=== block 1 ===
Block 1, PDN straps and rails:
The bar under the picture is 20 um long. Pins as bars on the die edge. Tap cells in gray.
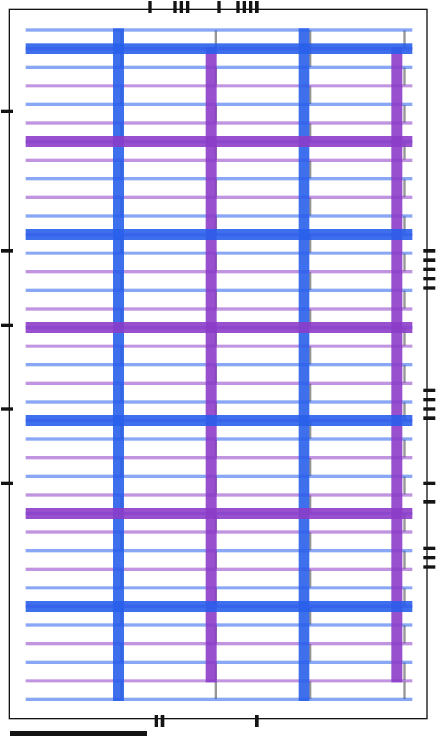
`src/rtl/lfsr_pkg.sv`:
```
// Shared types, default constants and next-state functions for the loadable LFSR counter.
// Functions work on a MaxWidth-bit container; callers zero-extend and truncate.
package lfsr_pkg;

    localparam int unsigned MaxWidth = 64;

    localparam logic [7:0]  Taps8       = 8'hB8;
    localparam logic [15:0] Taps16      = 16'hB400;
    localparam logic [7:0]  DefaultSeed = 8'h01;

    typedef enum logic {StIdle, StRun} lfsr_state_e;

    function automatic logic [MaxWidth-1:0] lfsr_fwd(input logic [MaxWidth-1:0] q,
                                                     input logic [MaxWidth-1:0] taps,
                                                     input int unsigned         width);
        logic [MaxWidth-1:0] mask;
        logic                fb;
        mask = {MaxWidth{1'b1}} >> (MaxWidth - width);
        fb   = ^(q & taps & mask);
        return ((q << 1) | MaxWidth'(fb)) & mask;
    endfunction

    // Inverse of lfsr_fwd: the bit shifted out is recovered because the MSB tap is always set.
    function automatic logic [MaxWidth-1:0] lfsr_rev(input logic [MaxWidth-1:0] q,
                                                     input logic [MaxWidth-1:0] taps,
                                                     input int unsigned         width);
        logic [MaxWidth-1:0] mask;
        logic                fb;
        mask = {MaxWidth{1'b1}} >> (MaxWidth - width);
        fb   = q[0] ^ (^((q >> 1) & taps & (mask >> 1)));
        return ((q & mask) >> 1) | (MaxWidth'(fb) << (width - 1));
    endfunction

endpackage

```
`src/rtl/lfsr_step.sv`:
```
// Combinational LFSR next-state: forward (dir=0) or reverse (dir=1) step of the current value.
module lfsr_step import lfsr_pkg::*; #(
    parameter int unsigned      WIDTH = 8,
    parameter logic [WIDTH-1:0] TAPS  = Taps8
) (
    input  logic [WIDTH-1:0] cur,
    input  logic             dir,
    output logic [WIDTH-1:0] nxt
);

    logic [MaxWidth-1:0] fwd_val;
    logic [MaxWidth-1:0] rev_val;

    always_comb begin
        fwd_val = lfsr_fwd(MaxWidth'(cur), MaxWidth'(TAPS), WIDTH);
        rev_val = lfsr_rev(MaxWidth'(cur), MaxWidth'(TAPS), WIDTH);
        nxt     = dir ? WIDTH'(rev_val) : WIDTH'(fwd_val);
    end

endmodule

```
`src/rtl/lfsr_counter_load.sv`:
```
// Loadable Fibonacci LFSR counter with all-zero load protection and period measurement.
// Define LFSR_DIR_EN to add a dir input allowing reverse stepping.
module lfsr_counter_load import lfsr_pkg::*; #(
    parameter int unsigned      WIDTH = 8,
    parameter logic [WIDTH-1:0] TAPS  = Taps8,
    parameter logic [WIDTH-1:0] SEED  = WIDTH'(DefaultSeed)
) (
    input  logic             clk,
    input  logic             rst,
    input  logic             load,
    input  logic             cen,
`ifdef LFSR_DIR_EN
    input  logic             dir,
`endif
    input  logic [WIDTH-1:0] data,
    output logic [WIDTH-1:0] q,
    output logic             lockup_err,
    output logic             wrap,
    output logic [WIDTH-1:0] period,
    output logic             period_valid
);

    logic             step_dir;
    logic [WIDTH-1:0] step_nxt;

`ifdef LFSR_DIR_EN
    assign step_dir = dir;
`else
    assign step_dir = 1'b0;
`endif

    lfsr_step #(
        .WIDTH (WIDTH),
        .TAPS  (TAPS)
    ) u_step (
        .cur (q),
        .dir (step_dir),
        .nxt (step_nxt)
    );

    lfsr_state_e      state_q, state_d;
    logic [WIDTH-1:0] q_q, q_d;
    logic [WIDTH-1:0] start_q, start_d;
    logic [WIDTH-1:0] step_cnt_q, step_cnt_d;
    logic             lockup_q, lockup_d;
    logic             wrap_q, wrap_d;
    logic [WIDTH-1:0] period_q, period_d;
    logic             period_valid_q, period_valid_d;

    always_ff @(posedge clk or posedge rst) begin
        if (rst) begin
            state_q        <= StIdle;
            q_q            <= SEED;
            start_q        <= SEED;
            step_cnt_q     <= '0;
            lockup_q       <= 1'b0;
            wrap_q         <= 1'b0;
            period_q       <= '0;
            period_valid_q <= 1'b0;
        end else begin
            state_q        <= state_d;
            q_q            <= q_d;
            start_q        <= start_d;
            step_cnt_q     <= step_cnt_d;
            lockup_q       <= lockup_d;
            wrap_q         <= wrap_d;
            period_q       <= period_d;
            period_valid_q <= period_valid_d;
        end
    end

    always_comb begin
        state_d        = state_q;
        q_d            = q_q;
        start_d        = start_q;
        step_cnt_d     = step_cnt_q;
        lockup_d       = lockup_q;
        wrap_d         = 1'b0;
        period_d       = period_q;
        period_valid_d = period_valid_q;

        if (load) begin
            // An all-zero load would lock the register up; substitute the seed instead.
            q_d        = (data == '0) ? SEED : data;
            start_d    = (data == '0) ? SEED : data;
            lockup_d   = (data == '0);
            step_cnt_d = '0;
            state_d    = StIdle;
        end else if (cen) begin
            q_d     = step_nxt;
            state_d = StRun;
            if (step_dir) begin
                step_cnt_d     = '0;
                period_valid_d = 1'b0;
            end else if (step_nxt == start_q) begin
                wrap_d         = 1'b1;
                period_d       = step_cnt_q + 1'b1;
                period_valid_d = 1'b1;
                step_cnt_d     = '0;
            end else begin
                step_cnt_d = step_cnt_q + 1'b1;
            end
        end
    end

    assign q            = q_q;
    assign lockup_err   = lockup_q;
    assign wrap         = wrap_q & (state_q == StRun);
    assign period       = period_q;
    assign period_valid = period_valid_q;

endmodule

```
`config.mk`:
```
export PLATFORM = sky130hd
export DESIGN_NAME = lfsr_counter_load
export DESIGN_NICKNAME = d
export VERILOG_FILES = /design/src/rtl/lfsr_pkg.sv /design/src/rtl/lfsr_step.sv /design/src/rtl/lfsr_counter_load.sv
export SDC_FILE = /design/constraint.sdc
export NUM_CORES = 1
export LEC_CHECK = 0
export ABC_AREA = 1
export ABC_CLOCK_PERIOD_IN_PS = 4500
export CAP_MARGIN = 10
export CORE_ASPECT_RATIO = 1.75
export CORE_MARGIN = 2
export CORE_UTILIZATION = 35
export CTS_BUF_LIST = sky130_fd_sc_hd__clkbuf_16
export DETAILED_ROUTE_END_ITERATION = 10
export PLACE_DENSITY = 0.61
export SLEW_MARGIN = 20
export SYNTH_ARGS = -nofsm -noshare
export SYNTH_HDL_FRONTEND = slang
export SYNTH_HIERARCHICAL = 1
export SYNTH_SLANG_ARGS = --single-unit
```
`constraint.sdc`:
```
create_clock -name clk -period 4.5 [get_ports clk]
set_input_delay 0.675 -clock clk [delete_from_list [all_inputs] [get_ports clk]]
set_output_delay 0.675 -clock clk [all_outputs]
set_load 0.02 [all_outputs]
```
==> flow_summary_export.csv <==
group,metric,value,unit
floorplan,die_h,103.6,um
cts,cts_made_buffers,5,
pwr,p_per_area,340.5,mW/mm^2
layout,ff_count,36,
synth,numSynthFlops,36,
synth,xor_share,0.01767,
synth,syn_inst,264,
worst_setup_path,ff2ff_path_depth,9,
synth,ys_types,28,
synth,netlist_top_cells_count,"112 x nand2_1, 34 x dfrtp_1, 28 x inv_1",
drt,post-route-drc-count,0,
drt,drt-met1-wl,1.834,mm
worst_setup_path,startpoint,"load",
layout,logic_gates,188,
worst_setup_path,cpPeakStageDelay,0.72,ns
layout,utilization,0.4514,
run_status,outcome,"completed",
sta,relSlewSlack,0.5192,
synth,muxShareOfSynthArea,0,
synth,synth.avg_cell_area,7.512,um^2
layout,fillCellCount,568,
worst_setup_path,cp_top_family,"simple AND/OR/NAND/NOR gates",
place,numPortBuffers,30,
layout,drive_above_1_share,0.09667,
cts,insertion_delay,0.28,ns
layout,ff_latch_area,903.4,um^2
worst_setup_path,crit_path_end,"q[0]",
cts,path_clk_slew,0.05,ns
flow_run,maxCapViolations,0,
sta,grt_setup_unrepaired,"false",
sta,finalWorstSetupSlack,2.275,ns
global_routing,grt.overflow.total,0,
place,dpl.hpwl,3.537,mm
place,placedCellCount,368,
worst_setup_path,crit_arrival,2.44,ns
synth,synth.area.top_cells,"dfrtp_1 43%, nand2_1 21%, inv_1 5.3%",
About 'PDN straps and rails' of block 1:
VDD -> purple
VSS -> blue
met1 rails = 37
rows = 36
met4 straps = 4


=== block 2 ===
Block 2, PDN straps and rails:
The bar under the picture is 20 um long. Pins as bars on the die edge. Tap cells in gray.
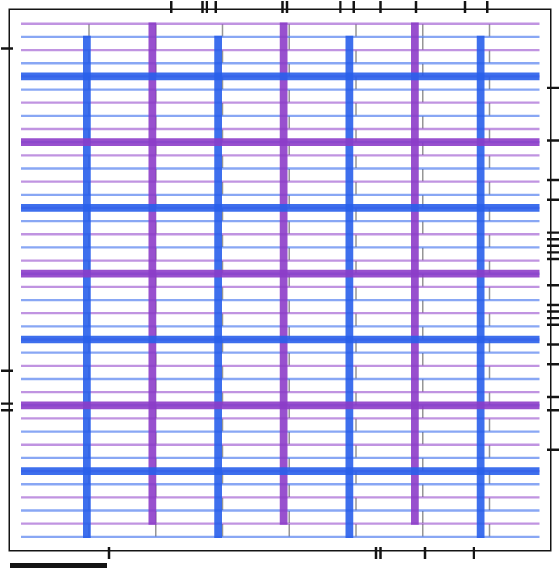
Block 2, cell classes on the final placement:
The bar under the picture is 20 um long.
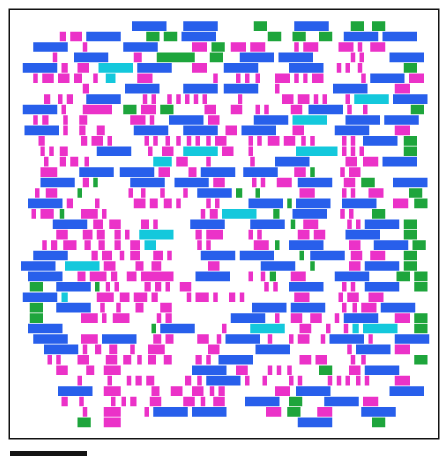
`config.mk`:
```
export PLATFORM = sky130hd
export DESIGN_NAME = arinc429_rx
export DESIGN_NICKNAME = d
export VERILOG_FILES = /design/src/rtl/arinc429_rx_pkg.sv /design/src/rtl/arinc429_line_decode.sv /design/src/rtl/arinc429_rx.sv
export SDC_FILE = /design/constraint.sdc
export NUM_CORES = 1
export LEC_CHECK = 0
export CELL_PAD_IN_SITES_DETAIL_PLACEMENT = 1
export CELL_PAD_IN_SITES_GLOBAL_PLACEMENT = 2
export CORE_MARGIN = 2
export CORE_UTILIZATION = 41
export DETAILED_ROUTE_END_ITERATION = 6
export GPL_TIMING_DRIVEN = 0
export PLACE_DENSITY_LB_ADDON = 0.05
export SYNTH_ARGS = -nofsm -noshare
export SYNTH_HDL_FRONTEND = slang
export SYNTH_SLANG_ARGS = --single-unit
```
`constraint.sdc`:
```
create_clock -name F50MHz -period 9.3 [get_ports F50MHz]
set_input_delay 1.86 -clock F50MHz [delete_from_list [all_inputs] [get_ports F50MHz]]
set_output_delay 1.86 -clock F50MHz [all_outputs]
set_load 0.02 [all_outputs]
```
`src/rtl/arinc429_rx_pkg.sv`:
```
// Shared definitions for the ARINC 429 receiver: line symbol codes, default
// link timing, word width and receiver FSM states.
package arinc429_rx_pkg;

  localparam int unsigned DefClkHz   = 50_000_000;
  localparam int unsigned DefBitRate = 100_000;
  localparam int unsigned DefGapBits = 4;
  localparam int unsigned WordBits   = 32;

  // Code is simply {A,B} as seen on the line pair.
  typedef enum logic [1:0] {
    SymNull = 2'b00,
    SymLo   = 2'b01,
    SymHi   = 2'b10,
    SymIll  = 2'b11
  } sym_e;

  typedef enum logic [2:0] {
    StGap,
    StIdle,
    StSample,
    StRtz,
    StNext
  } state_e;

  // True for the two symbols that carry a data bit.
  function automatic logic sym_is_bit(input logic [1:0] s);
    return (s == SymHi) || (s == SymLo);
  endfunction

endpackage

```
`src/rtl/arinc429_line_decode.sv`:
```
// Line front end: two-stage synchronizer on A/B followed by symbol decode.
module arinc429_line_decode
  import arinc429_rx_pkg::*;
(
  input  logic       i_clk,
  input  logic       i_rst,
  input  logic       i_line_a,
  input  logic       i_line_b,
  output logic [1:0] o_sym
);

  logic [1:0] r_meta;
  logic [1:0] r_sync;

  // Two-flop synchronizer; reset to NULL so a reset looks like an idle line.
  always_ff @(posedge i_clk or posedge i_rst) begin
    if (i_rst) begin
      r_meta <= 2'b00;
      r_sync <= 2'b00;
    end else begin
      r_meta <= {i_line_a, i_line_b};
      r_sync <= r_meta;
    end
  end

  // Map the synchronized pair onto the symbol code.
  always_comb begin
    o_sym = SymNull;
    unique case (r_sync)
      2'b10:   o_sym = SymHi;
      2'b01:   o_sym = SymLo;
      2'b11:   o_sym = SymIll;
      default: o_sym = SymNull;
    endcase
  end

endmodule

```
`src/rtl/arinc429_rx.sv`:
```
// ARINC 429 receiver: qualifies the inter-word gap, samples each RZ bit a
// quarter bit after its leading edge, checks framing timing and delivers the
// 32-bit word with an odd-parity flag.
module arinc429_rx
  import arinc429_rx_pkg::*;
#(
  parameter int unsigned CLK_HZ   = DefClkHz,
  parameter int unsigned BIT_RATE = DefBitRate,
  parameter int unsigned GAP_BITS = DefGapBits
) (
  input  logic                F50MHz,
  input  logic                reset,
  input  logic                line_a,
  input  logic                line_b,
  output logic [WordBits-1:0] rx_data,
  output logic                rx_valid,
  output logic                rx_par_err,
  output logic                rx_frame_err,
  output logic                rx_busy
);

  localparam int unsigned T     = CLK_HZ / BIT_RATE;
  localparam int unsigned H     = T / 2;
  localparam int unsigned Q     = T / 4;
  localparam int unsigned TmrW  = $clog2(2 * T);
  localparam int unsigned NullW = $clog2(GAP_BITS * T);

  localparam logic [TmrW-1:0]  TmrQLast    = TmrW'(Q - 1);
  localparam logic [TmrW-1:0]  TmrRtzMax   = TmrW'(H);
  localparam logic [TmrW-1:0]  TmrNextLast = TmrW'(T + H - 1);
  localparam logic [NullW-1:0] NullLast    = NullW'(GAP_BITS * T - 1);
  localparam logic [5:0]       BitLast     = 6'(WordBits - 1);

  logic [1:0]          w_sym;
  state_e              r_state;
  state_e              w_state_nxt;
  logic                w_start;
  logic                w_shift;
  logic                w_abort;
  logic [TmrW-1:0]     r_tmr;
  logic [NullW-1:0]    r_null_cnt;
  logic [5:0]          r_bit_cnt;
  logic [1:0]          r_bit_sym;
  logic [WordBits-1:0] r_shreg;
  logic                r_deliver;
  logic [WordBits-1:0] r_data;
  logic                r_valid;
  logic                r_par_err;
  logic                r_frame_err;

  arinc429_line_decode u_line_decode (
    .i_clk    (F50MHz),
    .i_rst    (reset),
    .i_line_a (line_a),
    .i_line_b (line_b),
    .o_sym    (w_sym)
  );

  // FSM state register.
  always_ff @(posedge F50MHz or posedge reset) begin
    if (reset) r_state <= StGap;
    else       r_state <= w_state_nxt;
  end

  // Next-state decode plus start/shift/abort controls for the datapath.
  always_comb begin
    w_state_nxt = r_state;
    w_start     = 1'b0;
    w_shift     = 1'b0;
    w_abort     = 1'b0;
    unique case (r_state)
      StGap: begin
        if (w_sym == SymNull && r_null_cnt == NullLast) w_state_nxt = StIdle;
      end
      StIdle: begin
        // ILL here only disqualifies the gap; it is not a framing error.
        if (w_sym == SymIll) begin
          w_state_nxt = StGap;
        end else if (sym_is_bit(w_sym)) begin
          w_start     = 1'b1;
          w_state_nxt = StSample;
        end
      end
      StSample: begin
        if (w_sym != r_bit_sym) begin
          w_abort = 1'b1;
        end else if (r_tmr == TmrQLast) begin
          w_shift     = 1'b1;
          w_state_nxt = (r_bit_cnt == BitLast) ? StGap : StRtz;
        end
      end
      StRtz: begin
        if (w_sym == SymNull) begin
          w_state_nxt = StNext;
        end else if (w_sym != r_bit_sym || r_tmr >= TmrRtzMax) begin
          w_abort = 1'b1;
        end
      end
      StNext: begin
        if (w_sym == SymIll) begin
          w_abort = 1'b1;
        end else if (sym_is_bit(w_sym)) begin
          w_start     = 1'b1;
          w_state_nxt = StSample;
        end else if (r_tmr >= TmrNextLast) begin
          w_abort = 1'b1;
        end
      end
      default: w_state_nxt = StGap;
    endcase
    if (w_abort) w_state_nxt = StGap;
  end

  // Timers and bit counter; tmr counts cycles since the current bit's leading edge.
  always_ff @(posedge F50MHz or posedge reset) begin
    if (reset) begin
      r_tmr      <= '0;
      r_null_cnt <= '0;
      r_bit_cnt  <= '0;
      r_bit_sym  <= SymNull;
    end else begin
      if (r_state != StGap || w_sym != SymNull) begin
        r_null_cnt <= '0;
      end else if (r_null_cnt != NullLast) begin
        r_null_cnt <= r_null_cnt + 1'b1;
      end

      if (w_start) begin
        // The leading-edge cycle itself is the first cycle of the bit.
        r_tmr     <= TmrW'(1);
        r_bit_sym <= w_sym;
      end else if (r_state == StSample || r_state == StRtz || r_state == StNext) begin
        r_tmr <= r_tmr + 1'b1;
      end

      if (r_state == StIdle && w_start) begin
        r_bit_cnt <= '0;
      end else if (w_shift) begin
        r_bit_cnt <= r_bit_cnt + 1'b1;
      end
    end
  end

  // Shift register: first bit on the line ends up in bit 0.
  always_ff @(posedge F50MHz or posedge reset) begin
    if (reset) begin
      r_shreg   <= '0;
      r_deliver <= 1'b0;
    end else begin
      if (w_shift) r_shreg <= {(r_bit_sym == SymHi), r_shreg[WordBits-1:1]};
      r_deliver <= w_shift && (r_bit_cnt == BitLast);
    end
  end

  // Output registers: word and parity load together with the valid strobe.
  always_ff @(posedge F50MHz or posedge reset) begin
    if (reset) begin
      r_data      <= '0;
      r_valid     <= 1'b0;
      r_par_err   <= 1'b0;
      r_frame_err <= 1'b0;
    end else begin
      r_valid     <= r_deliver;
      r_frame_err <= w_abort;
      if (r_deliver) begin
        r_data    <= r_shreg;
        r_par_err <= ~^r_shreg;
      end
    end
  end

  assign rx_data      = r_data;
  assign rx_valid     = r_valid;
  assign rx_par_err   = r_par_err;
  assign rx_frame_err = r_frame_err;
  assign rx_busy      = (r_state == StSample) || (r_state == StRtz) || (r_state == StNext);

endmodule

```
==> flow_summary_export.csv <==
group,metric,value,unit
run_status,outcome,"completed",
layout,fin_cells,648,
floorplan,die_width,111.6,um
worst_setup_path,path_max_fanout,9,
floorplan,tap-cell-count,143,
worst_setup_path,cp_num_buf_inv,3,
pwr,leakage,2.682,nW
global_routing,grt-busiest-layer,"met2",
pwr,p_switching,0.1814,mW
cts,cts_setup_buffers,0,
pwr,power_frac_comb,0.022,
cts,cts-root-buf,"clkbuf_16",
floorplan,fp-utilization,0.4178,
global_routing,grtUsageMet3,0.04790,
synth,netlist_top_cells_count,"113 x nand2_1, 104 x dfrtp_1, 37 x xnor2_1",
sta,fin_tns_setup,0,ns
layout,drive_above_1_share,0.1168,
layout,seq-cell-share,0.4610,
sta,finalWorstSetupSlack,5.050,ns
worst_setup_path,startpoint,"r_state[2]",
pwr,switching_share,0.2124,
hold_path,hold_path.class,"flop to flop",
drt,detailroute.via_count,3240,
drt,routed.top_layer,"met4",
sta,fmaxAchievable,235.3,MHz
cts,cts_hold_buf,0,
sta,grt_setup_unrepaired,"false",
layout,nNonClkInverters,10,
sta,finClkSkew,0.008758,ns
synth,yosys_area,0.004751,mm^2
pwr,internal_power,0.6727,mW
cts,cts_htree_levels,3,
pwr,powerComb,0.0187,mW
layout,sh_comb_area,0.3633,
drt,wl_per_cell,14.90,um
floorplan,fp-row-count,39,
worst_setup_path,crit_slowest_cell,"clkdlybuf4s50_1",
floorplan,core-area,0.01137,mm^2
global_routing,grt_util_met1,0.2213,
sta,min_period_over_period,0.4570,
layout,ff_latch_area,0.002603,mm^2
global_routing,grt_pass1_vias,3368,
place,numPortBuffers,39,
synth,topCombFamilyByArea,"simple AND/OR/NAND/NOR gates",
synth,xor_share,0.09955,
synth,netlist_area,0.004751,mm^2
About 'PDN straps and rails' of block 2:
VSS -> blue
VDD -> purple
met1 rails = 40
met4 straps = 7
tap cells = 143
signal pins = 40

About 'cell classes on the final placement' of block 2:
clock drivers and dummy loads -> cyan  # cells 15, share of their area 5.4%
other buffers and delay cells -> green  # cells 55, share of their area 8.7%
flops -> blue  # cells 104, share of their area 48%
all other logic -> magenta  # cells 331, share of their area 38%


=== block 3 ===
`src/rtl/spi_cmd_reader.sv`:
```
// spi_cmd_reader
// SPI master (mode 0) that reads one measurement result per request from the
// frequency-measurement slave. Each frame is: CS low, CLK_DIV-cycle setup,
// CMD_BITS command bits out on MOSI (MSB first), RESP_BITS response bits in
// from MISO (MSB first), CLK_DIV-cycle hold, CS high, and then a CLK_DIV-cycle
// gap before the next request is accepted.
//
// Ports:
//   i_Clk       system clock, rising edge
//   i_Rst       synchronous reset, active high
//   i_Start     request pulse, sampled only while o_Busy=0
//   i_Cmd       command word, latched when the start is accepted
//   o_Busy      high from the cycle after an accepted start until the gap ends
//   o_Done      one-cycle pulse when o_Resp is updated
//   o_Resp      last received response, held until the next o_Done
//   o_SPI_CLK   SCLK, idles low
//   o_SPI_MOSI  serial command out, changes after SCLK falling edges
//   o_SPI_CS    chip select, active low
//   i_SPI_MISO  serial data in, sampled on SCLK falling edges
module spi_cmd_reader #(
    parameter int CLK_DIV   = 4,
    parameter int CMD_BITS  = 8,
    parameter int RESP_BITS = 40
) (
    input  logic                 i_Clk,
    input  logic                 i_Rst,
    input  logic                 i_Start,
    input  logic [CMD_BITS-1:0]  i_Cmd,
    output logic                 o_Busy,
    output logic                 o_Done,
    output logic [RESP_BITS-1:0] o_Resp,
    output logic                 o_SPI_CLK,
    output logic                 o_SPI_MOSI,
    output logic                 o_SPI_CS,
    input  logic                 i_SPI_MISO
);
    localparam int TOTAL = CMD_BITS + RESP_BITS;
    localparam int BW    = $clog2(TOTAL + 1);
    localparam int DW    = (CLK_DIV > 1) ? $clog2(CLK_DIV) : 1;

    typedef enum logic [2:0] {IDLE, SETUP, XFER, HOLD, GAP} state_t;

    state_t               state;
    logic [DW-1:0]        div_cnt;
    logic [BW-1:0]        bit_cnt;   // SCLK falling edges seen this frame
    logic [CMD_BITS-1:0]  cmd_sr;
    logic [RESP_BITS-1:0] resp_sr;
    logic                 div_wrap;

    assign div_wrap = (div_cnt == DW'(CLK_DIV - 1));

    always_ff @(posedge i_Clk) begin
        if (i_Rst) begin
            state      <= IDLE;
            div_cnt    <= '0;
            bit_cnt    <= '0;
            cmd_sr     <= '0;
            resp_sr    <= '0;
            o_Busy     <= 1'b0;
            o_Done     <= 1'b0;
            o_Resp     <= '0;
            o_SPI_CLK  <= 1'b0;
            o_SPI_MOSI <= 1'b0;
            o_SPI_CS   <= 1'b1;
        end else begin
            o_Done <= 1'b0;
            // Half-period counter free-runs in every state but IDLE; each
            // state acts only on the wrap.
            if (state != IDLE)
                div_cnt <= div_wrap ? '0 : div_cnt + 1'b1;

            case (state)
                IDLE: begin
                    if (i_Start) begin
                        cmd_sr     <= i_Cmd;
                        o_SPI_MOSI <= i_Cmd[CMD_BITS-1];
                        o_SPI_CS   <= 1'b0;
                        o_Busy     <= 1'b1;
                        div_cnt    <= '0;
                        bit_cnt    <= '0;
                        state      <= SETUP;
                    end
                end
                SETUP: begin
                    if (div_wrap)
                        state <= XFER;
                end
                XFER: begin
                    if (div_wrap) begin
                        o_SPI_CLK <= ~o_SPI_CLK;
                        if (o_SPI_CLK) begin
                            // Falling edge number bit_cnt+1.
                            bit_cnt <= bit_cnt + 1'b1;
                            if (bit_cnt < BW'(CMD_BITS)) begin
                                // Zero fill means the last command shift
                                // leaves MOSI at 0.
                                cmd_sr     <= cmd_sr << 1;
                                o_SPI_MOSI <= cmd_sr[CMD_BITS-2];
                            end else begin
                                resp_sr <= {resp_sr[RESP_BITS-2:0], i_SPI_MISO};
                            end
                            if (bit_cnt == BW'(TOTAL - 1))
                                state <= HOLD;
                        end
                    end
                end
                HOLD: begin
                    if (div_wrap) begin
                        o_SPI_CS <= 1'b1;
                        o_Resp   <= resp_sr;
                        o_Done   <= 1'b1;
                        state    <= GAP;
                    end
                end
                GAP: begin
                    if (div_wrap) begin
                        o_Busy  <= 1'b0;
                        bit_cnt <= '0;
                        state   <= IDLE;
                    end
                end
                default: state <= IDLE;
            endcase
        end
    end
endmodule

```
`config.mk`:
```
export PLATFORM = sky130hd
export DESIGN_NAME = spi_cmd_reader
export DESIGN_NICKNAME = d
export VERILOG_FILES = /design/src/rtl/spi_cmd_reader.sv
export SDC_FILE = /design/constraint.sdc
export NUM_CORES = 1
export LEC_CHECK = 0
export CORE_MARGIN = 1
export CORE_UTILIZATION = 45
export DETAILED_ROUTE_END_ITERATION = 6
export MAX_ROUTING_LAYER = met4
export PLACE_DENSITY = 0.71
export SKIP_CTS_REPAIR_TIMING = 1
export SLEW_MARGIN = 20
export SYNTH_ARGS = -nofsm -noshare
export SYNTH_HDL_FRONTEND = slang
export SYNTH_SLANG_ARGS = --single-unit
```
`constraint.sdc`:
```
create_clock -name i_Clk -period 2.25 [get_ports i_Clk]
set_input_delay 0.45 -clock i_Clk [delete_from_list [all_inputs] [get_ports i_Clk]]
set_output_delay 0.45 -clock i_Clk [all_outputs]
set_load 0.02 [all_outputs]
```
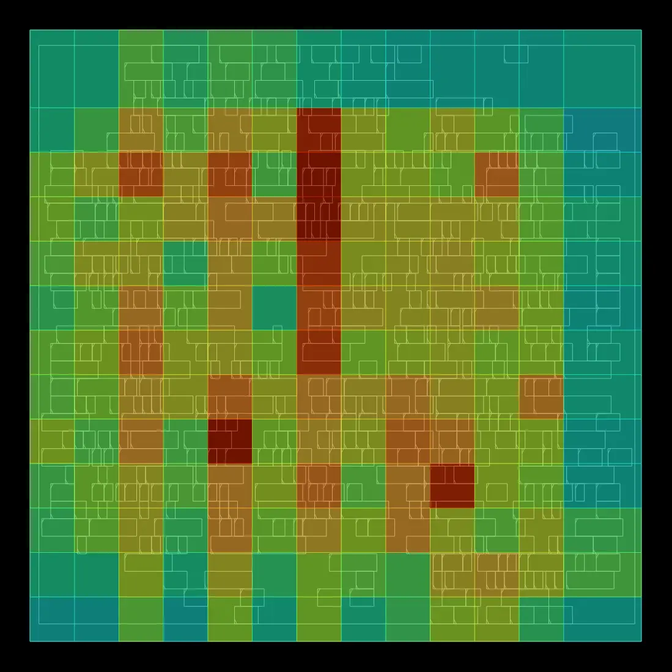
Block 3: track usage over the die
met3 usage: 0.05395
gr usage total: 0.1898
final core occ: 0.5649
Most Crowded Layer GR: met2

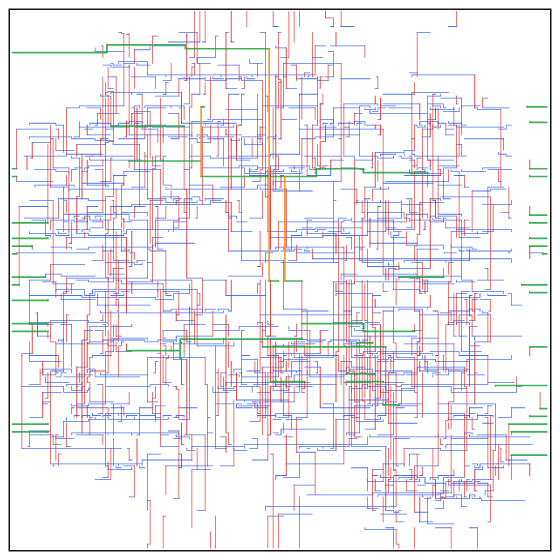
Block 3: routed metal, one color a layer
met3 -> green  # wire length 351 um
met2 -> red  # wire length 3,720 um
met4 -> orange  # wire length 71.4 um
met1 -> blue  # wire length 3,710 um

==> flow_summary_export.csv <==
group,metric,value,unit
drt,routed.top_layer,"met4",
drt,drt-met1-wl,3.707,mm
pwr,powerComb,0.128,mW
layout,fin_nets,543,
global_routing,grt_pass1_vias,2838,
layout,clock_cell_area_share,0.03309,
worst_setup_path,critPathRequiredTime,2.53,ns
layout,antenna_cells,0,
synth,netlist_top_cells_count,"181 x nand2_1, 103 x dfxtp_1, 89 x a21oi_1",
worst_setup_path,cp_top_family,"simple AND/OR/NAND/NOR gates",
pwr,switching_share,0.2235,
layout,final-nonclk-buf-share,0.1430,
floorplan,core-area,0.008299,mm^2
layout,logic_gates,348,
place,place_ws,0.006275,ns
run_status,outcome,"completed",
layout,drive_above_1_share,0.06379,
pwr,internal_power,2.291,mW
global_routing,met2_usage,0.3094,
worst_setup_path,worstSetupPathType,"flop to flop",
global_routing,grt_pass1_wl,12.99,mm
drt,post-route-drc-count,0,
layout,lay_top_cells,"181 x nand2_1, 103 x dfxtp_1, 89 x a21oi_1",
floorplan,ioPinCount,57,
place,numPortBuffers,56,
sta,setup_viol,0,
sta,maxSlewViolCount,0,
layout,nNonClkInverters,1,
pwr,clock_power,0.969,mW
worst_setup_path,crit_path_end,"bit_cnt[4]",
floorplan,fp-utilization,0.4677,
synth,netlist_area,0.003881,mm^2
synth,async_reset_ff_frac,0,
sta,layout_min_cycle_time,2.067,ns

=== block 4 ===
Block 4, PDN straps and rails:
The bar under the picture is 50 um long. Pins as bars on the die edge. Tap cells in gray.
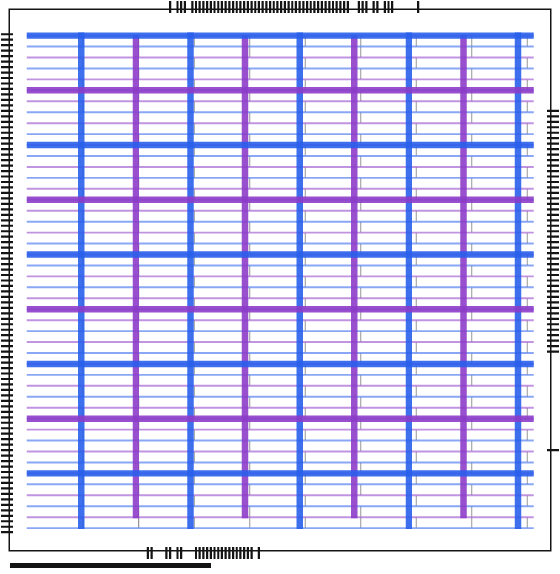
Block 4, cell classes on the final placement:
The bar under the picture is 50 um long.
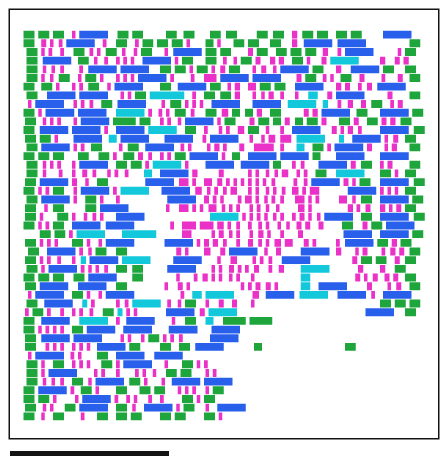
Block 4, clock wires, drivers and flops:
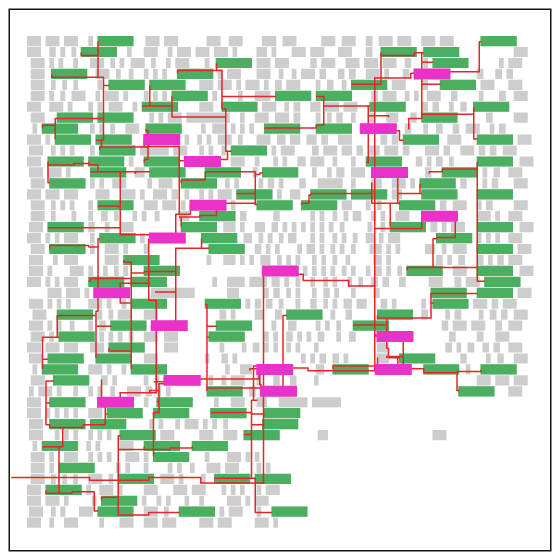
[src/rtl/uart_apb_master.sv]
// APB4 initiator: turns one valid/ready command into one APB transfer and returns
// a single response (read data, slave error, timeout) through a held response register.
module uart_apb_master #(
    parameter int unsigned TIMEOUT = 255
) (
    input  logic        pclk,
    input  logic        preset_n,
    input  logic        cmd_valid,
    output logic        cmd_ready,
    input  logic        cmd_write,
    input  logic [31:0] cmd_addr,
    input  logic [31:0] cmd_wdata,
    input  logic [3:0]  cmd_strb,
    output logic        rsp_valid,
    input  logic        rsp_ready,
    output logic [31:0] rsp_rdata,
    output logic        rsp_err,
    output logic        rsp_timeout,
    output logic        psel,
    output logic        penable,
    output logic        pwrite,
    output logic [31:0] paddr,
    output logic [31:0] pwdata,
    output logic [3:0]  pstrb,
    input  logic [31:0] prdata,
    input  logic        pready,
    input  logic        pslverr,
    output logic        busy,
    output logic [1:0]  state_o
);

    // Handshakes: a command is taken when cmd_valid & cmd_ready at a rising edge, a
    // response is consumed when rsp_valid & rsp_ready at a rising edge; neither
    // ready depends combinationally on the other side's valid or ready.

    typedef enum logic [1:0] {
        IDLE   = 2'd0,
        SETUP  = 2'd1,
        ACCESS = 2'd2
    } state_e;

    localparam bit          TO_EN   = (TIMEOUT != 0);
    localparam logic [15:0] TO_LAST = TO_EN ? 16'(TIMEOUT - 1) : 16'd0;

    state_e      state_q, state_d;
    logic [15:0] wait_q, wait_d;
    logic [31:0] paddr_q, paddr_d;
    logic [31:0] pwdata_q, pwdata_d;
    logic [3:0]  pstrb_q, pstrb_d;
    logic        pwrite_q, pwrite_d;
    logic        rsp_valid_q, rsp_valid_d;
    logic [31:0] rsp_rdata_q, rsp_rdata_d;
    logic        rsp_err_q, rsp_err_d;
    logic        rsp_timeout_q, rsp_timeout_d;

    always_ff @(posedge pclk or negedge preset_n) begin
        if (!preset_n) begin
            state_q       <= IDLE;
            wait_q        <= '0;
            paddr_q       <= '0;
            pwdata_q      <= '0;
            pstrb_q       <= '0;
            pwrite_q      <= 1'b0;
            rsp_valid_q   <= 1'b0;
            rsp_rdata_q   <= '0;
            rsp_err_q     <= 1'b0;
            rsp_timeout_q <= 1'b0;
        end else begin
            state_q       <= state_d;
            wait_q        <= wait_d;
            paddr_q       <= paddr_d;
            pwdata_q      <= pwdata_d;
            pstrb_q       <= pstrb_d;
            pwrite_q      <= pwrite_d;
            rsp_valid_q   <= rsp_valid_d;
            rsp_rdata_q   <= rsp_rdata_d;
            rsp_err_q     <= rsp_err_d;
            rsp_timeout_q <= rsp_timeout_d;
        end
    end

    always_comb begin
        state_d       = state_q;
        wait_d        = wait_q;
        paddr_d       = paddr_q;
        pwdata_d      = pwdata_q;
        pstrb_d       = pstrb_q;
        pwrite_d      = pwrite_q;
        rsp_valid_d   = rsp_valid_q;
        rsp_rdata_d   = rsp_rdata_q;
        rsp_err_d     = rsp_err_q;
        rsp_timeout_d = rsp_timeout_q;

        if (rsp_valid_q && rsp_ready) begin
            rsp_valid_d = 1'b0;
        end

        case (state_q)
            IDLE: begin
                // A new command is only taken once the previous response has drained.
                if (cmd_valid && !rsp_valid_q) begin
                    state_d  = SETUP;
                    wait_d   = '0;
                    paddr_d  = cmd_addr;
                    pwrite_d = cmd_write;
                    pwdata_d = cmd_wdata;
                    pstrb_d  = cmd_write ? cmd_strb : 4'b0000;
                end
            end
            SETUP: state_d = ACCESS;
            ACCESS: begin
                if (pready) begin
                    state_d       = IDLE;
                    rsp_valid_d   = 1'b1;
                    rsp_rdata_d   = pwrite_q ? 32'd0 : prdata;
                    rsp_err_d     = pslverr;
                    rsp_timeout_d = 1'b0;
                end else if (TO_EN && (wait_q == TO_LAST)) begin
                    state_d       = IDLE;
                    rsp_valid_d   = 1'b1;
                    rsp_rdata_d   = '0;
                    rsp_err_d     = 1'b1;
                    rsp_timeout_d = 1'b1;
                end else begin
                    wait_d = wait_q + 16'd1;
                end
            end
            default: state_d = IDLE;
        endcase
    end

    assign cmd_ready   = (state_q == IDLE) && !rsp_valid_q;
    assign psel        = (state_q != IDLE);
    assign penable     = (state_q == ACCESS);
    assign busy        = (state_q != IDLE);
    assign pwrite      = pwrite_q;
    assign paddr       = paddr_q;
    assign pwdata      = pwdata_q;
    assign pstrb       = pstrb_q;
    assign rsp_valid   = rsp_valid_q;
    assign rsp_rdata   = rsp_rdata_q;
    assign rsp_err     = rsp_err_q;
    assign rsp_timeout = rsp_timeout_q;
    assign state_o     = state_q;

endmodule

[config.mk]
export PLATFORM = sky130hd
export DESIGN_NAME = uart_apb_master
export DESIGN_NICKNAME = d
export VERILOG_FILES = /design/src/rtl/uart_apb_master.sv
export SDC_FILE = /design/constraint.sdc
export NUM_CORES = 1
export LEC_CHECK = 0
export ABC_AREA = 1
export CAP_MARGIN = 15
export CELL_PAD_IN_SITES_DETAIL_PLACEMENT = 1
export CELL_PAD_IN_SITES_GLOBAL_PLACEMENT = 1
export CORE_MARGIN = 4
export CORE_UTILIZATION = 33
export CTS_CLUSTER_DIAMETER = 100
export DETAILED_ROUTE_END_ITERATION = 10
export PLACE_DENSITY = 0.91
export SLEW_MARGIN = 10
export SYNTH_ARGS = -nofsm -noshare
export SYNTH_HDL_FRONTEND = slang
export SYNTH_SLANG_ARGS = --single-unit
export TNS_END_PERCENT = 10
[constraint.sdc]
create_clock -name pclk -period 2.42 [get_ports pclk]
set_input_delay 0.363 -clock pclk [delete_from_list [all_inputs] [get_ports pclk]]
set_output_delay 0.363 -clock pclk [all_outputs]
set_load 0.005 [all_outputs]
==> flow_summary_export.csv <==
group,metric,value,unit
worst_setup_path,cp_top_family,"buffers and inverters",
synth,syn_inst,637,
synth,postSynthNetCount,746,
sta,hold_viol_final,0,
floorplan,core-area,0.01543,mm^2
synth,synth.avg_cell_area,8.252,um^2
drt,dr_wl_met3,1.716,mm
global_routing,antenna_found_initial,0,
layout,logic_gates,458,
pwr,vdd_drop_max,548.2,uV
floorplan,ioPinCount,217,
pwr,switching_share,0.3369,
pwr,powerComb,3.83,mW
worst_setup_path,start_kind,"flop",
synth,topCombFamilyByArea,"simple AND/OR/NAND/NOR gates",
sta,holdWs,0.4694,ns
flow_run,warnings,27,
synth,ys_sh_simple,0.3402,
drt,wl_per_cell,16.57,um
synth,synth.area.top_cells,"dfrtp_1 58%, nand2_1 21%, nand3_1 8.2%",
run_status,outcome,"completed",
pwr,clock_power,2.47,mW
synth,muxShareOfSynthArea,0,
## Picture notes: 'PDN straps and rails' of block 4
VDD -> purple
VSS -> blue
met4 straps = 9
met5 straps = 9
tap cells = 211
met1 rails = 46
signal pins = 217

## Picture notes: 'cell classes on the final placement' of block 4
clock drivers and dummy loads -> cyan  # cells 32, share of their area 7.2%
flops -> blue  # cells 122, share of their area 38%
other buffers and delay cells -> green  # cells 228, share of their area 29%
all other logic -> magenta  # cells 483, share of their area 26%

## Picture notes: 'clock wires, drivers and flops' of block 4
clock wires -> red  # length 1,670 um
flip-flops -> green  # count 122
cells driving clock nets -> magenta  # count 17
flops lie = widely spread
routed clock nets = 18


=== block 5 ===
File: src/rtl/prog_loader_pkg.sv
// rtl/prog_loader_pkg.sv - shared loader types and default parameters
package prog_loader_pkg;

  typedef enum logic [2:0] {
    S_IDLE,
    S_COUNT,
    S_HI,
    S_LO,
    S_WRITE,
    S_CHECK,
    S_DONE,
    S_ERR
  } loader_state_t;

  localparam logic [7:0] HEADER_DEFAULT = 8'hA5;
  localparam int         ADDR_W_DEFAULT = 7;

endpackage

File: src/rtl/word_assembler.sv
// rtl/word_assembler.sv - packs hi/lo image bytes into a 16-bit word and keeps the XOR checksum
module word_assembler (
  input  logic        Clk,
  input  logic        Reset,
  input  logic        clr,
  input  logic        hi_en,
  input  logic        lo_en,
  input  logic [7:0]  byte_data,
  output logic [15:0] word,
  output logic [7:0]  csum
);

  always_ff @(posedge Clk or negedge Reset) begin
    if (!Reset) begin
      word <= '0;
      csum <= '0;
    end else if (clr) begin
      csum <= '0;
    end else if (hi_en) begin
      word[15:8] <= byte_data;
      csum       <= csum ^ byte_data;
    end else if (lo_en) begin
      word[7:0] <= byte_data;
      csum      <= csum ^ byte_data;
    end
  end

endmodule

File: src/rtl/prog_loader.sv
// rtl/prog_loader.sv - byte-stream program loader writing 16-bit words into instruction memory
module prog_loader
  import prog_loader_pkg::*;
#(
  parameter logic [7:0] HEADER = HEADER_DEFAULT,
  parameter int         ADDR_W = ADDR_W_DEFAULT
) (
  input  logic              Clk,
  input  logic              Reset,
  input  logic [7:0]        In_Data,
  input  logic              In_Valid,
  output logic              In_Ready,
  input  logic              Restart,
  output logic [ADDR_W-1:0] IM_Addr,
  output logic [15:0]       IM_Data,
  output logic              IM_Wr,
  output logic              CPU_Hold,
  output logic              Done,
  output logic              Err
);

  localparam int CW = ADDR_W + 1;

  loader_state_t state, state_nxt;
  logic [CW-1:0] n_words, wcnt, wcnt_inc;
  logic [7:0]    csum;
  logic          accept;

  assign accept   = In_Valid & In_Ready;
  assign wcnt_inc = wcnt + CW'(1);
  assign IM_Addr  = wcnt[ADDR_W-1:0];

  word_assembler u_asm (
    .Clk       (Clk),
    .Reset     (Reset),
    .clr       (state == S_COUNT && accept),
    .hi_en     (state == S_HI && accept),
    .lo_en     (state == S_LO && accept),
    .byte_data (In_Data),
    .word      (IM_Data),
    .csum      (csum)
  );

  always_ff @(posedge Clk or negedge Reset) begin
    if (!Reset) state <= S_IDLE;
    else        state <= state_nxt;
  end

  // Count byte 0 means a full 2**ADDR_W-word image, hence the extra counter bit.
  always_ff @(posedge Clk or negedge Reset) begin
    if (!Reset) begin
      n_words <= '0;
      wcnt    <= '0;
    end else if (state == S_COUNT && accept) begin
      n_words <= (In_Data == 8'h00) ? {1'b1, {ADDR_W{1'b0}}} : CW'(In_Data);
      wcnt    <= '0;
    end else if (state == S_WRITE) begin
      wcnt <= wcnt_inc;
    end
  end

  always_comb begin
    state_nxt = state;
    In_Ready  = 1'b0;
    IM_Wr     = 1'b0;
    CPU_Hold  = 1'b1;
    Done      = 1'b0;
    Err       = 1'b0;
    case (state)
      S_IDLE: begin
        In_Ready = 1'b1;
        if (accept && In_Data == HEADER) state_nxt = S_COUNT;
      end
      S_COUNT: begin
        In_Ready = 1'b1;
        if (accept) state_nxt = S_HI;
      end
      S_HI: begin
        In_Ready = 1'b1;
        if (accept) state_nxt = S_LO;
      end
      S_LO: begin
        In_Ready = 1'b1;
        if (accept) state_nxt = S_WRITE;
      end
      S_WRITE: begin
        IM_Wr     = 1'b1;
        state_nxt = (wcnt_inc == n_words) ? S_CHECK : S_HI;
      end
      S_CHECK: begin
        In_Ready = 1'b1;
        if (accept) state_nxt = (In_Data == csum) ? S_DONE : S_ERR;
      end
      S_DONE: begin
        Done     = 1'b1;
        CPU_Hold = 1'b0;
        if (Restart) state_nxt = S_IDLE;
      end
      S_ERR: begin
        Err = 1'b1;
        if (Restart) state_nxt = S_IDLE;
      end
      default: state_nxt = S_IDLE;
    endcase
  end

endmodule

File: config.mk
export PLATFORM = sky130hd
export DESIGN_NAME = prog_loader
export DESIGN_NICKNAME = d
export VERILOG_FILES = /design/src/rtl/prog_loader_pkg.sv /design/src/rtl/word_assembler.sv /design/src/rtl/prog_loader.sv
export SDC_FILE = /design/constraint.sdc
export NUM_CORES = 1
export LEC_CHECK = 0
export ABC_AREA = 1
export CAP_MARGIN = 40
export CORE_ASPECT_RATIO = 2
export CORE_MARGIN = 2
export CORE_UTILIZATION = 35
export CTS_CLUSTER_SIZE = 14
export DETAILED_ROUTE_END_ITERATION = 10
export GPL_ROUTABILITY_DRIVEN = 0
export SYNTH_ARGS = -nofsm -noshare
export SYNTH_HDL_FRONTEND = slang
export SYNTH_SLANG_ARGS = --single-unit
File: constraint.sdc
create_clock -name Clk -period 3.5 [get_ports Clk]
set_input_delay 0.7 -clock Clk [delete_from_list [all_inputs] [get_ports Clk]]
set_output_delay 0.7 -clock Clk [all_outputs]
set_load 0.03 [all_outputs]
==> flow_summary_export.csv <==
group,metric,value,unit
pwr,p_switching,1.009,mW
layout,ff_count,43,
layout,layout_top_cell,"nand2_1",
synth,ys_cells,279,
cts,cts-root-buf,"clkbuf_16",
hold_path,hold_path.class,"primary input to async pin",
worst_setup_path,critPathRequiredTime,2.80,ns
layout,logic_area,908.4,um^2
pwr,power_frac_comb,0.452,
cts,path_clk_slew,0.06,ns
place,place_ws,1.175,ns
worst_setup_path,crit_arrival,1.93,ns
floorplan,fp-row-count,40,
layout,seq-cell-share,0.3870,
place,numPortBuffers,39,
sta,worst_pin_slew,0.5908,ns
worst_setup_path,start_kind,"flop",
floorplan,tap-cell-count,84,
worst_setup_path,r2r_slack,1.64,ns
sta,fmaxAchievable,380.2,MHz
run_status,outcome,"completed",
worst_setup_path,crit_path_end_kind,"output pin",
drt,routed.top_layer,"met4",
global_routing,grt_usage,0.1737,
cts,tritoncts,"yes",
synth,synth-compound-area-share,0.1093,
sta,finalWorstSetupSlack,0.8700,ns
sta,setup_viol,0,
cts,cts_htree_levels,2,
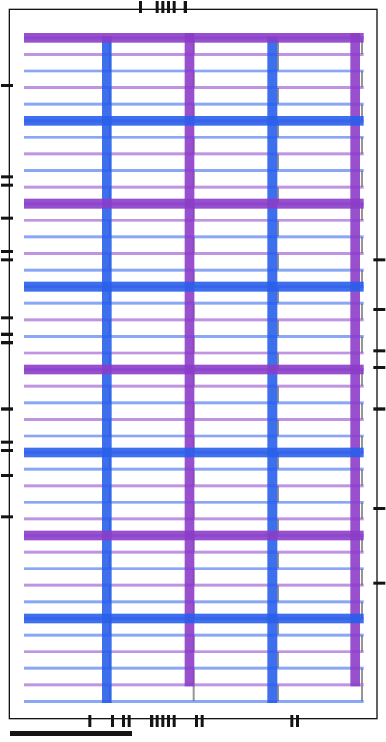
Block 5: PDN straps and rails
The bar under the picture is 20 um long. Pins as bars on the die edge. Tap cells in gray.
VDD -> purple
VSS -> blue
signal pins = 40
met1 rails = 41
rows = 40
met4 straps = 4
met5 straps = 8

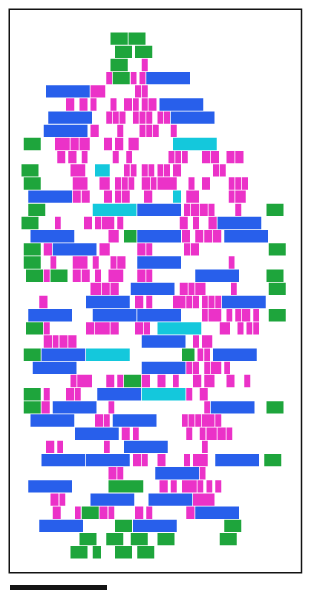
Block 5: cell classes on the final placement
The bar under the picture is 20 um long.
flops -> blue  # cells 43, share of their area 40%
clock drivers and dummy loads -> cyan  # cells 7, share of their area 5.2%
other buffers and delay cells -> green  # cells 42, share of their area 16%
all other logic -> magenta  # cells 222, share of their area 39%

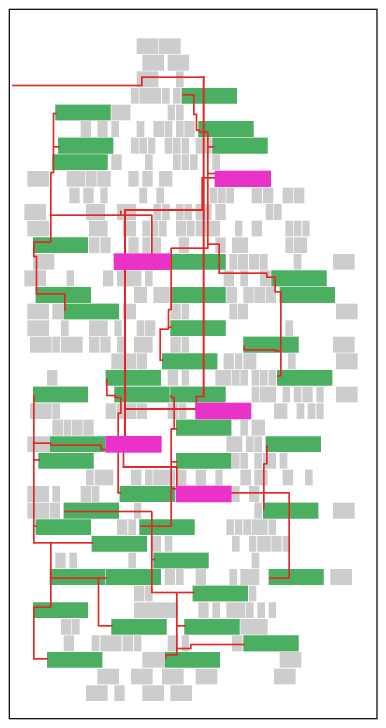
Block 5: clock wires, drivers and flops
clock wires -> red  # length 617 um
cells driving clock nets -> magenta  # count 5
flip-flops -> green  # count 43
flops lie = widely spread


=== block 6 ===
Block 6, PDN straps and rails:
The bar under the picture is 20 um long. Pins as bars on the die edge. Tap cells in gray.
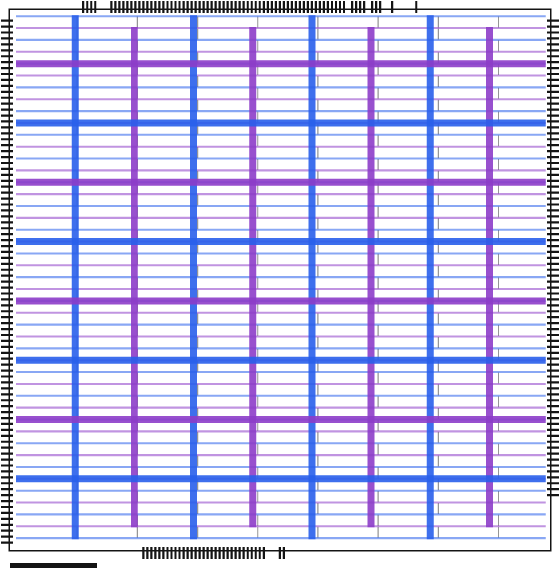
Block 6, cell classes on the final placement:
The bar under the picture is 20 um long.
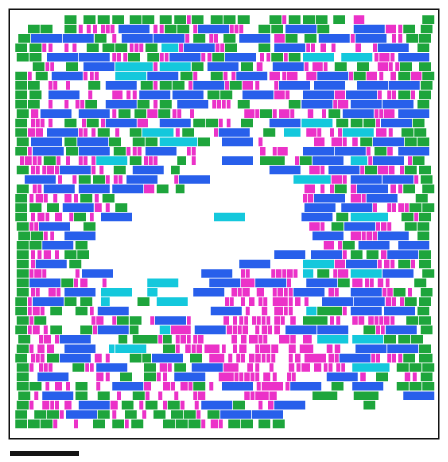
Block 6, clock wires, drivers and flops:
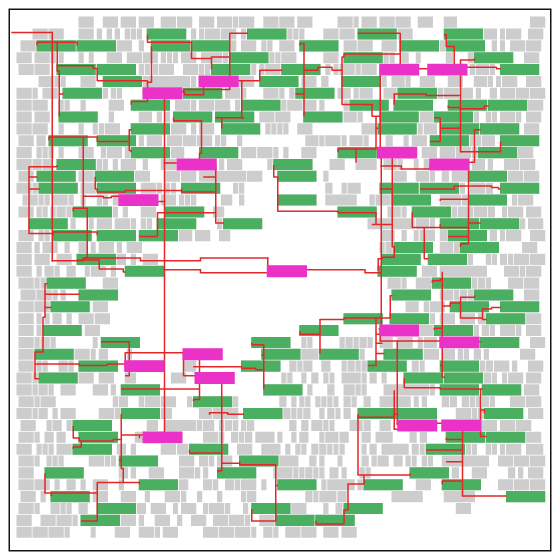
==> src/rtl/mips_mem_arbiter.sv <==
// mips_mem_arbiter
// Shares one Avalon-style memory bus between the instruction-fetch port and
// the data port of a Harvard MIPS core. One transaction at a time: arbitrate
// in IDLE, drive the bus from registers in I_BUS/D_BUS, then pulse the
// completion strobe of the served port for one cycle in RESP. A saturating
// watchdog ends transactions whose waitrequest never drops and raises a
// sticky bus error so the core cannot deadlock.

module mips_mem_arbiter #(
  parameter int DATA_FIRST = 1,
  parameter int TIMEOUT    = 256
) (
  input  logic        i_clk,
  input  logic        i_rst_n,
  input  logic        i_instr_req,
  input  logic [31:0] i_instr_addr,
  output logic [31:0] o_instr_readdata,
  output logic        o_instr_valid,
  input  logic        i_data_req,
  input  logic        i_data_we,
  input  logic [31:0] i_data_addr,
  input  logic [31:0] i_data_wdata,
  input  logic [3:0]  i_data_be,
  output logic [31:0] o_data_readdata,
  output logic        o_data_done,
  output logic [31:0] o_mem_address,
  output logic        o_mem_read,
  output logic        o_mem_write,
  output logic [31:0] o_mem_writedata,
  output logic [3:0]  o_mem_byteenable,
  input  logic [31:0] i_mem_readdata,
  input  logic        i_mem_waitrequest,
  output logic        o_bus_error
);

  localparam int               CNT_W        = $clog2(TIMEOUT) + 1;
  localparam logic [CNT_W-1:0] CNT_LIMIT    = CNT_W'(TIMEOUT - 1);
  localparam logic [CNT_W-1:0] CNT_MAX      = {CNT_W{1'b1}};
  localparam logic [CNT_W-1:0] CNT_ONE      = CNT_W'(1);
  localparam logic [31:0]      TIMEOUT_WORD = 32'hFFFF_FFFF;

  typedef enum logic [1:0] {
    S_IDLE  = 2'd0,
    S_I_BUS = 2'd1,
    S_D_BUS = 2'd2,
    S_RESP  = 2'd3
  } state_t;

  state_t           r_state;
  logic             r_last_data;   // 1: data port was served last, 0: instruction port
  logic [CNT_W-1:0] r_cnt;
  logic             r_mem_read;
  logic             r_mem_write;
  logic [31:0]      r_mem_address;
  logic [31:0]      r_mem_writedata;
  logic [3:0]       r_mem_byteenable;
  logic [31:0]      r_instr_readdata;
  logic [31:0]      r_data_readdata;
  logic             r_instr_valid;
  logic             r_data_done;
  logic             r_bus_error;

  logic             w_pick_data;
  logic             w_any_req;
  logic             w_strobe;
  logic             w_done;
  logic             w_expire;
  logic [CNT_W-1:0] w_cnt_next;

  // Arbitration: pick the data port when it is alone, or when both request and
  // either data has fixed priority or the instruction port was served last.
  always_comb begin
    w_any_req   = i_instr_req | i_data_req;
    w_pick_data = 1'b0;
    if (i_data_req && !i_instr_req) begin
      w_pick_data = 1'b1;
    end else if (i_data_req && i_instr_req) begin
      w_pick_data = (DATA_FIRST != 0) ? 1'b1 : r_last_data == 1'b0;
    end else begin
      w_pick_data = 1'b0;
    end
  end

  // Bus completion / watchdog expiry detection and saturating counter increment.
  always_comb begin
    w_strobe   = r_mem_read | r_mem_write;
    w_done     = w_strobe & ~i_mem_waitrequest;
    w_expire   = w_strobe & i_mem_waitrequest & (r_cnt == CNT_LIMIT);
    w_cnt_next = r_cnt;
    if (r_cnt != CNT_MAX) begin
      w_cnt_next = r_cnt + CNT_ONE;
    end else begin
      w_cnt_next = r_cnt;
    end
  end

  // Transaction FSM; every output is a register updated here. The bus address
  // is left at its last value after completion since the strobes qualify it.
  always_ff @(posedge i_clk or negedge i_rst_n) begin
    if (!i_rst_n) begin
      r_state          <= S_IDLE;
      r_last_data      <= 1'b0;
      r_cnt            <= '0;
      r_mem_read       <= 1'b0;
      r_mem_write      <= 1'b0;
      r_mem_address    <= 32'h0000_0000;
      r_mem_writedata  <= 32'h0000_0000;
      r_mem_byteenable <= 4'h0;
      r_instr_readdata <= 32'h0000_0000;
      r_data_readdata  <= 32'h0000_0000;
      r_instr_valid    <= 1'b0;
      r_data_done      <= 1'b0;
      r_bus_error      <= 1'b0;
    end else begin
      case (r_state)
        S_IDLE: begin
          r_instr_valid <= 1'b0;
          r_data_done   <= 1'b0;
          r_cnt         <= '0;
          if (w_any_req) begin
            if (w_pick_data) begin
              r_state          <= S_D_BUS;
              r_mem_read       <= ~i_data_we;
              r_mem_write      <= i_data_we;
              r_mem_address    <= i_data_addr;
              r_mem_writedata  <= i_data_wdata;
              r_mem_byteenable <= i_data_be;
            end else begin
              r_state          <= S_I_BUS;
              r_mem_read       <= 1'b1;
              r_mem_write      <= 1'b0;
              r_mem_address    <= i_instr_addr;
              r_mem_byteenable <= 4'hF;
            end
          end
        end

        S_I_BUS: begin
          if (w_done) begin
            r_state          <= S_RESP;
            r_mem_read       <= 1'b0;
            r_mem_write      <= 1'b0;
            r_instr_readdata <= i_mem_readdata;
            r_instr_valid    <= 1'b1;
            r_last_data      <= 1'b0;
            r_cnt            <= '0;
          end else if (w_expire) begin
            r_state          <= S_RESP;
            r_mem_read       <= 1'b0;
            r_mem_write      <= 1'b0;
            r_instr_readdata <= TIMEOUT_WORD;
            r_instr_valid    <= 1'b1;
            r_last_data      <= 1'b0;
            r_bus_error      <= 1'b1;
            r_cnt            <= '0;
          end else begin
            r_cnt <= w_cnt_next;
          end
        end

        S_D_BUS: begin
          if (w_done) begin
            r_state     <= S_RESP;
            r_mem_read  <= 1'b0;
            r_mem_write <= 1'b0;
            r_data_done <= 1'b1;
            r_last_data <= 1'b1;
            r_cnt       <= '0;
            if (r_mem_read) begin
              r_data_readdata <= i_mem_readdata;
            end
          end else if (w_expire) begin
            r_state     <= S_RESP;
            r_mem_read  <= 1'b0;
            r_mem_write <= 1'b0;
            r_data_done <= 1'b1;
            r_last_data <= 1'b1;
            r_bus_error <= 1'b1;
            r_cnt       <= '0;
            if (r_mem_read) begin
              r_data_readdata <= TIMEOUT_WORD;
            end
          end else begin
            r_cnt <= w_cnt_next;
          end
        end

        S_RESP: begin
          // Requests present during the response cycle are only seen in IDLE.
          r_state       <= S_IDLE;
          r_instr_valid <= 1'b0;
          r_data_done   <= 1'b0;
        end

        default: begin
          r_state       <= S_IDLE;
          r_mem_read    <= 1'b0;
          r_mem_write   <= 1'b0;
          r_instr_valid <= 1'b0;
          r_data_done   <= 1'b0;
          r_cnt         <= '0;
        end
      endcase
    end
  end

  assign o_instr_readdata = r_instr_readdata;
  assign o_instr_valid    = r_instr_valid;
  assign o_data_readdata  = r_data_readdata;
  assign o_data_done      = r_data_done;
  assign o_mem_address    = r_mem_address;
  assign o_mem_read       = r_mem_read;
  assign o_mem_write      = r_mem_write;
  assign o_mem_writedata  = r_mem_writedata;
  assign o_mem_byteenable = r_mem_byteenable;
  assign o_bus_error      = r_bus_error;

endmodule

==> config.mk <==
export PLATFORM = sky130hd
export DESIGN_NAME = mips_mem_arbiter
export DESIGN_NICKNAME = d
export VERILOG_FILES = /design/src/rtl/mips_mem_arbiter.sv
export SDC_FILE = /design/constraint.sdc
export NUM_CORES = 1
export LEC_CHECK = 0
export ABC_AREA = 1
export CORE_UTILIZATION = 43
export CTS_CLUSTER_DIAMETER = 60
export DETAILED_ROUTE_END_ITERATION = 7
export PLACE_DENSITY = 0.83
export SYNTH_ARGS = -nofsm -noshare
export SYNTH_HDL_FRONTEND = slang
export SYNTH_SLANG_ARGS = --single-unit
==> constraint.sdc <==
create_clock -name i_clk -period 2.3 [get_ports i_clk]
set_input_delay 0.23 -clock i_clk [delete_from_list [all_inputs] [get_ports i_clk]]
set_output_delay 0.23 -clock i_clk [all_outputs]
set_load 0.05 [all_outputs]
==> flow_summary_export.csv <==
group,metric,value,unit
synth,yosys_warnings,0,
worst_setup_path,cpPeakStageDelay,0.86,ns
cts,cts_resized,0,
drt,wl_met2,8.320,mm
worst_setup_path,startpoint,"o_mem_read",
worst_setup_path,worstSetupPathType,"flop to output pin",
layout,layout_top_cell,"clkdlybuf4s50_1",
cts,clock-sinks,148,
place,gp_congestion,0.8733,
drt,drt_wl_total,17.43,mm
pwr,seqPwrFrac,0.264,
layout,seq-cell-share,0.3724,
layout,fin_nets,1111,
cts,cts-root-buf,"clkbuf_16",
floorplan,fp-utilization,0.4390,
floorplan,tap-cell-count,184,
synth,top_cell,"nand2_1",
pwr,p_switching,8.143,mW
synth,ys_seq_share,0.5804,
layout,ff_count,148,
sta,hold_viol_final,0,
layout,final-nonclk-buf-share,0.2943,
place,dpl.hpwl,12.61,mm
run_status,outcome,"completed",
pwr,internal_power,8.923,mW
layout,logic_area,0.002342,mm^2
drt,detailroute.via_count,5756,
synth,ys_cells,700,
floorplan,dieArea,0.01533,mm^2
global_routing,antenna_found_initial,0,
pwr,clkPwrFrac,0.181,
global_routing,grt_max_degree,65,
cts,insertion_delay,0.42,ns
floorplan,core-area,0.01453,mm^2
cts,cts_made_buffers,17,
worst_setup_path,crit_path_end,"o_mem_read",
worst_setup_path,critPathRequiredTime,2.07,ns
global_routing,grtUsageMet3,0.07372,
pwr,switching_share,0.4771,
global_routing,grt_pass1_wl,26.90,mm
drt,dr_wl_met3,1.495,mm
drt,wl_per_cell,14.97,um
drt,drtIter0Drc,285,
global_routing,met2_usage,0.3753,
floorplan,die_width,123.8,um
synth,yosys_area,0.006381,mm^2
synth,flop_cell,"dfrtp_1",
global_routing,grt_usage,0.2299,
worst_setup_path,crit_path_end_kind,"output pin",
synth,top_area_frac,0.5804,
synth,topCombFamilyByArea,"simple AND/OR/NAND/NOR gates",
pwr,p_per_area,1716,mW/mm^2
synth,postSynthNetCount,843,
layout,nClkBuffers,20,
layout,fillCellCount,1109,
## Picture notes: 'PDN straps and rails' of block 6
VSS -> blue
VDD -> purple
met4 straps = 8
met5 straps = 8

## Picture notes: 'cell classes on the final placement' of block 6
other buffers and delay cells -> green  # cells 288, share of their area 30%
all other logic -> magenta  # cells 513, share of their area 25%
clock drivers and dummy loads -> cyan  # cells 31, share of their area 6.8%
flops -> blue  # cells 148, share of their area 38%

## Picture notes: 'clock wires, drivers and flops' of block 6
clock wires -> red  # length 1,780 um
cells driving clock nets -> magenta  # count 17
flip-flops -> green  # count 148
flops lie = widely spread
routed clock nets = 18


=== block 7 ===
[src/rtl/arb_pkg.sv]
// Shared types and helpers for the 8-requester round-robin arbiter.
package arb_pkg;
  localparam int N   = 8;
  localparam int IDW = 3;

  typedef enum logic {IDLE, GRANT} arb_state_t;

  function automatic logic [N-1:0] onehot8(input logic [IDW-1:0] idx);
    logic [N-1:0] v;
    v = '0;
    v[idx] = 1'b1;
    return v;
  endfunction
endpackage

[src/rtl/rr_pick_8.sv]
// Rotated priority encoder: descending search from start, wrapping 0->7.
module rr_pick_8
  import arb_pkg::*;
(
  input  logic [N-1:0]   req,
  input  logic [N-1:0]   mask,
  input  logic [IDW-1:0] start,
  output logic [IDW-1:0] win_id,
  output logic           win_valid
);
  logic [N-1:0]   w_eff;
  logic [IDW-1:0] w_idx;

  assign w_eff = req & ~mask;

  // Walk from farthest to nearest so the slot at start is written last and wins.
  always_comb begin
    win_id    = '0;
    win_valid = 1'b0;
    w_idx     = '0;
    for (int k = N-1; k >= 0; k--) begin
      w_idx = start - IDW'(k);
      if (w_eff[w_idx]) begin
        win_id    = w_idx;
        win_valid = 1'b1;
      end
    end
  end
endmodule

[src/rtl/rr_arbiter_8.sv]
// Eight-requester arbiter with registered one-hot grant, rotation and hold timeout.
module rr_arbiter_8
  import arb_pkg::*;
#(
  parameter int MAX_HOLD = 16
) (
  input  logic           clk,
  input  logic           rst,
  input  logic [N-1:0]   req,
  input  logic           rr_mode,
  output logic [N-1:0]   gnt,
  output logic [IDW-1:0] gnt_id,
  output logic           gnt_valid,
  output logic           timeout
);
  localparam int HW = $clog2(MAX_HOLD) + 1;
  localparam logic [HW-1:0] HOLD_LAST = HW'(MAX_HOLD - 1);

  arb_state_t     r_state;
  logic [N-1:0]   r_gnt;
  logic [IDW-1:0] r_gnt_id;
  logic [IDW-1:0] r_last_id;
  logic [HW-1:0]  r_hold;
  logic           r_timeout;

  logic [IDW-1:0] w_start;
  logic [N-1:0]   w_mask;
  logic [IDW-1:0] w_win_id;
  logic           w_win_valid;
  logic           w_own;
  logic           w_to;

  // Fixed mode pins the search start at 7 regardless of history.
  assign w_start = rr_mode ? (r_last_id - 1'b1) : IDW'(N-1);
  assign w_mask  = (r_state == GRANT) ? onehot8(r_gnt_id) : '0;
  assign w_own   = req[r_gnt_id];
  assign w_to    = (MAX_HOLD != 0) && (r_state == GRANT) && w_own && (r_hold == HOLD_LAST);

  rr_pick_8 u_pick (
    .req       (req),
    .mask      (w_mask),
    .start     (w_start),
    .win_id    (w_win_id),
    .win_valid (w_win_valid)
  );

  always_ff @(posedge clk) begin
    if (rst) begin
      r_state   <= IDLE;
      r_gnt     <= '0;
      r_gnt_id  <= '0;
      r_last_id <= '0;
      r_hold    <= '0;
      r_timeout <= 1'b0;
    end else begin
      r_timeout <= 1'b0;
      case (r_state)
        IDLE: begin
          if (w_win_valid) begin
            r_state   <= GRANT;
            r_gnt     <= onehot8(w_win_id);
            r_gnt_id  <= w_win_id;
            r_last_id <= w_win_id;
            r_hold    <= '0;
          end
        end
        GRANT: begin
          if (w_own && !w_to) begin
            if (r_hold != '1) r_hold <= r_hold + 1'b1;
          end else begin
            r_timeout <= w_to;
            r_hold    <= '0;
            if (w_win_valid) begin
              r_gnt     <= onehot8(w_win_id);
              r_gnt_id  <= w_win_id;
              r_last_id <= w_win_id;
            end else if (!w_to) begin
              r_state <= IDLE;
              r_gnt   <= '0;
            end
            // Timeout with no contender: keep the same grant, counter restarts.
          end
        end
        default: r_state <= IDLE;
      endcase
    end
  end

  assign gnt       = r_gnt;
  assign gnt_id    = r_gnt_id;
  assign gnt_valid = |r_gnt;
  assign timeout   = r_timeout;
endmodule

[config.mk]
export PLATFORM = sky130hd
export DESIGN_NAME = rr_arbiter_8
export DESIGN_NICKNAME = d
export VERILOG_FILES = /design/src/rtl/arb_pkg.sv /design/src/rtl/rr_pick_8.sv /design/src/rtl/rr_arbiter_8.sv
export SDC_FILE = /design/constraint.sdc
export NUM_CORES = 1
export LEC_CHECK = 0
export CAP_MARGIN = 20
export CORE_MARGIN = 4
export CORE_UTILIZATION = 57
export DETAILED_ROUTE_END_ITERATION = 12
export GPL_TIMING_DRIVEN = 0
export PLACE_DENSITY = 0.93
export SETUP_SLACK_MARGIN = 0.2
export SLEW_MARGIN = 10
export SYNTH_ARGS = -nofsm -noshare
export SYNTH_HDL_FRONTEND = slang
export SYNTH_SLANG_ARGS = --single-unit
export TNS_END_PERCENT = 100
[constraint.sdc]
create_clock -name clk -period 4.41 [get_ports clk]
set_clock_uncertainty 0.05 [all_clocks]
set_input_delay 0.882 -clock clk [delete_from_list [all_inputs] [get_ports clk]]
set_output_delay 0.882 -clock clk [all_outputs]
set_load 0.02 [all_outputs]
==> flow_summary_export.csv <==
group,metric,value,unit
worst_setup_path,crit_cells,11,
sta,fin_tns_setup,0,ns
worst_setup_path,cp_top_family,"AND-OR/OR-AND gates",
pwr,switching_share,0.5446,
worst_setup_path,ff2ff_path_depth,15,
pwr,internal_power,1.027,mW
layout,fillCellCount,259,
layout,nClkBuffers,3,
worst_setup_path,r2r_slack,0.49,ns
layout,nNonClkInverters,13,
flow_run,warnings,29,
synth,numSynthFlops,18,
place,placedCellCount,321,
pwr,leakage,0.9474,nW
layout,lay_top_cells,"23 x clkdlybuf4s50_1, 18 x nor2_1, 18 x dfxtp_1",
drt,dr.pass1.iters,6,
global_routing,grt.overflow.total,0,
worst_setup_path,cp_common_cell,"buf_4",
synth,flop_cell,"dfxtp_1",
pwr,clkPwrFrac,0.035,
worst_setup_path,path_max_fanout,10,
place,placed_area,0.002347,mm^2
layout,seq-cell-share,0.1427,
global_routing,grt-busiest-layer,"met2",
floorplan,die_width,68.11,um
drt,drt_wl_total,6.687,mm
synth,postSynthNetCount,270,
cts,cts-root-buf,"clkbuf_4",
layout,syn_to_final_growth,22.60,%
worst_setup_path,cp_num_buf_inv,3,
floorplan,dieArea,0.004639,mm^2
sta,worst_pin_slew,0.9547,ns
layout,drive_above_1_share,0.1536,
worst_setup_path,crit_path_end,"gnt[7]",
worst_setup_path,r2r_end,"gnt[7]",
sta,layout_min_cycle_time,4.125,ns
drt,drtIter0Drc,395,
global_routing,grtUsageMet3,0.07389,
drt,routed.top_layer,"met4",
drt,drt-met1-wl,2.781,mm
cts,path_clk_slew,0.09,ns
floorplan,die_h,68.11,um
drt,wl_per_cell,20.51,um
worst_setup_path,cpPeakStageDelay,0.50,ns
worst_setup_path,start_kind,"primary input",
run_status,outcome,"completed",
layout,finalInstanceArea,0.002525,mm^2
sta,grt_setup_unrepaired,"false",
pwr,power_top_consumer,"combinational logic",
layout,buffers,37,
global_routing,met2_usage,0.4717,
global_routing,grt_util_met1,0.4080,
synth,netlist_top_cells_count,"18 x dfxtp_1, 18 x nand2_1, 18 x nor2_1",
drt,post-route-drc-count,0,
place,dpl.hpwl,4.998,mm
global_routing,antenna_found_initial,0,
sta,min_period_over_period,0.9353,
synth,synth.avg_cell_area,8.173,um^2
cts,cts_resized,9,
pwr,power_frac_comb,0.864,
global_routing,grt_pass1_vias,2161,
synth,yosys_area,0.002059,mm^2
pwr,clock_power,0.0796,mW
synth,yosys.area.top_type,"dfxtp_1",
layout,ff_count,18,
floorplan,fp-utilization,0.6029,
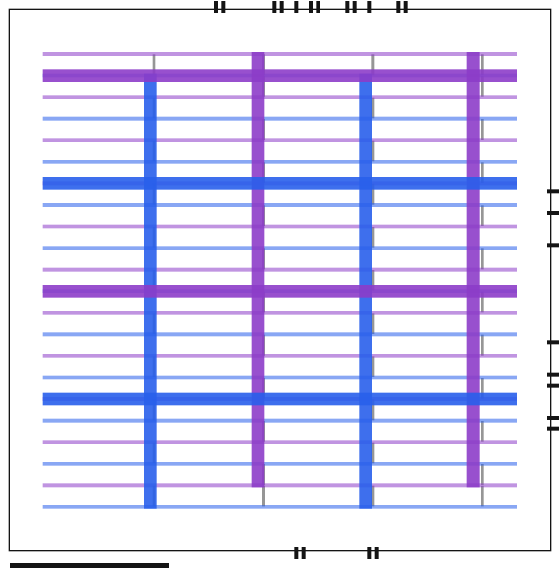
Block 7: PDN straps and rails
The bar under the picture is 20 um long. Pins as bars on the die edge. Tap cells in gray.
VDD -> purple
VSS -> blue
tap cells = 46
signal pins = 24
met4 straps = 4
met5 straps = 4
met1 rails = 22

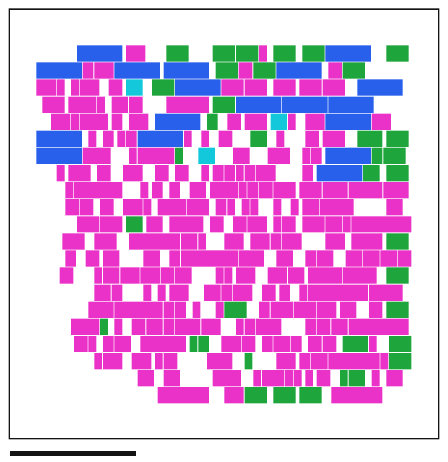
Block 7: cell classes on the final placement
The bar under the picture is 20 um long.
cells driving clock nets -> cyan  # cells 3, share of their area 0.91%
other buffers and delay cells -> green  # cells 37, share of their area 13%
flops -> blue  # cells 18, share of their area 15%
all other logic -> magenta  # cells 222, share of their area 72%


=== block 8 ===
Block 8, PDN straps and rails:
The bar under the picture is 20 um long. Pins as bars on the die edge. Tap cells in gray.
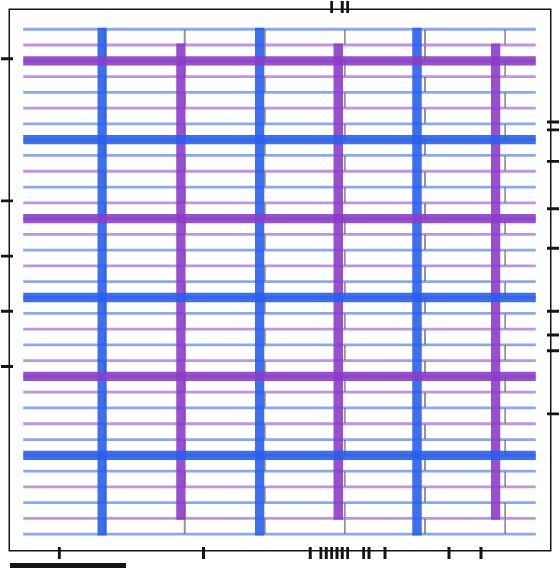
Block 8, cell classes on the final placement:
The bar under the picture is 20 um long.
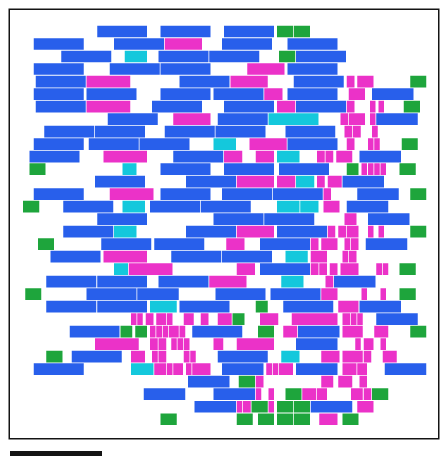
### src/rtl/sync_fifo_flags_pkg.sv
// Shared widths, mode encodings and op decode
// for the flagged synchronous FIFO.
package sync_fifo_flags_pkg;

  typedef enum int {
    FWFT_OFF = 0,
    FWFT_ON  = 1
  } fwft_mode_e;

  typedef enum logic [1:0] {
    OP_IDLE,
    OP_WR,
    OP_RD,
    OP_WR_RD
  } fifo_op_e;

  function automatic int addr_w(input int depth);
    return $clog2(depth);
  endfunction

  function automatic int cnt_w(input int depth);
    return $clog2(depth + 1);
  endfunction

  function automatic fifo_op_e op_of(input logic wr, input logic rd);
    fifo_op_e op;
    op = OP_IDLE;
    unique case (1'b1)
      (wr & rd):   op = OP_WR_RD;
      (wr & ~rd):  op = OP_WR;
      (~wr & rd):  op = OP_RD;
      default:     op = OP_IDLE;
    endcase
    return op;
  endfunction

endpackage

### src/rtl/sync_fifo_flags_if.sv
// Producer/consumer bundle of the flagged FIFO.
// master drives requests, slave is the FIFO.
interface sync_fifo_flags_if
  import sync_fifo_flags_pkg::*;
#(
  parameter int WIDTH = 8,
  parameter int DEPTH = 10
);
  localparam int CNT_W = cnt_w(DEPTH);

  logic [WIDTH-1:0] data_in;
  logic             wr_en;
  logic             rd_en;
  logic             clr_err;
  logic [WIDTH-1:0] data_out;
  logic             Full;
  logic             Empty;
  logic             almost_full;
  logic             almost_empty;
  logic [CNT_W-1:0] count;
  logic             overflow;
  logic             underflow;

  modport master (
    output data_in, wr_en, rd_en, clr_err,
    input  data_out, Full, Empty,
    input  almost_full, almost_empty,
    input  count, overflow, underflow
  );

  modport slave (
    input  data_in, wr_en, rd_en, clr_err,
    output data_out, Full, Empty,
    output almost_full, almost_empty,
    output count, overflow, underflow
  );
endinterface

### src/rtl/sync_fifo_flags_mem.sv
// FIFO storage: sync write port, async read port.
// Contents are deliberately not reset.
module fifo_mem #(
  parameter int WIDTH  = 8,
  parameter int DEPTH  = 10,
  parameter int ADDR_W = 4
) (
  input  logic              clk,
  input  logic              we_i,
  input  logic [ADDR_W-1:0] waddr_i,
  input  logic [WIDTH-1:0]  wdata_i,
  input  logic [ADDR_W-1:0] raddr_i,
  output logic [WIDTH-1:0]  rdata_o
);
  logic [WIDTH-1:0] mem_q [DEPTH];

  // store accepted write words
  always_ff @(posedge clk) begin
    if (we_i) mem_q[waddr_i] <= wdata_i;
  end

  assign rdata_o = mem_q[raddr_i];
endmodule

### src/rtl/sync_fifo_flags.sv
// Single-clock FIFO with any depth, occupancy
// flags, sticky errors and optional FWFT output.
module sync_fifo_flags
  import sync_fifo_flags_pkg::*;
#(
  parameter int WIDTH    = 8,
  parameter int DEPTH    = 10,
  parameter int AF_LEVEL = 8,
  parameter int AE_LEVEL = 2,
  parameter int FWFT     = 0
) (
  input  logic             clk,
  input  logic             reset,
  sync_fifo_flags_if.slave bus
);
  localparam int ADDR_W = addr_w(DEPTH);
  localparam int CNT_W  = cnt_w(DEPTH);

  logic [ADDR_W-1:0] wr_ptr_q, wr_ptr_d;
  logic [ADDR_W-1:0] rd_ptr_q, rd_ptr_d;
  logic [CNT_W-1:0]  cnt_q, cnt_d;
  logic [WIDTH-1:0]  dout_q, dout_d;
  logic              ovf_q, ovf_d;
  logic              unf_q, unf_d;
  logic [WIDTH-1:0]  mem_rdata;
  logic              empty, full;
  logic              rd_ok, wr_ok;
  fifo_op_e          op;

  function automatic logic [ADDR_W-1:0] ptr_inc(
    input logic [ADDR_W-1:0] p
  );
    return (p == ADDR_W'(DEPTH - 1)) ? '0 : p + ADDR_W'(1);
  endfunction

  assign empty = (cnt_q == '0);
  assign full  = (cnt_q == CNT_W'(DEPTH));
  assign rd_ok = bus.rd_en & ~empty;
  assign wr_ok = bus.wr_en & (~full | rd_ok);
  assign op    = op_of(wr_ok, rd_ok);

  fifo_mem #(
    .WIDTH  (WIDTH),
    .DEPTH  (DEPTH),
    .ADDR_W (ADDR_W)
  ) u_mem (
    .clk     (clk),
    .we_i    (wr_ok),
    .waddr_i (wr_ptr_q),
    .wdata_i (bus.data_in),
    .raddr_i (rd_ptr_q),
    .rdata_o (mem_rdata)
  );

  // next pointers, occupancy, read register, errors
  always_comb begin
    wr_ptr_d = wr_ptr_q;
    rd_ptr_d = rd_ptr_q;
    cnt_d    = cnt_q;
    dout_d   = dout_q;
    if (wr_ok) wr_ptr_d = ptr_inc(wr_ptr_q);
    if (rd_ok) begin
      rd_ptr_d = ptr_inc(rd_ptr_q);
      dout_d   = mem_rdata;
    end
    unique case (op)
      OP_WR:   cnt_d = cnt_q + CNT_W'(1);
      OP_RD:   cnt_d = cnt_q - CNT_W'(1);
      default: cnt_d = cnt_q;
    endcase
    ovf_d = ovf_q & ~bus.clr_err;
    unf_d = unf_q & ~bus.clr_err;
    if (bus.wr_en & ~wr_ok) ovf_d = 1'b1;
    if (bus.rd_en & empty)  unf_d = 1'b1;
  end

  // state registers
  always_ff @(posedge clk or negedge reset) begin
    if (!reset) begin
      wr_ptr_q <= '0;
      rd_ptr_q <= '0;
      cnt_q    <= '0;
      dout_q   <= '0;
      ovf_q    <= 1'b0;
      unf_q    <= 1'b0;
    end else begin
      wr_ptr_q <= wr_ptr_d;
      rd_ptr_q <= rd_ptr_d;
      cnt_q    <= cnt_d;
      dout_q   <= dout_d;
      ovf_q    <= ovf_d;
      unf_q    <= unf_d;
    end
  end

  assign bus.data_out     = (FWFT == int'(FWFT_ON))
                          ? mem_rdata : dout_q;
  assign bus.Full         = full;
  assign bus.Empty        = empty;
  assign bus.almost_full  = (cnt_q >= CNT_W'(AF_LEVEL));
  assign bus.almost_empty = (cnt_q <= CNT_W'(AE_LEVEL));
  assign bus.count        = cnt_q;
  assign bus.overflow     = ovf_q;
  assign bus.underflow    = unf_q;
endmodule

### src/flat_wrapper.sv
// flat-port wrapper written by rule: the top's interface ports become plain ports
module sync_fifo_flags_flat import sync_fifo_flags_pkg::*;
#(
  parameter int WIDTH    = 8,
  parameter int DEPTH    = 10,
  parameter int AF_LEVEL = 8,
  parameter int AE_LEVEL = 2,
  parameter int FWFT     = 0
)
  (clk, reset, bus_data_in, bus_wr_en, bus_rd_en, bus_clr_err, bus_data_out, bus_Full, bus_Empty, bus_almost_full, bus_almost_empty, bus_count, bus_overflow, bus_underflow);
  sync_fifo_flags_if #(.WIDTH(WIDTH), .DEPTH(DEPTH)) bus_i ();
  input  logic clk;
  input  logic reset;
  input wire logic [$bits(bus_i.data_in)-1:0] bus_data_in;
  input wire logic [$bits(bus_i.wr_en)-1:0] bus_wr_en;
  input wire logic [$bits(bus_i.rd_en)-1:0] bus_rd_en;
  input wire logic [$bits(bus_i.clr_err)-1:0] bus_clr_err;
  output wire logic [$bits(bus_i.data_out)-1:0] bus_data_out;
  output wire logic [$bits(bus_i.Full)-1:0] bus_Full;
  output wire logic [$bits(bus_i.Empty)-1:0] bus_Empty;
  output wire logic [$bits(bus_i.almost_full)-1:0] bus_almost_full;
  output wire logic [$bits(bus_i.almost_empty)-1:0] bus_almost_empty;
  output wire logic [$bits(bus_i.count)-1:0] bus_count;
  output wire logic [$bits(bus_i.overflow)-1:0] bus_overflow;
  output wire logic [$bits(bus_i.underflow)-1:0] bus_underflow;
  assign bus_i.data_in = bus_data_in;
  assign bus_i.wr_en = bus_wr_en;
  assign bus_i.rd_en = bus_rd_en;
  assign bus_i.clr_err = bus_clr_err;
  assign bus_data_out = bus_i.data_out;
  assign bus_Full = bus_i.Full;
  assign bus_Empty = bus_i.Empty;
  assign bus_almost_full = bus_i.almost_full;
  assign bus_almost_empty = bus_i.almost_empty;
  assign bus_count = bus_i.count;
  assign bus_overflow = bus_i.overflow;
  assign bus_underflow = bus_i.underflow;
  sync_fifo_flags #(.WIDTH(WIDTH), .DEPTH(DEPTH), .AF_LEVEL(AF_LEVEL), .AE_LEVEL(AE_LEVEL), .FWFT(FWFT)) u_core (.clk(clk), .reset(reset), .bus(bus_i));
endmodule
### config.mk
export PLATFORM = sky130hd
export DESIGN_NAME = sync_fifo_flags_flat
export DESIGN_NICKNAME = d
export VERILOG_FILES = /design/src/rtl/sync_fifo_flags_pkg.sv /design/src/rtl/sync_fifo_flags_if.sv /design/src/rtl/sync_fifo_flags_mem.sv /design/src/rtl/sync_fifo_flags.sv /design/src/flat_wrapper.sv
export SDC_FILE = /design/constraint.sdc
export NUM_CORES = 1
export LEC_CHECK = 0
export CORE_MARGIN = 2
export CORE_UTILIZATION = 53
export CTS_CLUSTER_DIAMETER = 40
export CTS_CLUSTER_SIZE = 40
export DETAILED_ROUTE_END_ITERATION = 12
export PLACE_DENSITY = 0.73
export SYNTH_ARGS = -nofsm -noshare
export SYNTH_HDL_FRONTEND = slang
export SYNTH_SLANG_ARGS = --single-unit
### constraint.sdc
create_clock -name clk -period 4 [get_ports clk]
set_input_delay 0.4 -clock clk [delete_from_list [all_inputs] [get_ports clk]]
set_output_delay 0.4 -clock clk [all_outputs]
set_load 0.05 [all_outputs]
==> flow_summary_export.csv <==
group,metric,value,unit
synth,synth.avg_cell_area,16.56,um^2
global_routing,grt-busiest-layer,"met2",
synth,top_area_frac,0.5713,
synth,numSynthFlops,102,
synth,postSynthNetCount,270,
flow_run,maxCapViolations,0,
layout,ff_count,102,
hold_path,min_from,"u_core.bus.data_out[0]",
synth,muxShareOfSynthArea,0.1404,
synth,syn_inst,254,
synth,yosys_area,0.004205,mm^2
floorplan,fp-row-count,32,
layout,syn_to_final_growth,14.22,%
sta,finalWorstSetupSlack,1.124,ns
worst_setup_path,crit_path_end_kind,"flop",
synth,netlist_area,0.004205,mm^2
pwr,p_seq,1.60,mW
cts,cts-root-buf,"clkbuf_8",
hold_path,hold_path_depth,2,
layout,utilization,0.6248,
layout,largest_class,"registers",
cts,cts_buffer_depth,2,
floorplan,dieArea,0.008663,mm^2
pwr,p_per_area,724.8,mW/mm^2
layout,nClkBuffers,9,
sta,setup_viol,0,
drt,antenna_left,0,
cts,cts_hold_buf,0,
floorplan,core-area,0.007687,mm^2
layout,sh_comb_area,0.2368,
layout,fillCellCount,579,
run_status,outcome,"completed",
synth,ys_types,37,
pwr,power.total,3.481,mW
layout,clock_cell_area_share,0.04611,
synth,top_cell,"edfxtp_1",
worst_setup_path,cp_num_buf_inv,1,
global_routing,grt_usage,0.1701,
pwr,powerComb,1.19,mW
layout,largest_register_ffs,80,
place,numPortBuffers,30,
## Picture notes: 'PDN straps and rails' of block 8
VSS -> blue
VDD -> purple
signal pins = 31
met1 rails = 33
met5 straps = 6
tap cells = 102

## Picture notes: 'cell classes on the final placement' of block 8
flops -> blue  # cells 102, share of their area 63%
clock drivers and dummy loads -> cyan  # cells 16, share of their area 4.7%
all other logic -> magenta  # cells 137, share of their area 25%
other buffers and delay cells -> green  # cells 35, share of their area 7.2%


=== block 9 ===
<file path="config.mk">
export PLATFORM = sky130hd
export DESIGN_NAME = alu_result_stage_flat
export DESIGN_NICKNAME = d
export VERILOG_FILES = /design/src/rtl/alu_result_stage_if.sv /design/src/rtl/alu_result_stage.sv /design/src/flat_wrapper.sv
export SDC_FILE = /design/constraint.sdc
export NUM_CORES = 1
export LEC_CHECK = 0
export CAP_MARGIN = 20
export CORE_ASPECT_RATIO = 1.4
export CORE_MARGIN = 2
export CORE_UTILIZATION = 50
export CTS_CLUSTER_DIAMETER = 80
export DETAILED_ROUTE_END_ITERATION = 10
export GPL_TIMING_DRIVEN = 1
export MAX_ROUTING_LAYER = met4
export PLACE_DENSITY = 0.85
export SLEW_MARGIN = 10
export SYNTH_ARGS = -nofsm -noshare
export SYNTH_HDL_FRONTEND = slang
export SYNTH_SLANG_ARGS = --single-unit
</file>
<file path="constraint.sdc">
create_clock -name clk -period 1.55 [get_ports clk]
set_input_delay 0.31 -clock clk [delete_from_list [all_inputs] [get_ports clk]]
set_output_delay 0.31 -clock clk [all_outputs]
set_load 0.02 [all_outputs]
</file>
<file path="src/rtl/alu_result_stage_if.sv">
// Handshake bundle between the bitwise units, the result stage and its consumer.
// slave = the result stage, master = the surrounding logic.
interface alu_result_stage_if #(
  parameter int WIDTH = 8,
  parameter int OP_W  = 3
);
  logic             in_valid;
  logic             in_ready;
  logic [WIDTH-1:0] in_data;
  logic [OP_W-1:0]  in_op;
  logic             out_valid;
  logic             out_ready;
  logic [WIDTH-1:0] out_data;
  logic [OP_W-1:0]  out_op;
  logic             out_zero;
  logic             out_ones;
  logic             out_parity;

  modport master (
    output in_valid,
    output in_data,
    output in_op,
    output out_ready,
    input  in_ready,
    input  out_valid,
    input  out_data,
    input  out_op,
    input  out_zero,
    input  out_ones,
    input  out_parity
  );

  modport slave (
    input  in_valid,
    input  in_data,
    input  in_op,
    input  out_ready,
    output in_ready,
    output out_valid,
    output out_data,
    output out_op,
    output out_zero,
    output out_ones,
    output out_parity
  );
endinterface

</file>
<file path="src/rtl/alu_result_stage.sv">
// Registered 2-entry skid stage for bitwise-unit results with zero/ones/parity flags.
// Optional transfer statistics counters when RESULT_STATS_EN is defined.
module alu_result_stage #(
  parameter int WIDTH = 8,
  parameter int OP_W  = 3
`ifdef RESULT_STATS_EN
  ,
  parameter int CNT_W = 16
`endif
) (
  input  logic                 clk,
  input  logic                 rst,
  alu_result_stage_if.slave    bus
`ifdef RESULT_STATS_EN
  ,
  input  logic                 stat_clr,
  output logic [CNT_W-1:0]     stat_count,
  output logic [CNT_W-1:0]     stat_zero
`endif
);

  typedef enum logic [1:0] {
    EMPTY = 2'd0,
    ONE   = 2'd1,
    TWO   = 2'd2
  } state_t;

  typedef struct packed {
    logic [WIDTH-1:0] data;
    logic [OP_W-1:0]  op;
    logic             zero;
    logic             ones;
    logic             parity;
  } entry_t;

  state_t state;
  state_t state_nx;
  entry_t head;
  entry_t skid;
  entry_t cap;

  logic push;
  logic pop;
  logic ld_head_in;
  logic ld_head_skid;
  logic clr_head;
  logic ld_skid;
  logic clr_skid;

  // Flags travel with the entry so the output never re-derives them.
  always_comb begin
    cap.data   = bus.in_data;
    cap.op     = bus.in_op;
    cap.zero   = (bus.in_data == '0);
    cap.ones   = &bus.in_data;
    cap.parity = ^bus.in_data;
  end

  assign push = bus.in_valid & bus.in_ready;
  assign pop  = bus.out_valid & bus.out_ready;

  always_ff @(posedge clk or posedge rst) begin
    if (rst) begin
      state <= EMPTY;
    end else begin
      state <= state_nx;
    end
  end

  always_comb begin
    state_nx      = state;
    bus.in_ready  = (state != TWO);
    bus.out_valid = (state != EMPTY);
    ld_head_in    = 1'b0;
    ld_head_skid  = 1'b0;
    clr_head      = 1'b0;
    ld_skid       = 1'b0;
    clr_skid      = 1'b0;
    unique case (state)
      EMPTY: begin
        if (push) begin
          state_nx   = ONE;
          ld_head_in = 1'b1;
        end
      end
      ONE: begin
        if (push && pop) begin
          ld_head_in = 1'b1;
        end else if (push) begin
          state_nx = TWO;
          ld_skid  = 1'b1;
        end else if (pop) begin
          state_nx = EMPTY;
          clr_head = 1'b1;
        end
      end
      TWO: begin
        if (pop) begin
          state_nx     = ONE;
          ld_head_skid = 1'b1;
          clr_skid     = 1'b1;
        end
      end
      default: begin
        state_nx = EMPTY;
      end
    endcase
  end

  always_ff @(posedge clk or posedge rst) begin
    if (rst) begin
      head <= '0;
    end else begin
      unique case (1'b1)
        ld_head_in:   head <= cap;
        ld_head_skid: head <= skid;
        clr_head:     head <= '0;
        default:      head <= head;
      endcase
    end
  end

  always_ff @(posedge clk or posedge rst) begin
    if (rst) begin
      skid <= '0;
    end else begin
      unique case (1'b1)
        ld_skid:  skid <= cap;
        clr_skid: skid <= '0;
        default:  skid <= skid;
      endcase
    end
  end

  assign bus.out_data   = head.data;
  assign bus.out_op     = head.op;
  assign bus.out_zero   = head.zero;
  assign bus.out_ones   = head.ones;
  assign bus.out_parity = head.parity;

`ifdef RESULT_STATS_EN
  // Saturating counters; a clear beats a same-cycle transfer.
  always_ff @(posedge clk or posedge rst) begin
    if (rst) begin
      stat_count <= '0;
      stat_zero  <= '0;
    end else if (stat_clr) begin
      stat_count <= '0;
      stat_zero  <= '0;
    end else if (pop) begin
      if (stat_count != '1) begin
        stat_count <= stat_count + 1'b1;
      end
      if (head.zero && (stat_zero != '1)) begin
        stat_zero <= stat_zero + 1'b1;
      end
    end
  end
`endif

endmodule

</file>
<file path="src/flat_wrapper.sv">
// flat-port wrapper written by rule: the top's interface ports become plain ports
module alu_result_stage_flat 
#(
  parameter int WIDTH = 8,
  parameter int OP_W  = 3

)
  (clk, rst, bus_in_valid, bus_in_data, bus_in_op, bus_out_ready, bus_in_ready, bus_out_valid, bus_out_data, bus_out_op, bus_out_zero, bus_out_ones, bus_out_parity);
  alu_result_stage_if #(.WIDTH(WIDTH), .OP_W(OP_W)) bus_i ();
  input  logic clk;
  input  logic rst;
  input wire logic [$bits(bus_i.in_valid)-1:0] bus_in_valid;
  input wire logic [$bits(bus_i.in_data)-1:0] bus_in_data;
  input wire logic [$bits(bus_i.in_op)-1:0] bus_in_op;
  input wire logic [$bits(bus_i.out_ready)-1:0] bus_out_ready;
  output wire logic [$bits(bus_i.in_ready)-1:0] bus_in_ready;
  output wire logic [$bits(bus_i.out_valid)-1:0] bus_out_valid;
  output wire logic [$bits(bus_i.out_data)-1:0] bus_out_data;
  output wire logic [$bits(bus_i.out_op)-1:0] bus_out_op;
  output wire logic [$bits(bus_i.out_zero)-1:0] bus_out_zero;
  output wire logic [$bits(bus_i.out_ones)-1:0] bus_out_ones;
  output wire logic [$bits(bus_i.out_parity)-1:0] bus_out_parity;
  assign bus_i.in_valid = bus_in_valid;
  assign bus_i.in_data = bus_in_data;
  assign bus_i.in_op = bus_in_op;
  assign bus_i.out_ready = bus_out_ready;
  assign bus_in_ready = bus_i.in_ready;
  assign bus_out_valid = bus_i.out_valid;
  assign bus_out_data = bus_i.out_data;
  assign bus_out_op = bus_i.out_op;
  assign bus_out_zero = bus_i.out_zero;
  assign bus_out_ones = bus_i.out_ones;
  assign bus_out_parity = bus_i.out_parity;
  alu_result_stage #(.WIDTH(WIDTH), .OP_W(OP_W)) u_core (.clk(clk), .rst(rst), .bus(bus_i));
endmodule
</file>
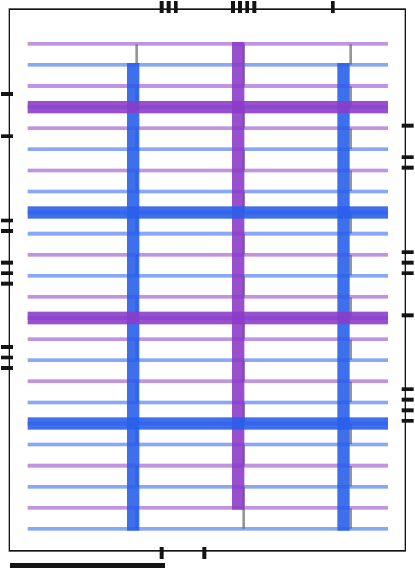
Block 9: PDN straps and rails
The bar under the picture is 20 um long. Pins as bars on the die edge. Tap cells in gray.
VSS -> blue
VDD -> purple
met5 straps = 4
tap cells = 37
signal pins = 31
met4 straps = 3

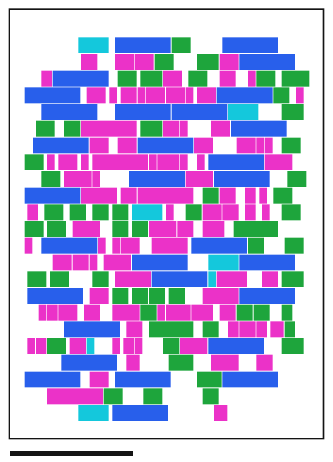
Block 9: cell classes on the final placement
The bar under the picture is 20 um long.
other buffers and delay cells -> green  # cells 55, share of their area 23%
clock drivers and dummy loads -> cyan  # cells 7, share of their area 3.6%
flops -> blue  # cells 30, share of their area 36%
all other logic -> magenta  # cells 96, share of their area 38%

==> flow_summary_export.csv <==
group,metric,value,unit
run_status,outcome,"completed",
place,placed_area,0.001972,mm^2
drt,post-route-drc-count,0,
synth,top_cell,"dfrtp_1",
drt,drt_wl_total,3.901,mm
synth,synth.avg_cell_area,11.40,um^2
layout,regMostFlops,"u_core.skid",
synth,postSynthNetCount,158,
floorplan,ioPinCount,31,
pwr,power_frac_comb,0.380,
floorplan,fp-utilization,0.5295,
global_routing,grt-busiest-layer,"met2",
layout,lay_top_cells,"30 x dfrtp_1, 21 x dlygate4sd2_1, 21 x buf_4",
pwr,clock_power,0.583,mW
cts,cts-root-buf,"clkbuf_8",
pwr,power.total,2.844,mW
global_routing,grt.overflow.total,0,
hold_path,hold_path.class,"primary input to async pin",
layout,utilization,0.7396,
layout,ff_latch_area,750.7,um^2
worst_setup_path,startpoint,"u_core.state[1]",
synth,synth.area.top_cells,"dfrtp_1 49%, ha_1 6.5%, a22oi_1 6.3%",
flow_run,maxCapViolations,0,
synth,flop_cell,"dfrtp_1",
layout,layout_top_cell,"dfrtp_1",
synth,topCombFamilyByArea,"AND-OR/OR-AND gates",
worst_setup_path,cp_common_cell,"buf_4",
pwr,p_seq,1.18,mW
floorplan,core-area,0.002907,mm^2
global_routing,antenna_found_initial,0,
cts,cts_buffer_depth,2,
pwr,power_top_consumer,"registers",
layout,fillCellCount,217,
global_routing,grt_max_degree,31,
layout,fin_nets,211,
layout,drive_above_1_share,0.3245,
sta,fmaxAchievable,665.4,MHz
layout,logic_area,755.7,um^2
layout,buffers,55,
place,place_ws,-0.4064,ns
sta,layout_min_cycle_time,1.503,ns
layout,ff_count,30,
place,gp_congestion,0.8368,
worst_setup_path,r2r_end,"u_core.skid[2]",
layout,final-nonclk-buf-share,0.2264,
cts,cts_resized,39,
layout,fin_cells,225,
synth,netlist_top_cells_count,"30 x dfrtp_1, 16 x nor2_1, 13 x a22oi_1",
pwr,clkPwrFrac,0.205,
synth,muxShareOfSynthArea,0.01951,
layout,antenna_cells,0,
drt,detailroute.via_count,1263,
pwr,p_switching,0.9927,mW
drt,drtIter0Drc,40,
sta,finClkSkew,0.002689,ns
worst_setup_path,crit_slowest_cell,"dfrtp_1",
drt,drt-met1-wl,1.444,mm
sta,setup_viol,0,
layout,largest_register_ffs,14,
sta,finalWorstSetupSlack,0.04723,ns
cts,cts_hold_buf,0,

=== block 10 ===
Block 10, PDN straps and rails:
The bar under the picture is 20 um long. Pins as bars on the die edge. Tap cells in gray.
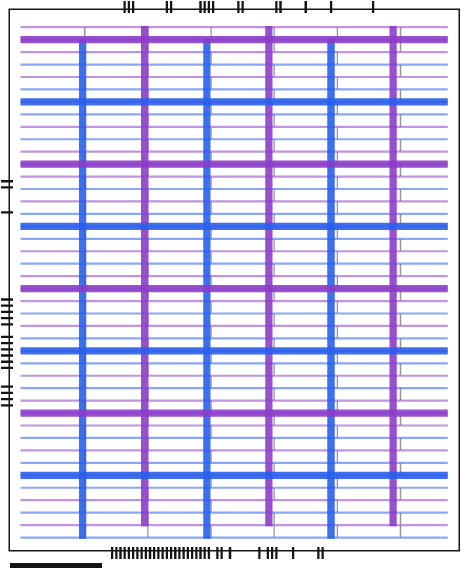
Block 10, cell classes on the final placement:
The bar under the picture is 20 um long.
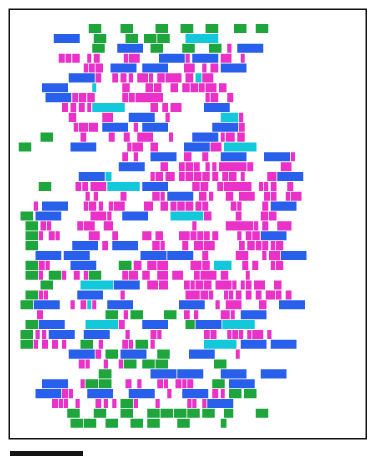
<file path="src/rtl/disparity_stream_framer.sv">
// Frames a raw disparity/confidence/gray pixel stream into lines and frames,
// tagging line/frame boundaries and enforcing an idle flush gap between frames.
module disparity_stream_framer #(
    parameter int disp_bits    = 5,
    parameter int LINE_WIDTH   = 640,
    parameter int FRAME_HEIGHT = 480,
    parameter int FLUSH_CYCLES = 4
) (
    input  logic                 clk,
    input  logic                 reset,
    input  logic [disp_bits-1:0] pix_disparity,
    input  logic [7:0]           pix_confidence,
    input  logic [7:0]           pix_gray,
    input  logic                 pix_sof,
    input  logic                 pix_valid,
    output logic                 pix_ready,
    output logic [disp_bits-1:0] disparity_out,
    output logic [7:0]           confidence_out,
    output logic [7:0]           gray_out,
    output logic                 first_pixel_in_line,
    output logic                 last_pixel_in_line,
    output logic                 last_pixel_in_frame,
    output logic                 out_valid,
    output logic                 frame_error,
    output logic [15:0]          frames_done
);
    typedef enum logic [1:0] {WAIT_SOF, ACTIVE, FLUSH} state_t;

    localparam logic [9:0] LAST_COL   = 10'(LINE_WIDTH - 1);
    localparam logic [9:0] LAST_ROW   = 10'(FRAME_HEIGHT - 1);
    localparam logic [3:0] FLUSH_LOAD = 4'(FLUSH_CYCLES);

    state_t               state_q, state_d;
    logic [9:0]           col_q, col_d, row_q, row_d;
    logic [3:0]           flush_q, flush_d;
    logic [15:0]          frames_q, frames_d;
    logic [disp_bits-1:0] disp_q;
    logic [7:0]           conf_q, gray_q;
    logic                 first_q, last_line_q, last_frame_q, valid_q, err_q;

    logic       xfer, emit, restart, err;
    logic [9:0] pos_col, pos_row;
    logic       first_d, last_line_d, last_frame_d;

    assign pix_ready = (state_q != FLUSH);
    assign xfer      = pix_valid && pix_ready;

    always_comb begin
        state_d  = state_q;
        col_d    = col_q;
        row_d    = row_q;
        flush_d  = flush_q;
        frames_d = frames_q;
        emit     = 1'b0;
        restart  = 1'b0;
        err      = 1'b0;
        case (state_q)
            WAIT_SOF: begin
                if (xfer && pix_sof) begin
                    emit    = 1'b1;
                    restart = 1'b1;
                end
            end
            ACTIVE: begin
                if (xfer) begin
                    emit    = 1'b1;
                    restart = pix_sof;
                    err     = pix_sof && ((col_q != 10'd0) || (row_q != 10'd0));
                end
            end
            FLUSH: begin
                flush_d = flush_q - 4'd1;
                if (flush_q <= 4'd1) state_d = WAIT_SOF;
            end
            default: state_d = WAIT_SOF;
        endcase

        // A start-of-frame always re-anchors the pixel at (0,0), even mid-frame.
        pos_col      = restart ? 10'd0 : col_q;
        pos_row      = restart ? 10'd0 : row_q;
        first_d      = emit && (pos_col == 10'd0);
        last_line_d  = emit && (pos_col == LAST_COL);
        last_frame_d = last_line_d && (pos_row == LAST_ROW);

        if (emit) begin
            if (last_frame_d) begin
                frames_d = frames_q + 16'd1;
                col_d    = 10'd0;
                row_d    = 10'd0;
                flush_d  = FLUSH_LOAD;
                state_d  = FLUSH;
            end else begin
                state_d = ACTIVE;
                if (pos_col == LAST_COL) begin
                    col_d = 10'd0;
                    row_d = pos_row + 10'd1;
                end else begin
                    col_d = pos_col + 10'd1;
                    row_d = pos_row;
                end
            end
        end
    end

    always_ff @(posedge clk) begin
        if (reset) begin
            state_q      <= WAIT_SOF;
            col_q        <= '0;
            row_q        <= '0;
            flush_q      <= '0;
            frames_q     <= '0;
            disp_q       <= '0;
            conf_q       <= '0;
            gray_q       <= '0;
            first_q      <= 1'b0;
            last_line_q  <= 1'b0;
            last_frame_q <= 1'b0;
            valid_q      <= 1'b0;
            err_q        <= 1'b0;
        end else begin
            state_q      <= state_d;
            col_q        <= col_d;
            row_q        <= row_d;
            flush_q      <= flush_d;
            frames_q     <= frames_d;
            first_q      <= first_d;
            last_line_q  <= last_line_d;
            last_frame_q <= last_frame_d;
            valid_q      <= emit;
            err_q        <= err;
            if (emit) begin
                disp_q <= pix_disparity;
                conf_q <= pix_confidence;
                gray_q <= pix_gray;
            end
        end
    end

    assign disparity_out       = disp_q;
    assign confidence_out      = conf_q;
    assign gray_out            = gray_q;
    assign first_pixel_in_line = first_q;
    assign last_pixel_in_line  = last_line_q;
    assign last_pixel_in_frame = last_frame_q;
    assign out_valid           = valid_q;
    assign frame_error         = err_q;
    assign frames_done         = frames_q;
endmodule
</file>
<file path="config.mk">
export PLATFORM = sky130hd
export DESIGN_NAME = disparity_stream_framer
export DESIGN_NICKNAME = d
export VERILOG_FILES = /design/src/rtl/disparity_stream_framer.sv
export SDC_FILE = /design/constraint.sdc
export NUM_CORES = 1
export LEC_CHECK = 0
export ABC_CLOCK_PERIOD_IN_PS = 7200
export CAP_MARGIN = 15
export CORE_AREA = 2 2 96 116
export CTS_CLUSTER_SIZE = 25
export DETAILED_ROUTE_END_ITERATION = 7
export DIE_AREA = 0 0 98 118
export GPL_ROUTABILITY_DRIVEN = 1
export PLACE_DENSITY = 0.58
export SKIP_CTS_REPAIR_TIMING = 1
export SLEW_MARGIN = 20
export SYNTH_ARGS = -nofsm -noshare
export SYNTH_HDL_FRONTEND = slang
export SYNTH_SLANG_ARGS = --single-unit
</file>
<file path="constraint.sdc">
create_clock -name clk -period 7.2 [get_ports clk]
set_input_delay 1.44 -clock clk [delete_from_list [all_inputs] [get_ports clk]]
set_output_delay 1.44 -clock clk [all_outputs]
set_load 0.01 [all_outputs]
</file>
==> flow_summary_export.csv <==
group,metric,value,unit
run_status,outcome,"completed",
worst_setup_path,cp_num_buf_inv,2,
pwr,power.total,0.8554,mW
place,placedCellCount,567,
drt,detailroute.via_count,2988,
drt,post-route-drc-count,0,
synth,top_area_frac,0.4319,
pwr,vdd_drop_max,98.93,uV
pwr,p_per_area,204.0,mW/mm^2
cts,tritoncts,"yes",
synth,ys_cells,390,
floorplan,ioPinCount,68,
synth,topCombFamilyByArea,"simple AND/OR/NAND/NOR gates",
layout,utilization,0.4026,
floorplan,core-area,0.01041,mm^2
cts,cts_buffer_depth,2,
worst_setup_path,cp_top_family,"simple AND/OR/NAND/NOR gates",
cts,cts-root-buf,"clkbuf_16",
layout,lay_top_cells,"68 x dfxtp_1, 67 x nand2_1, 66 x clkdlybuf4s50_1",
worst_setup_path,r2r_end,"row_q[5]",
worst_setup_path,start_kind,"primary input",
drt,drtIter0Drc,167,
flow_run,warnings,28,
layout,antenna_cells,0,
synth,postSynthNetCount,421,
layout,largest_class,"logic gates",
pwr,p_switching,0.1908,mW
hold_path,hold_path.class,"flop to flop",
layout,layout_top_cell,"dfxtp_1",
pwr,seqPwrFrac,0.455,
worst_setup_path,reg2reg_from,"state_q[1]",
synth,yosys.area.top_type,"dfxtp_1",
synth,syn_inst,390,
Notes on 'PDN straps and rails' of block 10 above:
VSS -> blue
VDD -> purple
met1 rails = 42
met4 straps = 6
rows = 41
met5 straps = 8
tap cells = 129

Notes on 'cell classes on the final placement' of block 10 above:
flops -> blue  # cells 68, share of their area 34%
all other logic -> magenta  # cells 301, share of their area 43%
clock drivers and dummy loads -> cyan  # cells 15, share of their area 6.7%
other buffers and delay cells -> green  # cells 69, share of their area 17%


=== block 11 ===
`config.mk`:
```
export PLATFORM = sky130hd
export DESIGN_NAME = seg_display_ctrl
export DESIGN_NICKNAME = d
export VERILOG_FILES = /design/src/rtl/seg_display_pkg.sv /design/src/rtl/seg_display_digit.sv /design/src/rtl/seg_display_ctrl.sv
export SDC_FILE = /design/constraint.sdc
export NUM_CORES = 1
export LEC_CHECK = 0
export ABC_AREA = 1
export CAP_MARGIN = 30
export CELL_PAD_IN_SITES_DETAIL_PLACEMENT = 2
export CELL_PAD_IN_SITES_GLOBAL_PLACEMENT = 2
export CORE_ASPECT_RATIO = 0.7
export CORE_UTILIZATION = 32
export CTS_CLUSTER_SIZE = 30
export DETAILED_ROUTE_END_ITERATION = 10
export GPL_TIMING_DRIVEN = 0
export PLACE_DENSITY_LB_ADDON = 0.1
export SETUP_SLACK_MARGIN = 0.5
export SLEW_MARGIN = 20
export SYNTH_ARGS = -nofsm -noshare
export SYNTH_HDL_FRONTEND = slang
export SYNTH_SLANG_ARGS = --single-unit
```
`constraint.sdc`:
```
create_clock -name clk -period 2.4 [get_ports clk]
set_input_delay 0.72 -clock clk [delete_from_list [all_inputs] [get_ports clk]]
set_output_delay 0.72 -clock clk [all_outputs]
set_load 0.01 [all_outputs]
```
`src/rtl/seg_display_pkg.sv`:
```
// Shared glyph codes and the active-low seven-segment decode used by the
// display controller.
package seg_display_pkg;

  localparam logic [4:0] GLYPH_R          = 5'd16;
  localparam logic [4:0] GLYPH_D          = 5'd17;
  localparam logic [4:0] GLYPH_T          = 5'd18;
  localparam logic [4:0] GLYPH_UNDERSCORE = 5'd19;
  localparam logic [4:0] GLYPH_DASH       = 5'd20;
  localparam logic [4:0] GLYPH_N          = 5'd21;
  localparam logic [4:0] GLYPH_BLANK      = 5'd31;

  localparam logic [7:0] SEG_BLANK = 8'hFF;

  // Bit 7 is DP, bits 6:0 are g..a; all active low.
  function automatic logic [7:0] seg_decode(input logic [4:0] code, input logic dp);
    logic [7:0] pat;
    case (code)
      5'd0:             pat = 8'hC0;
      5'd1:             pat = 8'hF9;
      5'd2:             pat = 8'hA4;
      5'd3:             pat = 8'hB0;
      5'd4:             pat = 8'h99;
      5'd5:             pat = 8'h92;
      5'd6:             pat = 8'h82;
      5'd7:             pat = 8'hF8;
      5'd8:             pat = 8'h80;
      5'd9:             pat = 8'h90;
      5'd10:            pat = 8'h88;
      5'd11:            pat = 8'h83;
      5'd12:            pat = 8'hC6;
      5'd13:            pat = 8'hA1;
      5'd14:            pat = 8'h86;
      5'd15:            pat = 8'h8E;
      GLYPH_R:          pat = 8'hAF;
      GLYPH_D:          pat = 8'hA1;
      GLYPH_T:          pat = 8'h87;
      GLYPH_UNDERSCORE: pat = 8'hF7;
      GLYPH_DASH:       pat = 8'hBF;
      GLYPH_N:          pat = 8'hAB;
      default:          pat = SEG_BLANK;
    endcase
    if (dp) pat[7] = 1'b0;
    return pat;
  endfunction

endpackage

```
`src/rtl/seg_display_digit.sv`:
```
// Per-digit combinational pattern: glyph decode, then leading-zero and blink
// masking.
module seg_display_digit
  import seg_display_pkg::*;
(
  input  logic [4:0] code,
  input  logic       dp,
  input  logic       suppress,
  input  logic       hide,
  output logic [7:0] seg
);

  always_comb begin
    seg = seg_decode(code, dp);
    // A suppressed leading zero keeps its decimal point.
    if (suppress) seg = {~dp, 7'h7F};
    if (hide)     seg = SEG_BLANK;
  end

endmodule

```
`src/rtl/seg_display_ctrl.sv`:
```
// Multi-digit seven-segment controller: shadowed digit codes, leading-zero
// suppression, blink, and static plus scanned registered outputs.
module seg_display_ctrl
  import seg_display_pkg::*;
#(
  parameter int NUM_DIGITS = 6,
  parameter int SCAN_DIV   = 50000,
  parameter int BLINK_DIV  = 256
) (
  input  logic                    clk,
  input  logic                    rst_n,
  input  logic                    load,
  input  logic [5*NUM_DIGITS-1:0] code_in,
  input  logic [NUM_DIGITS-1:0]   dp_in,
  input  logic [NUM_DIGITS-1:0]   blink_in,
  input  logic                    lzs_en,
  output logic [8*NUM_DIGITS-1:0] seg_all,
  output logic [7:0]              seg,
  output logic [NUM_DIGITS-1:0]   an,
  output logic                    blink_phase
);

  localparam int SW = $clog2(SCAN_DIV);
  localparam int BW = (BLINK_DIV > 1) ? $clog2(BLINK_DIV) : 1;
  localparam int IW = (NUM_DIGITS > 1) ? $clog2(NUM_DIGITS) : 1;

  localparam logic [SW-1:0] SLOT_LAST  = SW'(SCAN_DIV - 1);
  localparam logic [BW-1:0] BLINK_LAST = BW'(BLINK_DIV - 1);
  localparam logic [IW-1:0] IDX_LAST   = IW'(NUM_DIGITS - 1);

  logic [5*NUM_DIGITS-1:0] code_q, code_d;
  logic [NUM_DIGITS-1:0]   dp_q, dp_d;
  logic [NUM_DIGITS-1:0]   blink_q, blink_d;
  logic [SW-1:0]           slot_cnt_q, slot_cnt_d;
  logic [IW-1:0]           idx_q, idx_d;
  logic [BW-1:0]           blink_cnt_q, blink_cnt_d;
  logic                    blink_phase_q, blink_phase_d;
  logic [8*NUM_DIGITS-1:0] seg_all_q, seg_all_d;
  logic [7:0]              seg_q, seg_d;
  logic [NUM_DIGITS-1:0]   an_q, an_d;

  logic [NUM_DIGITS-1:0]   supp;
  logic                    zero_run;
  logic                    slot_tc;
  logic [7:0]              digit_pat [NUM_DIGITS];

  always_comb begin
    code_d  = code_q;
    dp_d    = dp_q;
    blink_d = blink_q;
    if (load) begin
      code_d  = code_in;
      dp_d    = dp_in;
      blink_d = blink_in;
    end
  end

  // Zero run starts at the top digit; digit 0 never joins it.
  always_comb begin
    supp     = '0;
    zero_run = lzs_en;
    for (int i = NUM_DIGITS - 1; i >= 1; i--) begin
      zero_run = zero_run && (code_q[5*i +: 5] == 5'd0);
      supp[i]  = zero_run;
    end
  end

  for (genvar g = 0; g < NUM_DIGITS; g++) begin : g_digit
    seg_display_digit u_digit (
      .code     (code_q[5*g +: 5]),
      .dp       (dp_q[g]),
      .suppress (supp[g]),
      .hide     (blink_q[g] & ~blink_phase_q),
      .seg      (digit_pat[g])
    );
  end

  always_comb begin
    slot_tc       = (slot_cnt_q == SLOT_LAST);
    slot_cnt_d    = slot_tc ? '0 : slot_cnt_q + SW'(1);
    idx_d         = idx_q;
    blink_cnt_d   = blink_cnt_q;
    blink_phase_d = blink_phase_q;
    if (slot_tc) begin
      idx_d = (idx_q == IDX_LAST) ? '0 : idx_q + IW'(1);
      if (blink_cnt_q == BLINK_LAST) begin
        blink_cnt_d   = '0;
        blink_phase_d = ~blink_phase_q;
      end else begin
        blink_cnt_d = blink_cnt_q + BW'(1);
      end
    end
  end

  // Slot count 0 is the anti-ghost guard: everything dark.
  always_comb begin
    seg_all_d = '0;
    an_d      = '1;
    seg_d     = SEG_BLANK;
    for (int i = 0; i < NUM_DIGITS; i++) begin
      seg_all_d[8*i +: 8] = digit_pat[i];
      if (slot_cnt_q != '0 && idx_q == IW'(i)) begin
        an_d[i] = 1'b0;
        seg_d   = digit_pat[i];
      end
    end
  end

  always_ff @(posedge clk or negedge rst_n) begin
    if (!rst_n) begin
      code_q        <= {NUM_DIGITS{GLYPH_BLANK}};
      dp_q          <= '0;
      blink_q       <= '0;
      slot_cnt_q    <= '0;
      idx_q         <= '0;
      blink_cnt_q   <= '0;
      blink_phase_q <= 1'b1;
      seg_all_q     <= '1;
      seg_q         <= SEG_BLANK;
      an_q          <= '1;
    end else begin
      code_q        <= code_d;
      dp_q          <= dp_d;
      blink_q       <= blink_d;
      slot_cnt_q    <= slot_cnt_d;
      idx_q         <= idx_d;
      blink_cnt_q   <= blink_cnt_d;
      blink_phase_q <= blink_phase_d;
      seg_all_q     <= seg_all_d;
      seg_q         <= seg_d;
      an_q          <= an_d;
    end
  end

  assign seg_all     = seg_all_q;
  assign seg         = seg_q;
  assign an          = an_q;
  assign blink_phase = blink_phase_q;

endmodule

```
==> flow_summary_export.csv <==
group,metric,value,unit
synth,numSynthFlops,132,
layout,drive_above_1_share,0.3827,
cts,cts_made_buffers,17,
sta,grt_setup_unrepaired,"true",
synth,synth.area.top_cells,"dfstp_2 32%, nand2_1 14%, dfrtp_1 13%",
drt,drtIter0Drc,329,
drt,routed.top_layer,"met4",
place,gp_congestion,0.8610,
layout,fin_nets,1239,
layout,layout_top_cell,"nand2_1",
synth,ys_cells,972,
worst_setup_path,ff2ff_path_depth,11,
worst_setup_path,r2r_end,"seg_all[1]",
synth,netlist_top_cells_count,"282 x nand2_1, 103 x inv_1, 97 x nor2_1",
cts,cts-root-buf,"clkbuf_16",
layout,buffers,190,
worst_setup_path,path_max_fanout,5,
layout,fillCellCount,2555,
layout,logic_area,0.004235,mm^2
pwr,p_seq,2.68,mW
run_status,outcome,"completed",
floorplan,ioPinCount,109,
drt,drt_wl_total,29.33,mm
layout,ff_latch_area,0.003423,mm^2
synth,postSynthNetCount,1056,
global_routing,grt_max_degree,72,
synth,async_reset_ff_frac,1.000,
global_routing,grt_usage,0.2389,
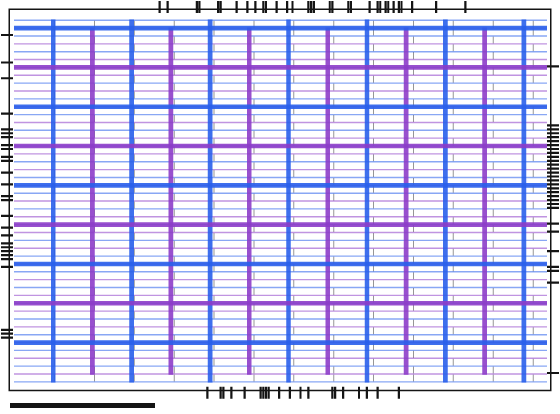
Block 11: PDN straps and rails
The bar under the picture is 50 um long. Pins as bars on the die edge. Tap cells in gray.
VSS -> blue
VDD -> purple
met5 straps = 9
signal pins = 109
tap cells = 312
rows = 46
met4 straps = 13

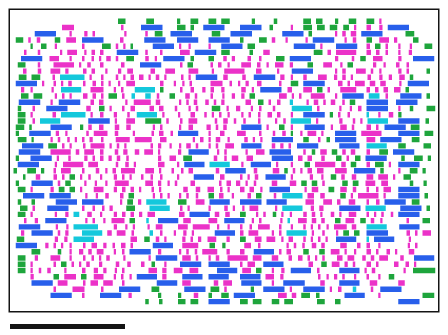
Block 11: cell classes on the final placement
The bar under the picture is 50 um long.
all other logic -> magenta  # cells 814, share of their area 46%
clock drivers and dummy loads -> cyan  # cells 32, share of their area 5.9%
flops -> blue  # cells 132, share of their area 33%
other buffers and delay cells -> green  # cells 190, share of their area 15%


=== block 12 ===
===== src/rtl/fft_addr_ctrl.sv =====
// Address sequencer for an in-place radix-2 FFT: walks stage/butterfly indices,
// inserts a datapath flush gap between stages and reports completion.
module fft_addr_ctrl #(
  parameter int R   = 5,
  parameter int LAT = 3
) (
  input  logic         i_clk,
  input  logic         i_rst,
  input  logic         i_start,
  input  logic         i_stall,
  output logic         o_busy,
  output logic         o_valid,
  output logic [3:0]   o_c,
  output logic [R-2:0] o_b,
  output logic         o_s,
  output logic [R-2:0] o_tw,
  output logic         o_last,
  output logic         o_done
);

  localparam int BW = R - 1;

  typedef enum logic [1:0] {IDLE, RUN, FLUSH, DONE} state_t;

  state_t          state_q, state_d;
  logic [3:0]      c_q, c_d;
  logic [BW-1:0]   b_q, b_d;
  logic [3:0]      cnt_q, cnt_d;
  logic            valid_q, valid_d;
  logic            busy_q, busy_d;
  logic            done_q, done_d;

  logic [BW-1:0]   tw_mask;
  logic [3:0]      tw_shift;

  always_comb begin
    state_d = state_q;
    c_d     = c_q;
    b_d     = b_q;
    cnt_d   = cnt_q;
    valid_d = valid_q;
    busy_d  = busy_q;
    done_d  = 1'b0;
    case (state_q)
      IDLE: begin
        if (i_start) begin
          state_d = RUN;
          c_d     = '0;
          b_d     = '0;
          valid_d = 1'b1;
          busy_d  = 1'b1;
        end
      end
      RUN: begin
        if (!i_stall) begin
          if (b_q == {BW{1'b1}}) begin
            state_d = FLUSH;
            valid_d = 1'b0;
            cnt_d   = '0;
          end else begin
            b_d = b_q + 1'b1;
          end
        end
      end
      FLUSH: begin
        // The gap only counts cycles in which the datapath actually advanced.
        if (!i_stall) begin
          if (cnt_q == 4'(LAT - 1)) begin
            cnt_d = '0;
            if (c_q == 4'(R - 1)) begin
              state_d = DONE;
              busy_d  = 1'b0;
              done_d  = 1'b1;
            end else begin
              state_d = RUN;
              c_d     = c_q + 1'b1;
              b_d     = '0;
              valid_d = 1'b1;
            end
          end else begin
            cnt_d = cnt_q + 1'b1;
          end
        end
      end
      DONE: begin
        state_d = IDLE;
        c_d     = '0;
        b_d     = '0;
      end
      default: state_d = IDLE;
    endcase
  end

  always_ff @(posedge i_clk) begin
    if (i_rst) begin
      state_q <= IDLE;
      c_q     <= '0;
      b_q     <= '0;
      cnt_q   <= '0;
      valid_q <= 1'b0;
      busy_q  <= 1'b0;
      done_q  <= 1'b0;
    end else begin
      state_q <= state_d;
      c_q     <= c_d;
      b_q     <= b_d;
      cnt_q   <= cnt_d;
      valid_q <= valid_d;
      busy_q  <= busy_d;
      done_q  <= done_d;
    end
  end

  // Low c bits of b move to the top of the exponent; wraps to all-ones at c = R-1.
  always_comb begin
    tw_mask  = (BW'(1) << c_q) - BW'(1);
    tw_shift = 4'(BW) - c_q;
  end

  assign o_busy  = busy_q;
  assign o_valid = valid_q;
  assign o_c     = c_q;
  assign o_b     = b_q;
  assign o_s     = ^b_q;
  assign o_tw    = (b_q & tw_mask) << tw_shift;
  assign o_last  = valid_q & (b_q == {BW{1'b1}});
  assign o_done  = done_q;

endmodule

===== config.mk =====
export PLATFORM = sky130hd
export DESIGN_NAME = fft_addr_ctrl
export DESIGN_NICKNAME = d
export VERILOG_FILES = /design/src/rtl/fft_addr_ctrl.sv
export SDC_FILE = /design/constraint.sdc
export NUM_CORES = 1
export LEC_CHECK = 0
export CORE_ASPECT_RATIO = 1.25
export CORE_UTILIZATION = 50
export DETAILED_ROUTE_END_ITERATION = 10
export HOLD_SLACK_MARGIN = 0.1
export PLACE_DENSITY_LB_ADDON = 0.2
export SYNTH_ARGS = -nofsm -noshare
export SYNTH_HDL_FRONTEND = slang
export SYNTH_SLANG_ARGS = --single-unit

===== constraint.sdc =====
create_clock -name i_clk -period 3.6 [get_ports i_clk]
set_input_delay 0.72 -clock i_clk [delete_from_list [all_inputs] [get_ports i_clk]]
set_output_delay 0.72 -clock i_clk [all_outputs]
set_load 0.05 [all_outputs]

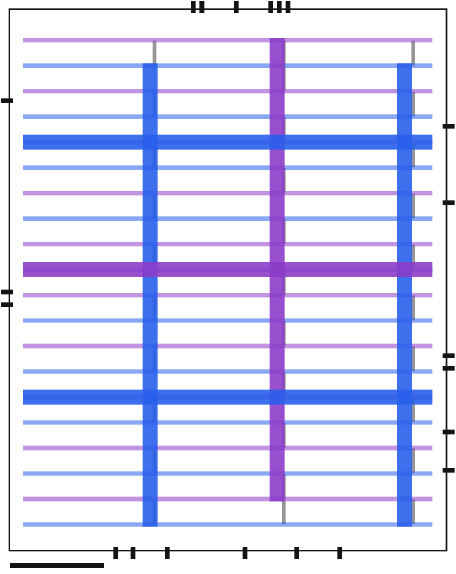
Block 12: PDN straps and rails
The bar under the picture is 10 um long. Pins as bars on the die edge. Tap cells in gray.
VDD -> purple
VSS -> blue
met4 straps = 3
signal pins = 21
rows = 19
tap cells = 31

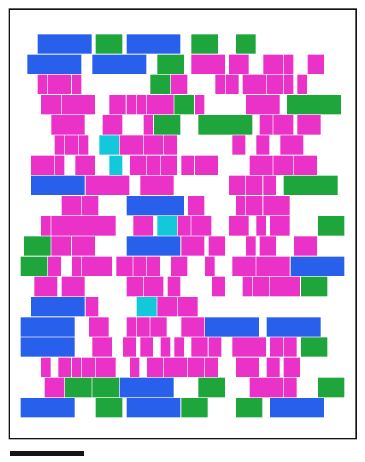
Block 12: cell classes on the final placement
The bar under the picture is 10 um long.
all other logic -> magenta  # cells 128, share of their area 59%
clock drivers and dummy loads -> cyan  # cells 4, share of their area 1.9%
other buffers and delay cells -> green  # cells 22, share of their area 16%
flops -> blue  # cells 17, share of their area 23%

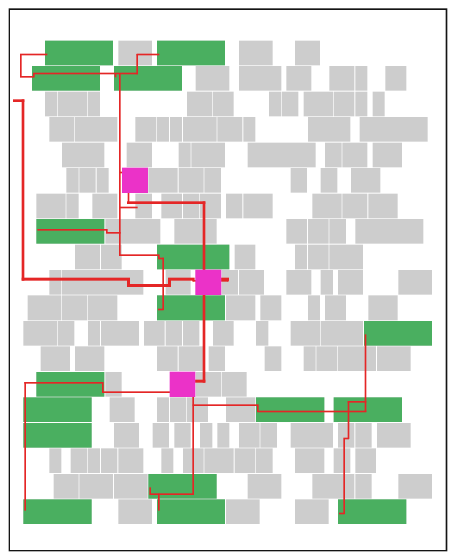
Block 12: clock wires, drivers and flops
clock wires -> red  # length 234 um
flip-flops -> green  # count 17
cells driving clock nets -> magenta  # count 3
flops lie = widely spread
routed clock nets = 4

==> flow_summary_export.csv <==
group,metric,value,unit
sta,setup_viol,0,
synth,ys_types,49,
drt,wl_met2,1.638,mm
run_status,outcome,"completed",
layout,seq-cell-share,0.2249,
pwr,internal_power,0.4702,mW
drt,detailroute.via_count,1229,
flow_run,maxCapViolations,0,
worst_setup_path,crit_path_end_kind,"output pin",
hold_path,min_from,"o_busy",
synth,synth-edff-count,0,
floorplan,tap-cell-count,31,
place,placed_area,0.001490,mm^2
worst_setup_path,start_kind,"flop",
flow_run,warnings,29,
synth,fa_ha_area_frac,0.07078,
pwr,powerComb,0.549,mW
worst_setup_path,r2r_slack,1.49,ns
layout,finalInstanceArea,0.001519,mm^2
layout,nNonClkInverters,7,
synth,netlist_top_cells_count,"17 x dfxtp_1, 12 x nor2_1, 11 x a21oi_1",
worst_setup_path,cpPeakStageDelay,0.45,ns
cts,path_clk_slew,0.11,ns
synth,ys_cells,153,
hold_path,hold_end,"o_busy",
worst_setup_path,crit_arrival,2.69,ns
synth,top_cell,"dfxtp_1",
drt,routed.top_layer,"met4",
hold_path,hold_path.class,"flop to flop",
global_routing,grtUsageMet3,0.04050,
drt,antenna_left,0,
pwr,p_switching,0.4762,mW
synth,ys_sh_simple,0.2952,
pwr,seqPwrFrac,0.309,
pwr,power_top_consumer,"combinational logic",
pwr,leakage,0.5414,nW
sta,holdWs,0.4985,ns
place,place_ws,0.3868,ns
floorplan,fp-utilization,0.5479,
sta,fin_tns_setup,0,ns
worst_setup_path,r2r_end,"state_q[1]",
pwr,clock_power,0.105,mW
place,gp_congestion,0.9014,
cts,cts_htree_levels,1,
floorplan,core-area,0.002258,mm^2
synth,async_reset_ff_frac,0,
layout,final-nonclk-buf-share,0.1598,
layout,logic_area,842.1,um^2


==> screenshots <==
Track usage over the die.
image #1
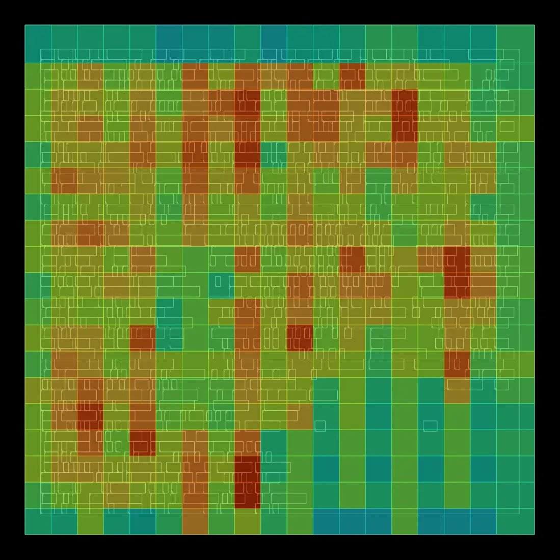
image #2
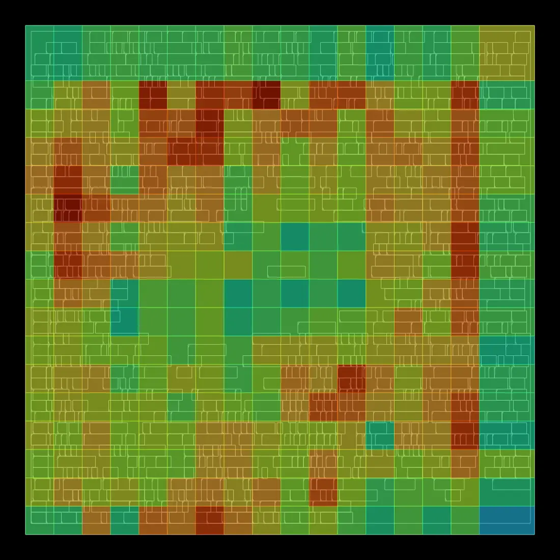
image #3
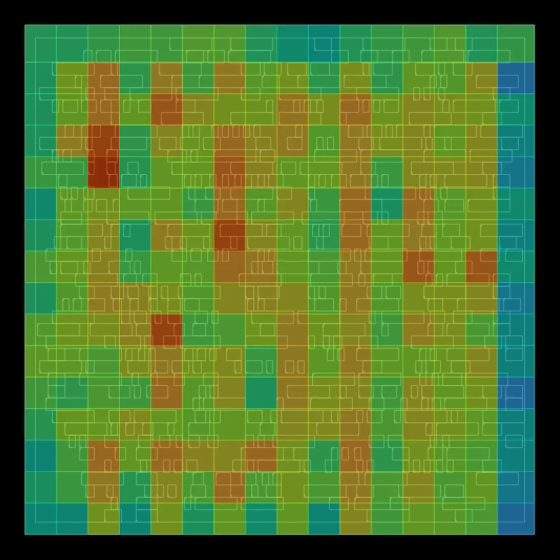
image #4
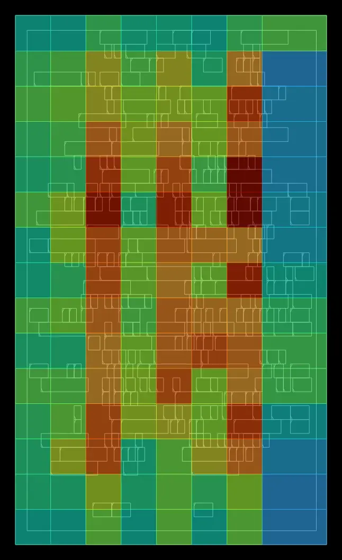
image #5
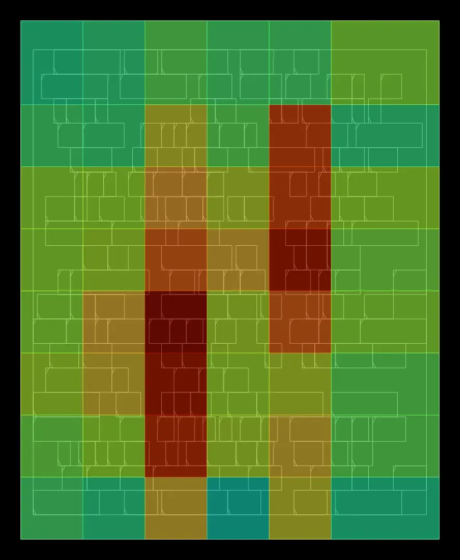
image #6
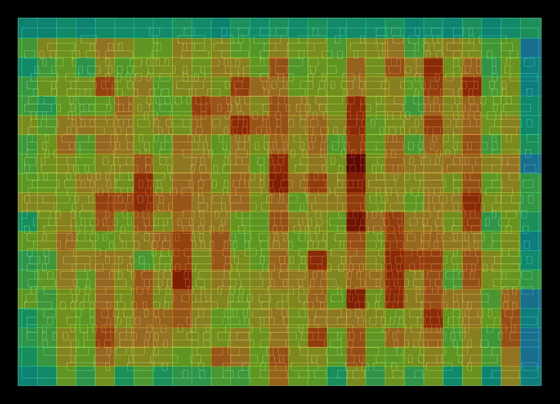
Of these, most wire per cell: image #6
Of these, least wire per cell: image #4
Image #3 comes from block 2.
Image #5 comes from block 12.
Image #2 comes from block 6.
Image #6 comes from block 11.
Image #1 comes from block 4.
Image #4 comes from block 1.


## Gallery

Clock wires, drivers and flops.
Plate I
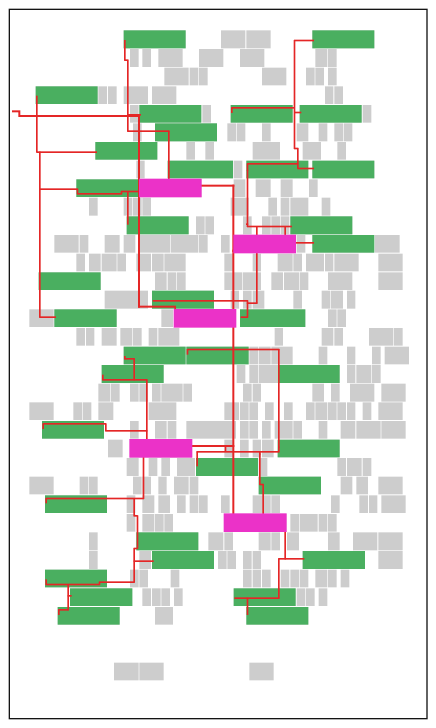
Plate II
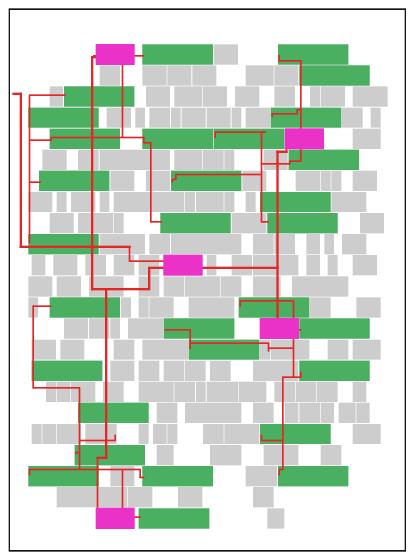
Plate III
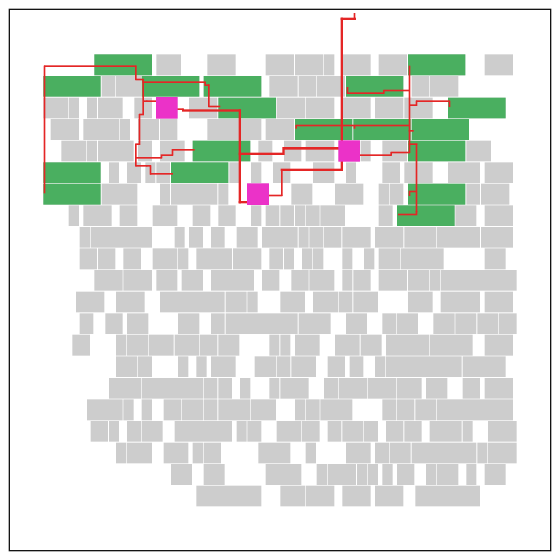
Plate IV
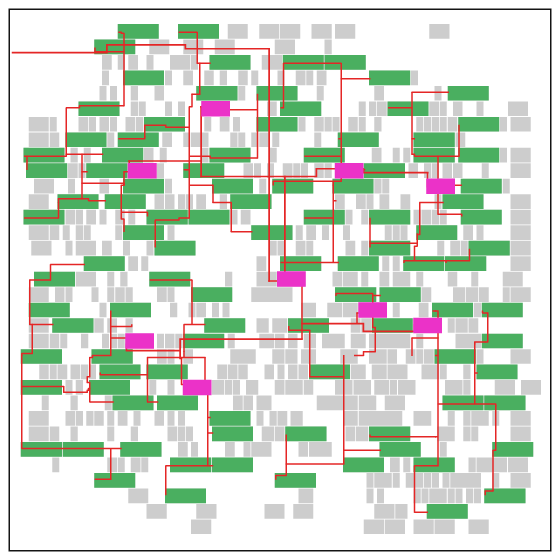
Plate V
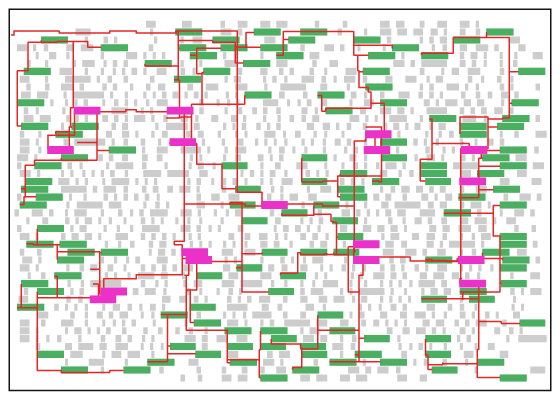
Plate VI
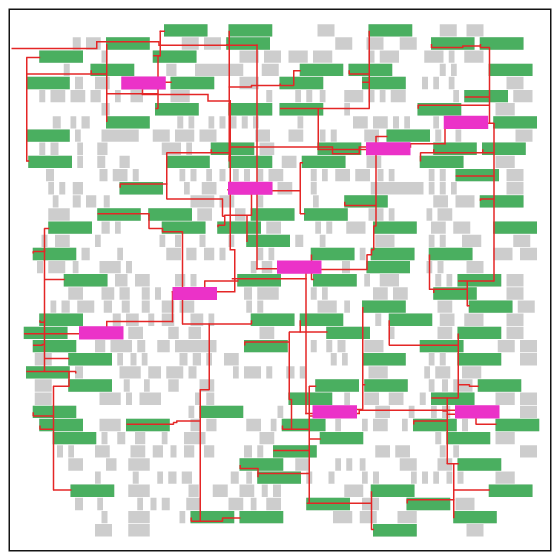
The one with the fewest sequential cells is Plate III.
The one with the most sequential cells is Plate V.
Plate I comes from block 1.
Plate III comes from block 7.
Plate V comes from block 11.
Plate II comes from block 9.
Plate IV comes from block 3.
Plate VI comes from block 2.

Key to Plate III:
flip-flops -> green  # count 18
clock wires -> red  # length 208 um
cells driving clock nets -> magenta  # count 3
routed clock nets = 4

No activity file was given, so power comes from the tool's default toggle rates.
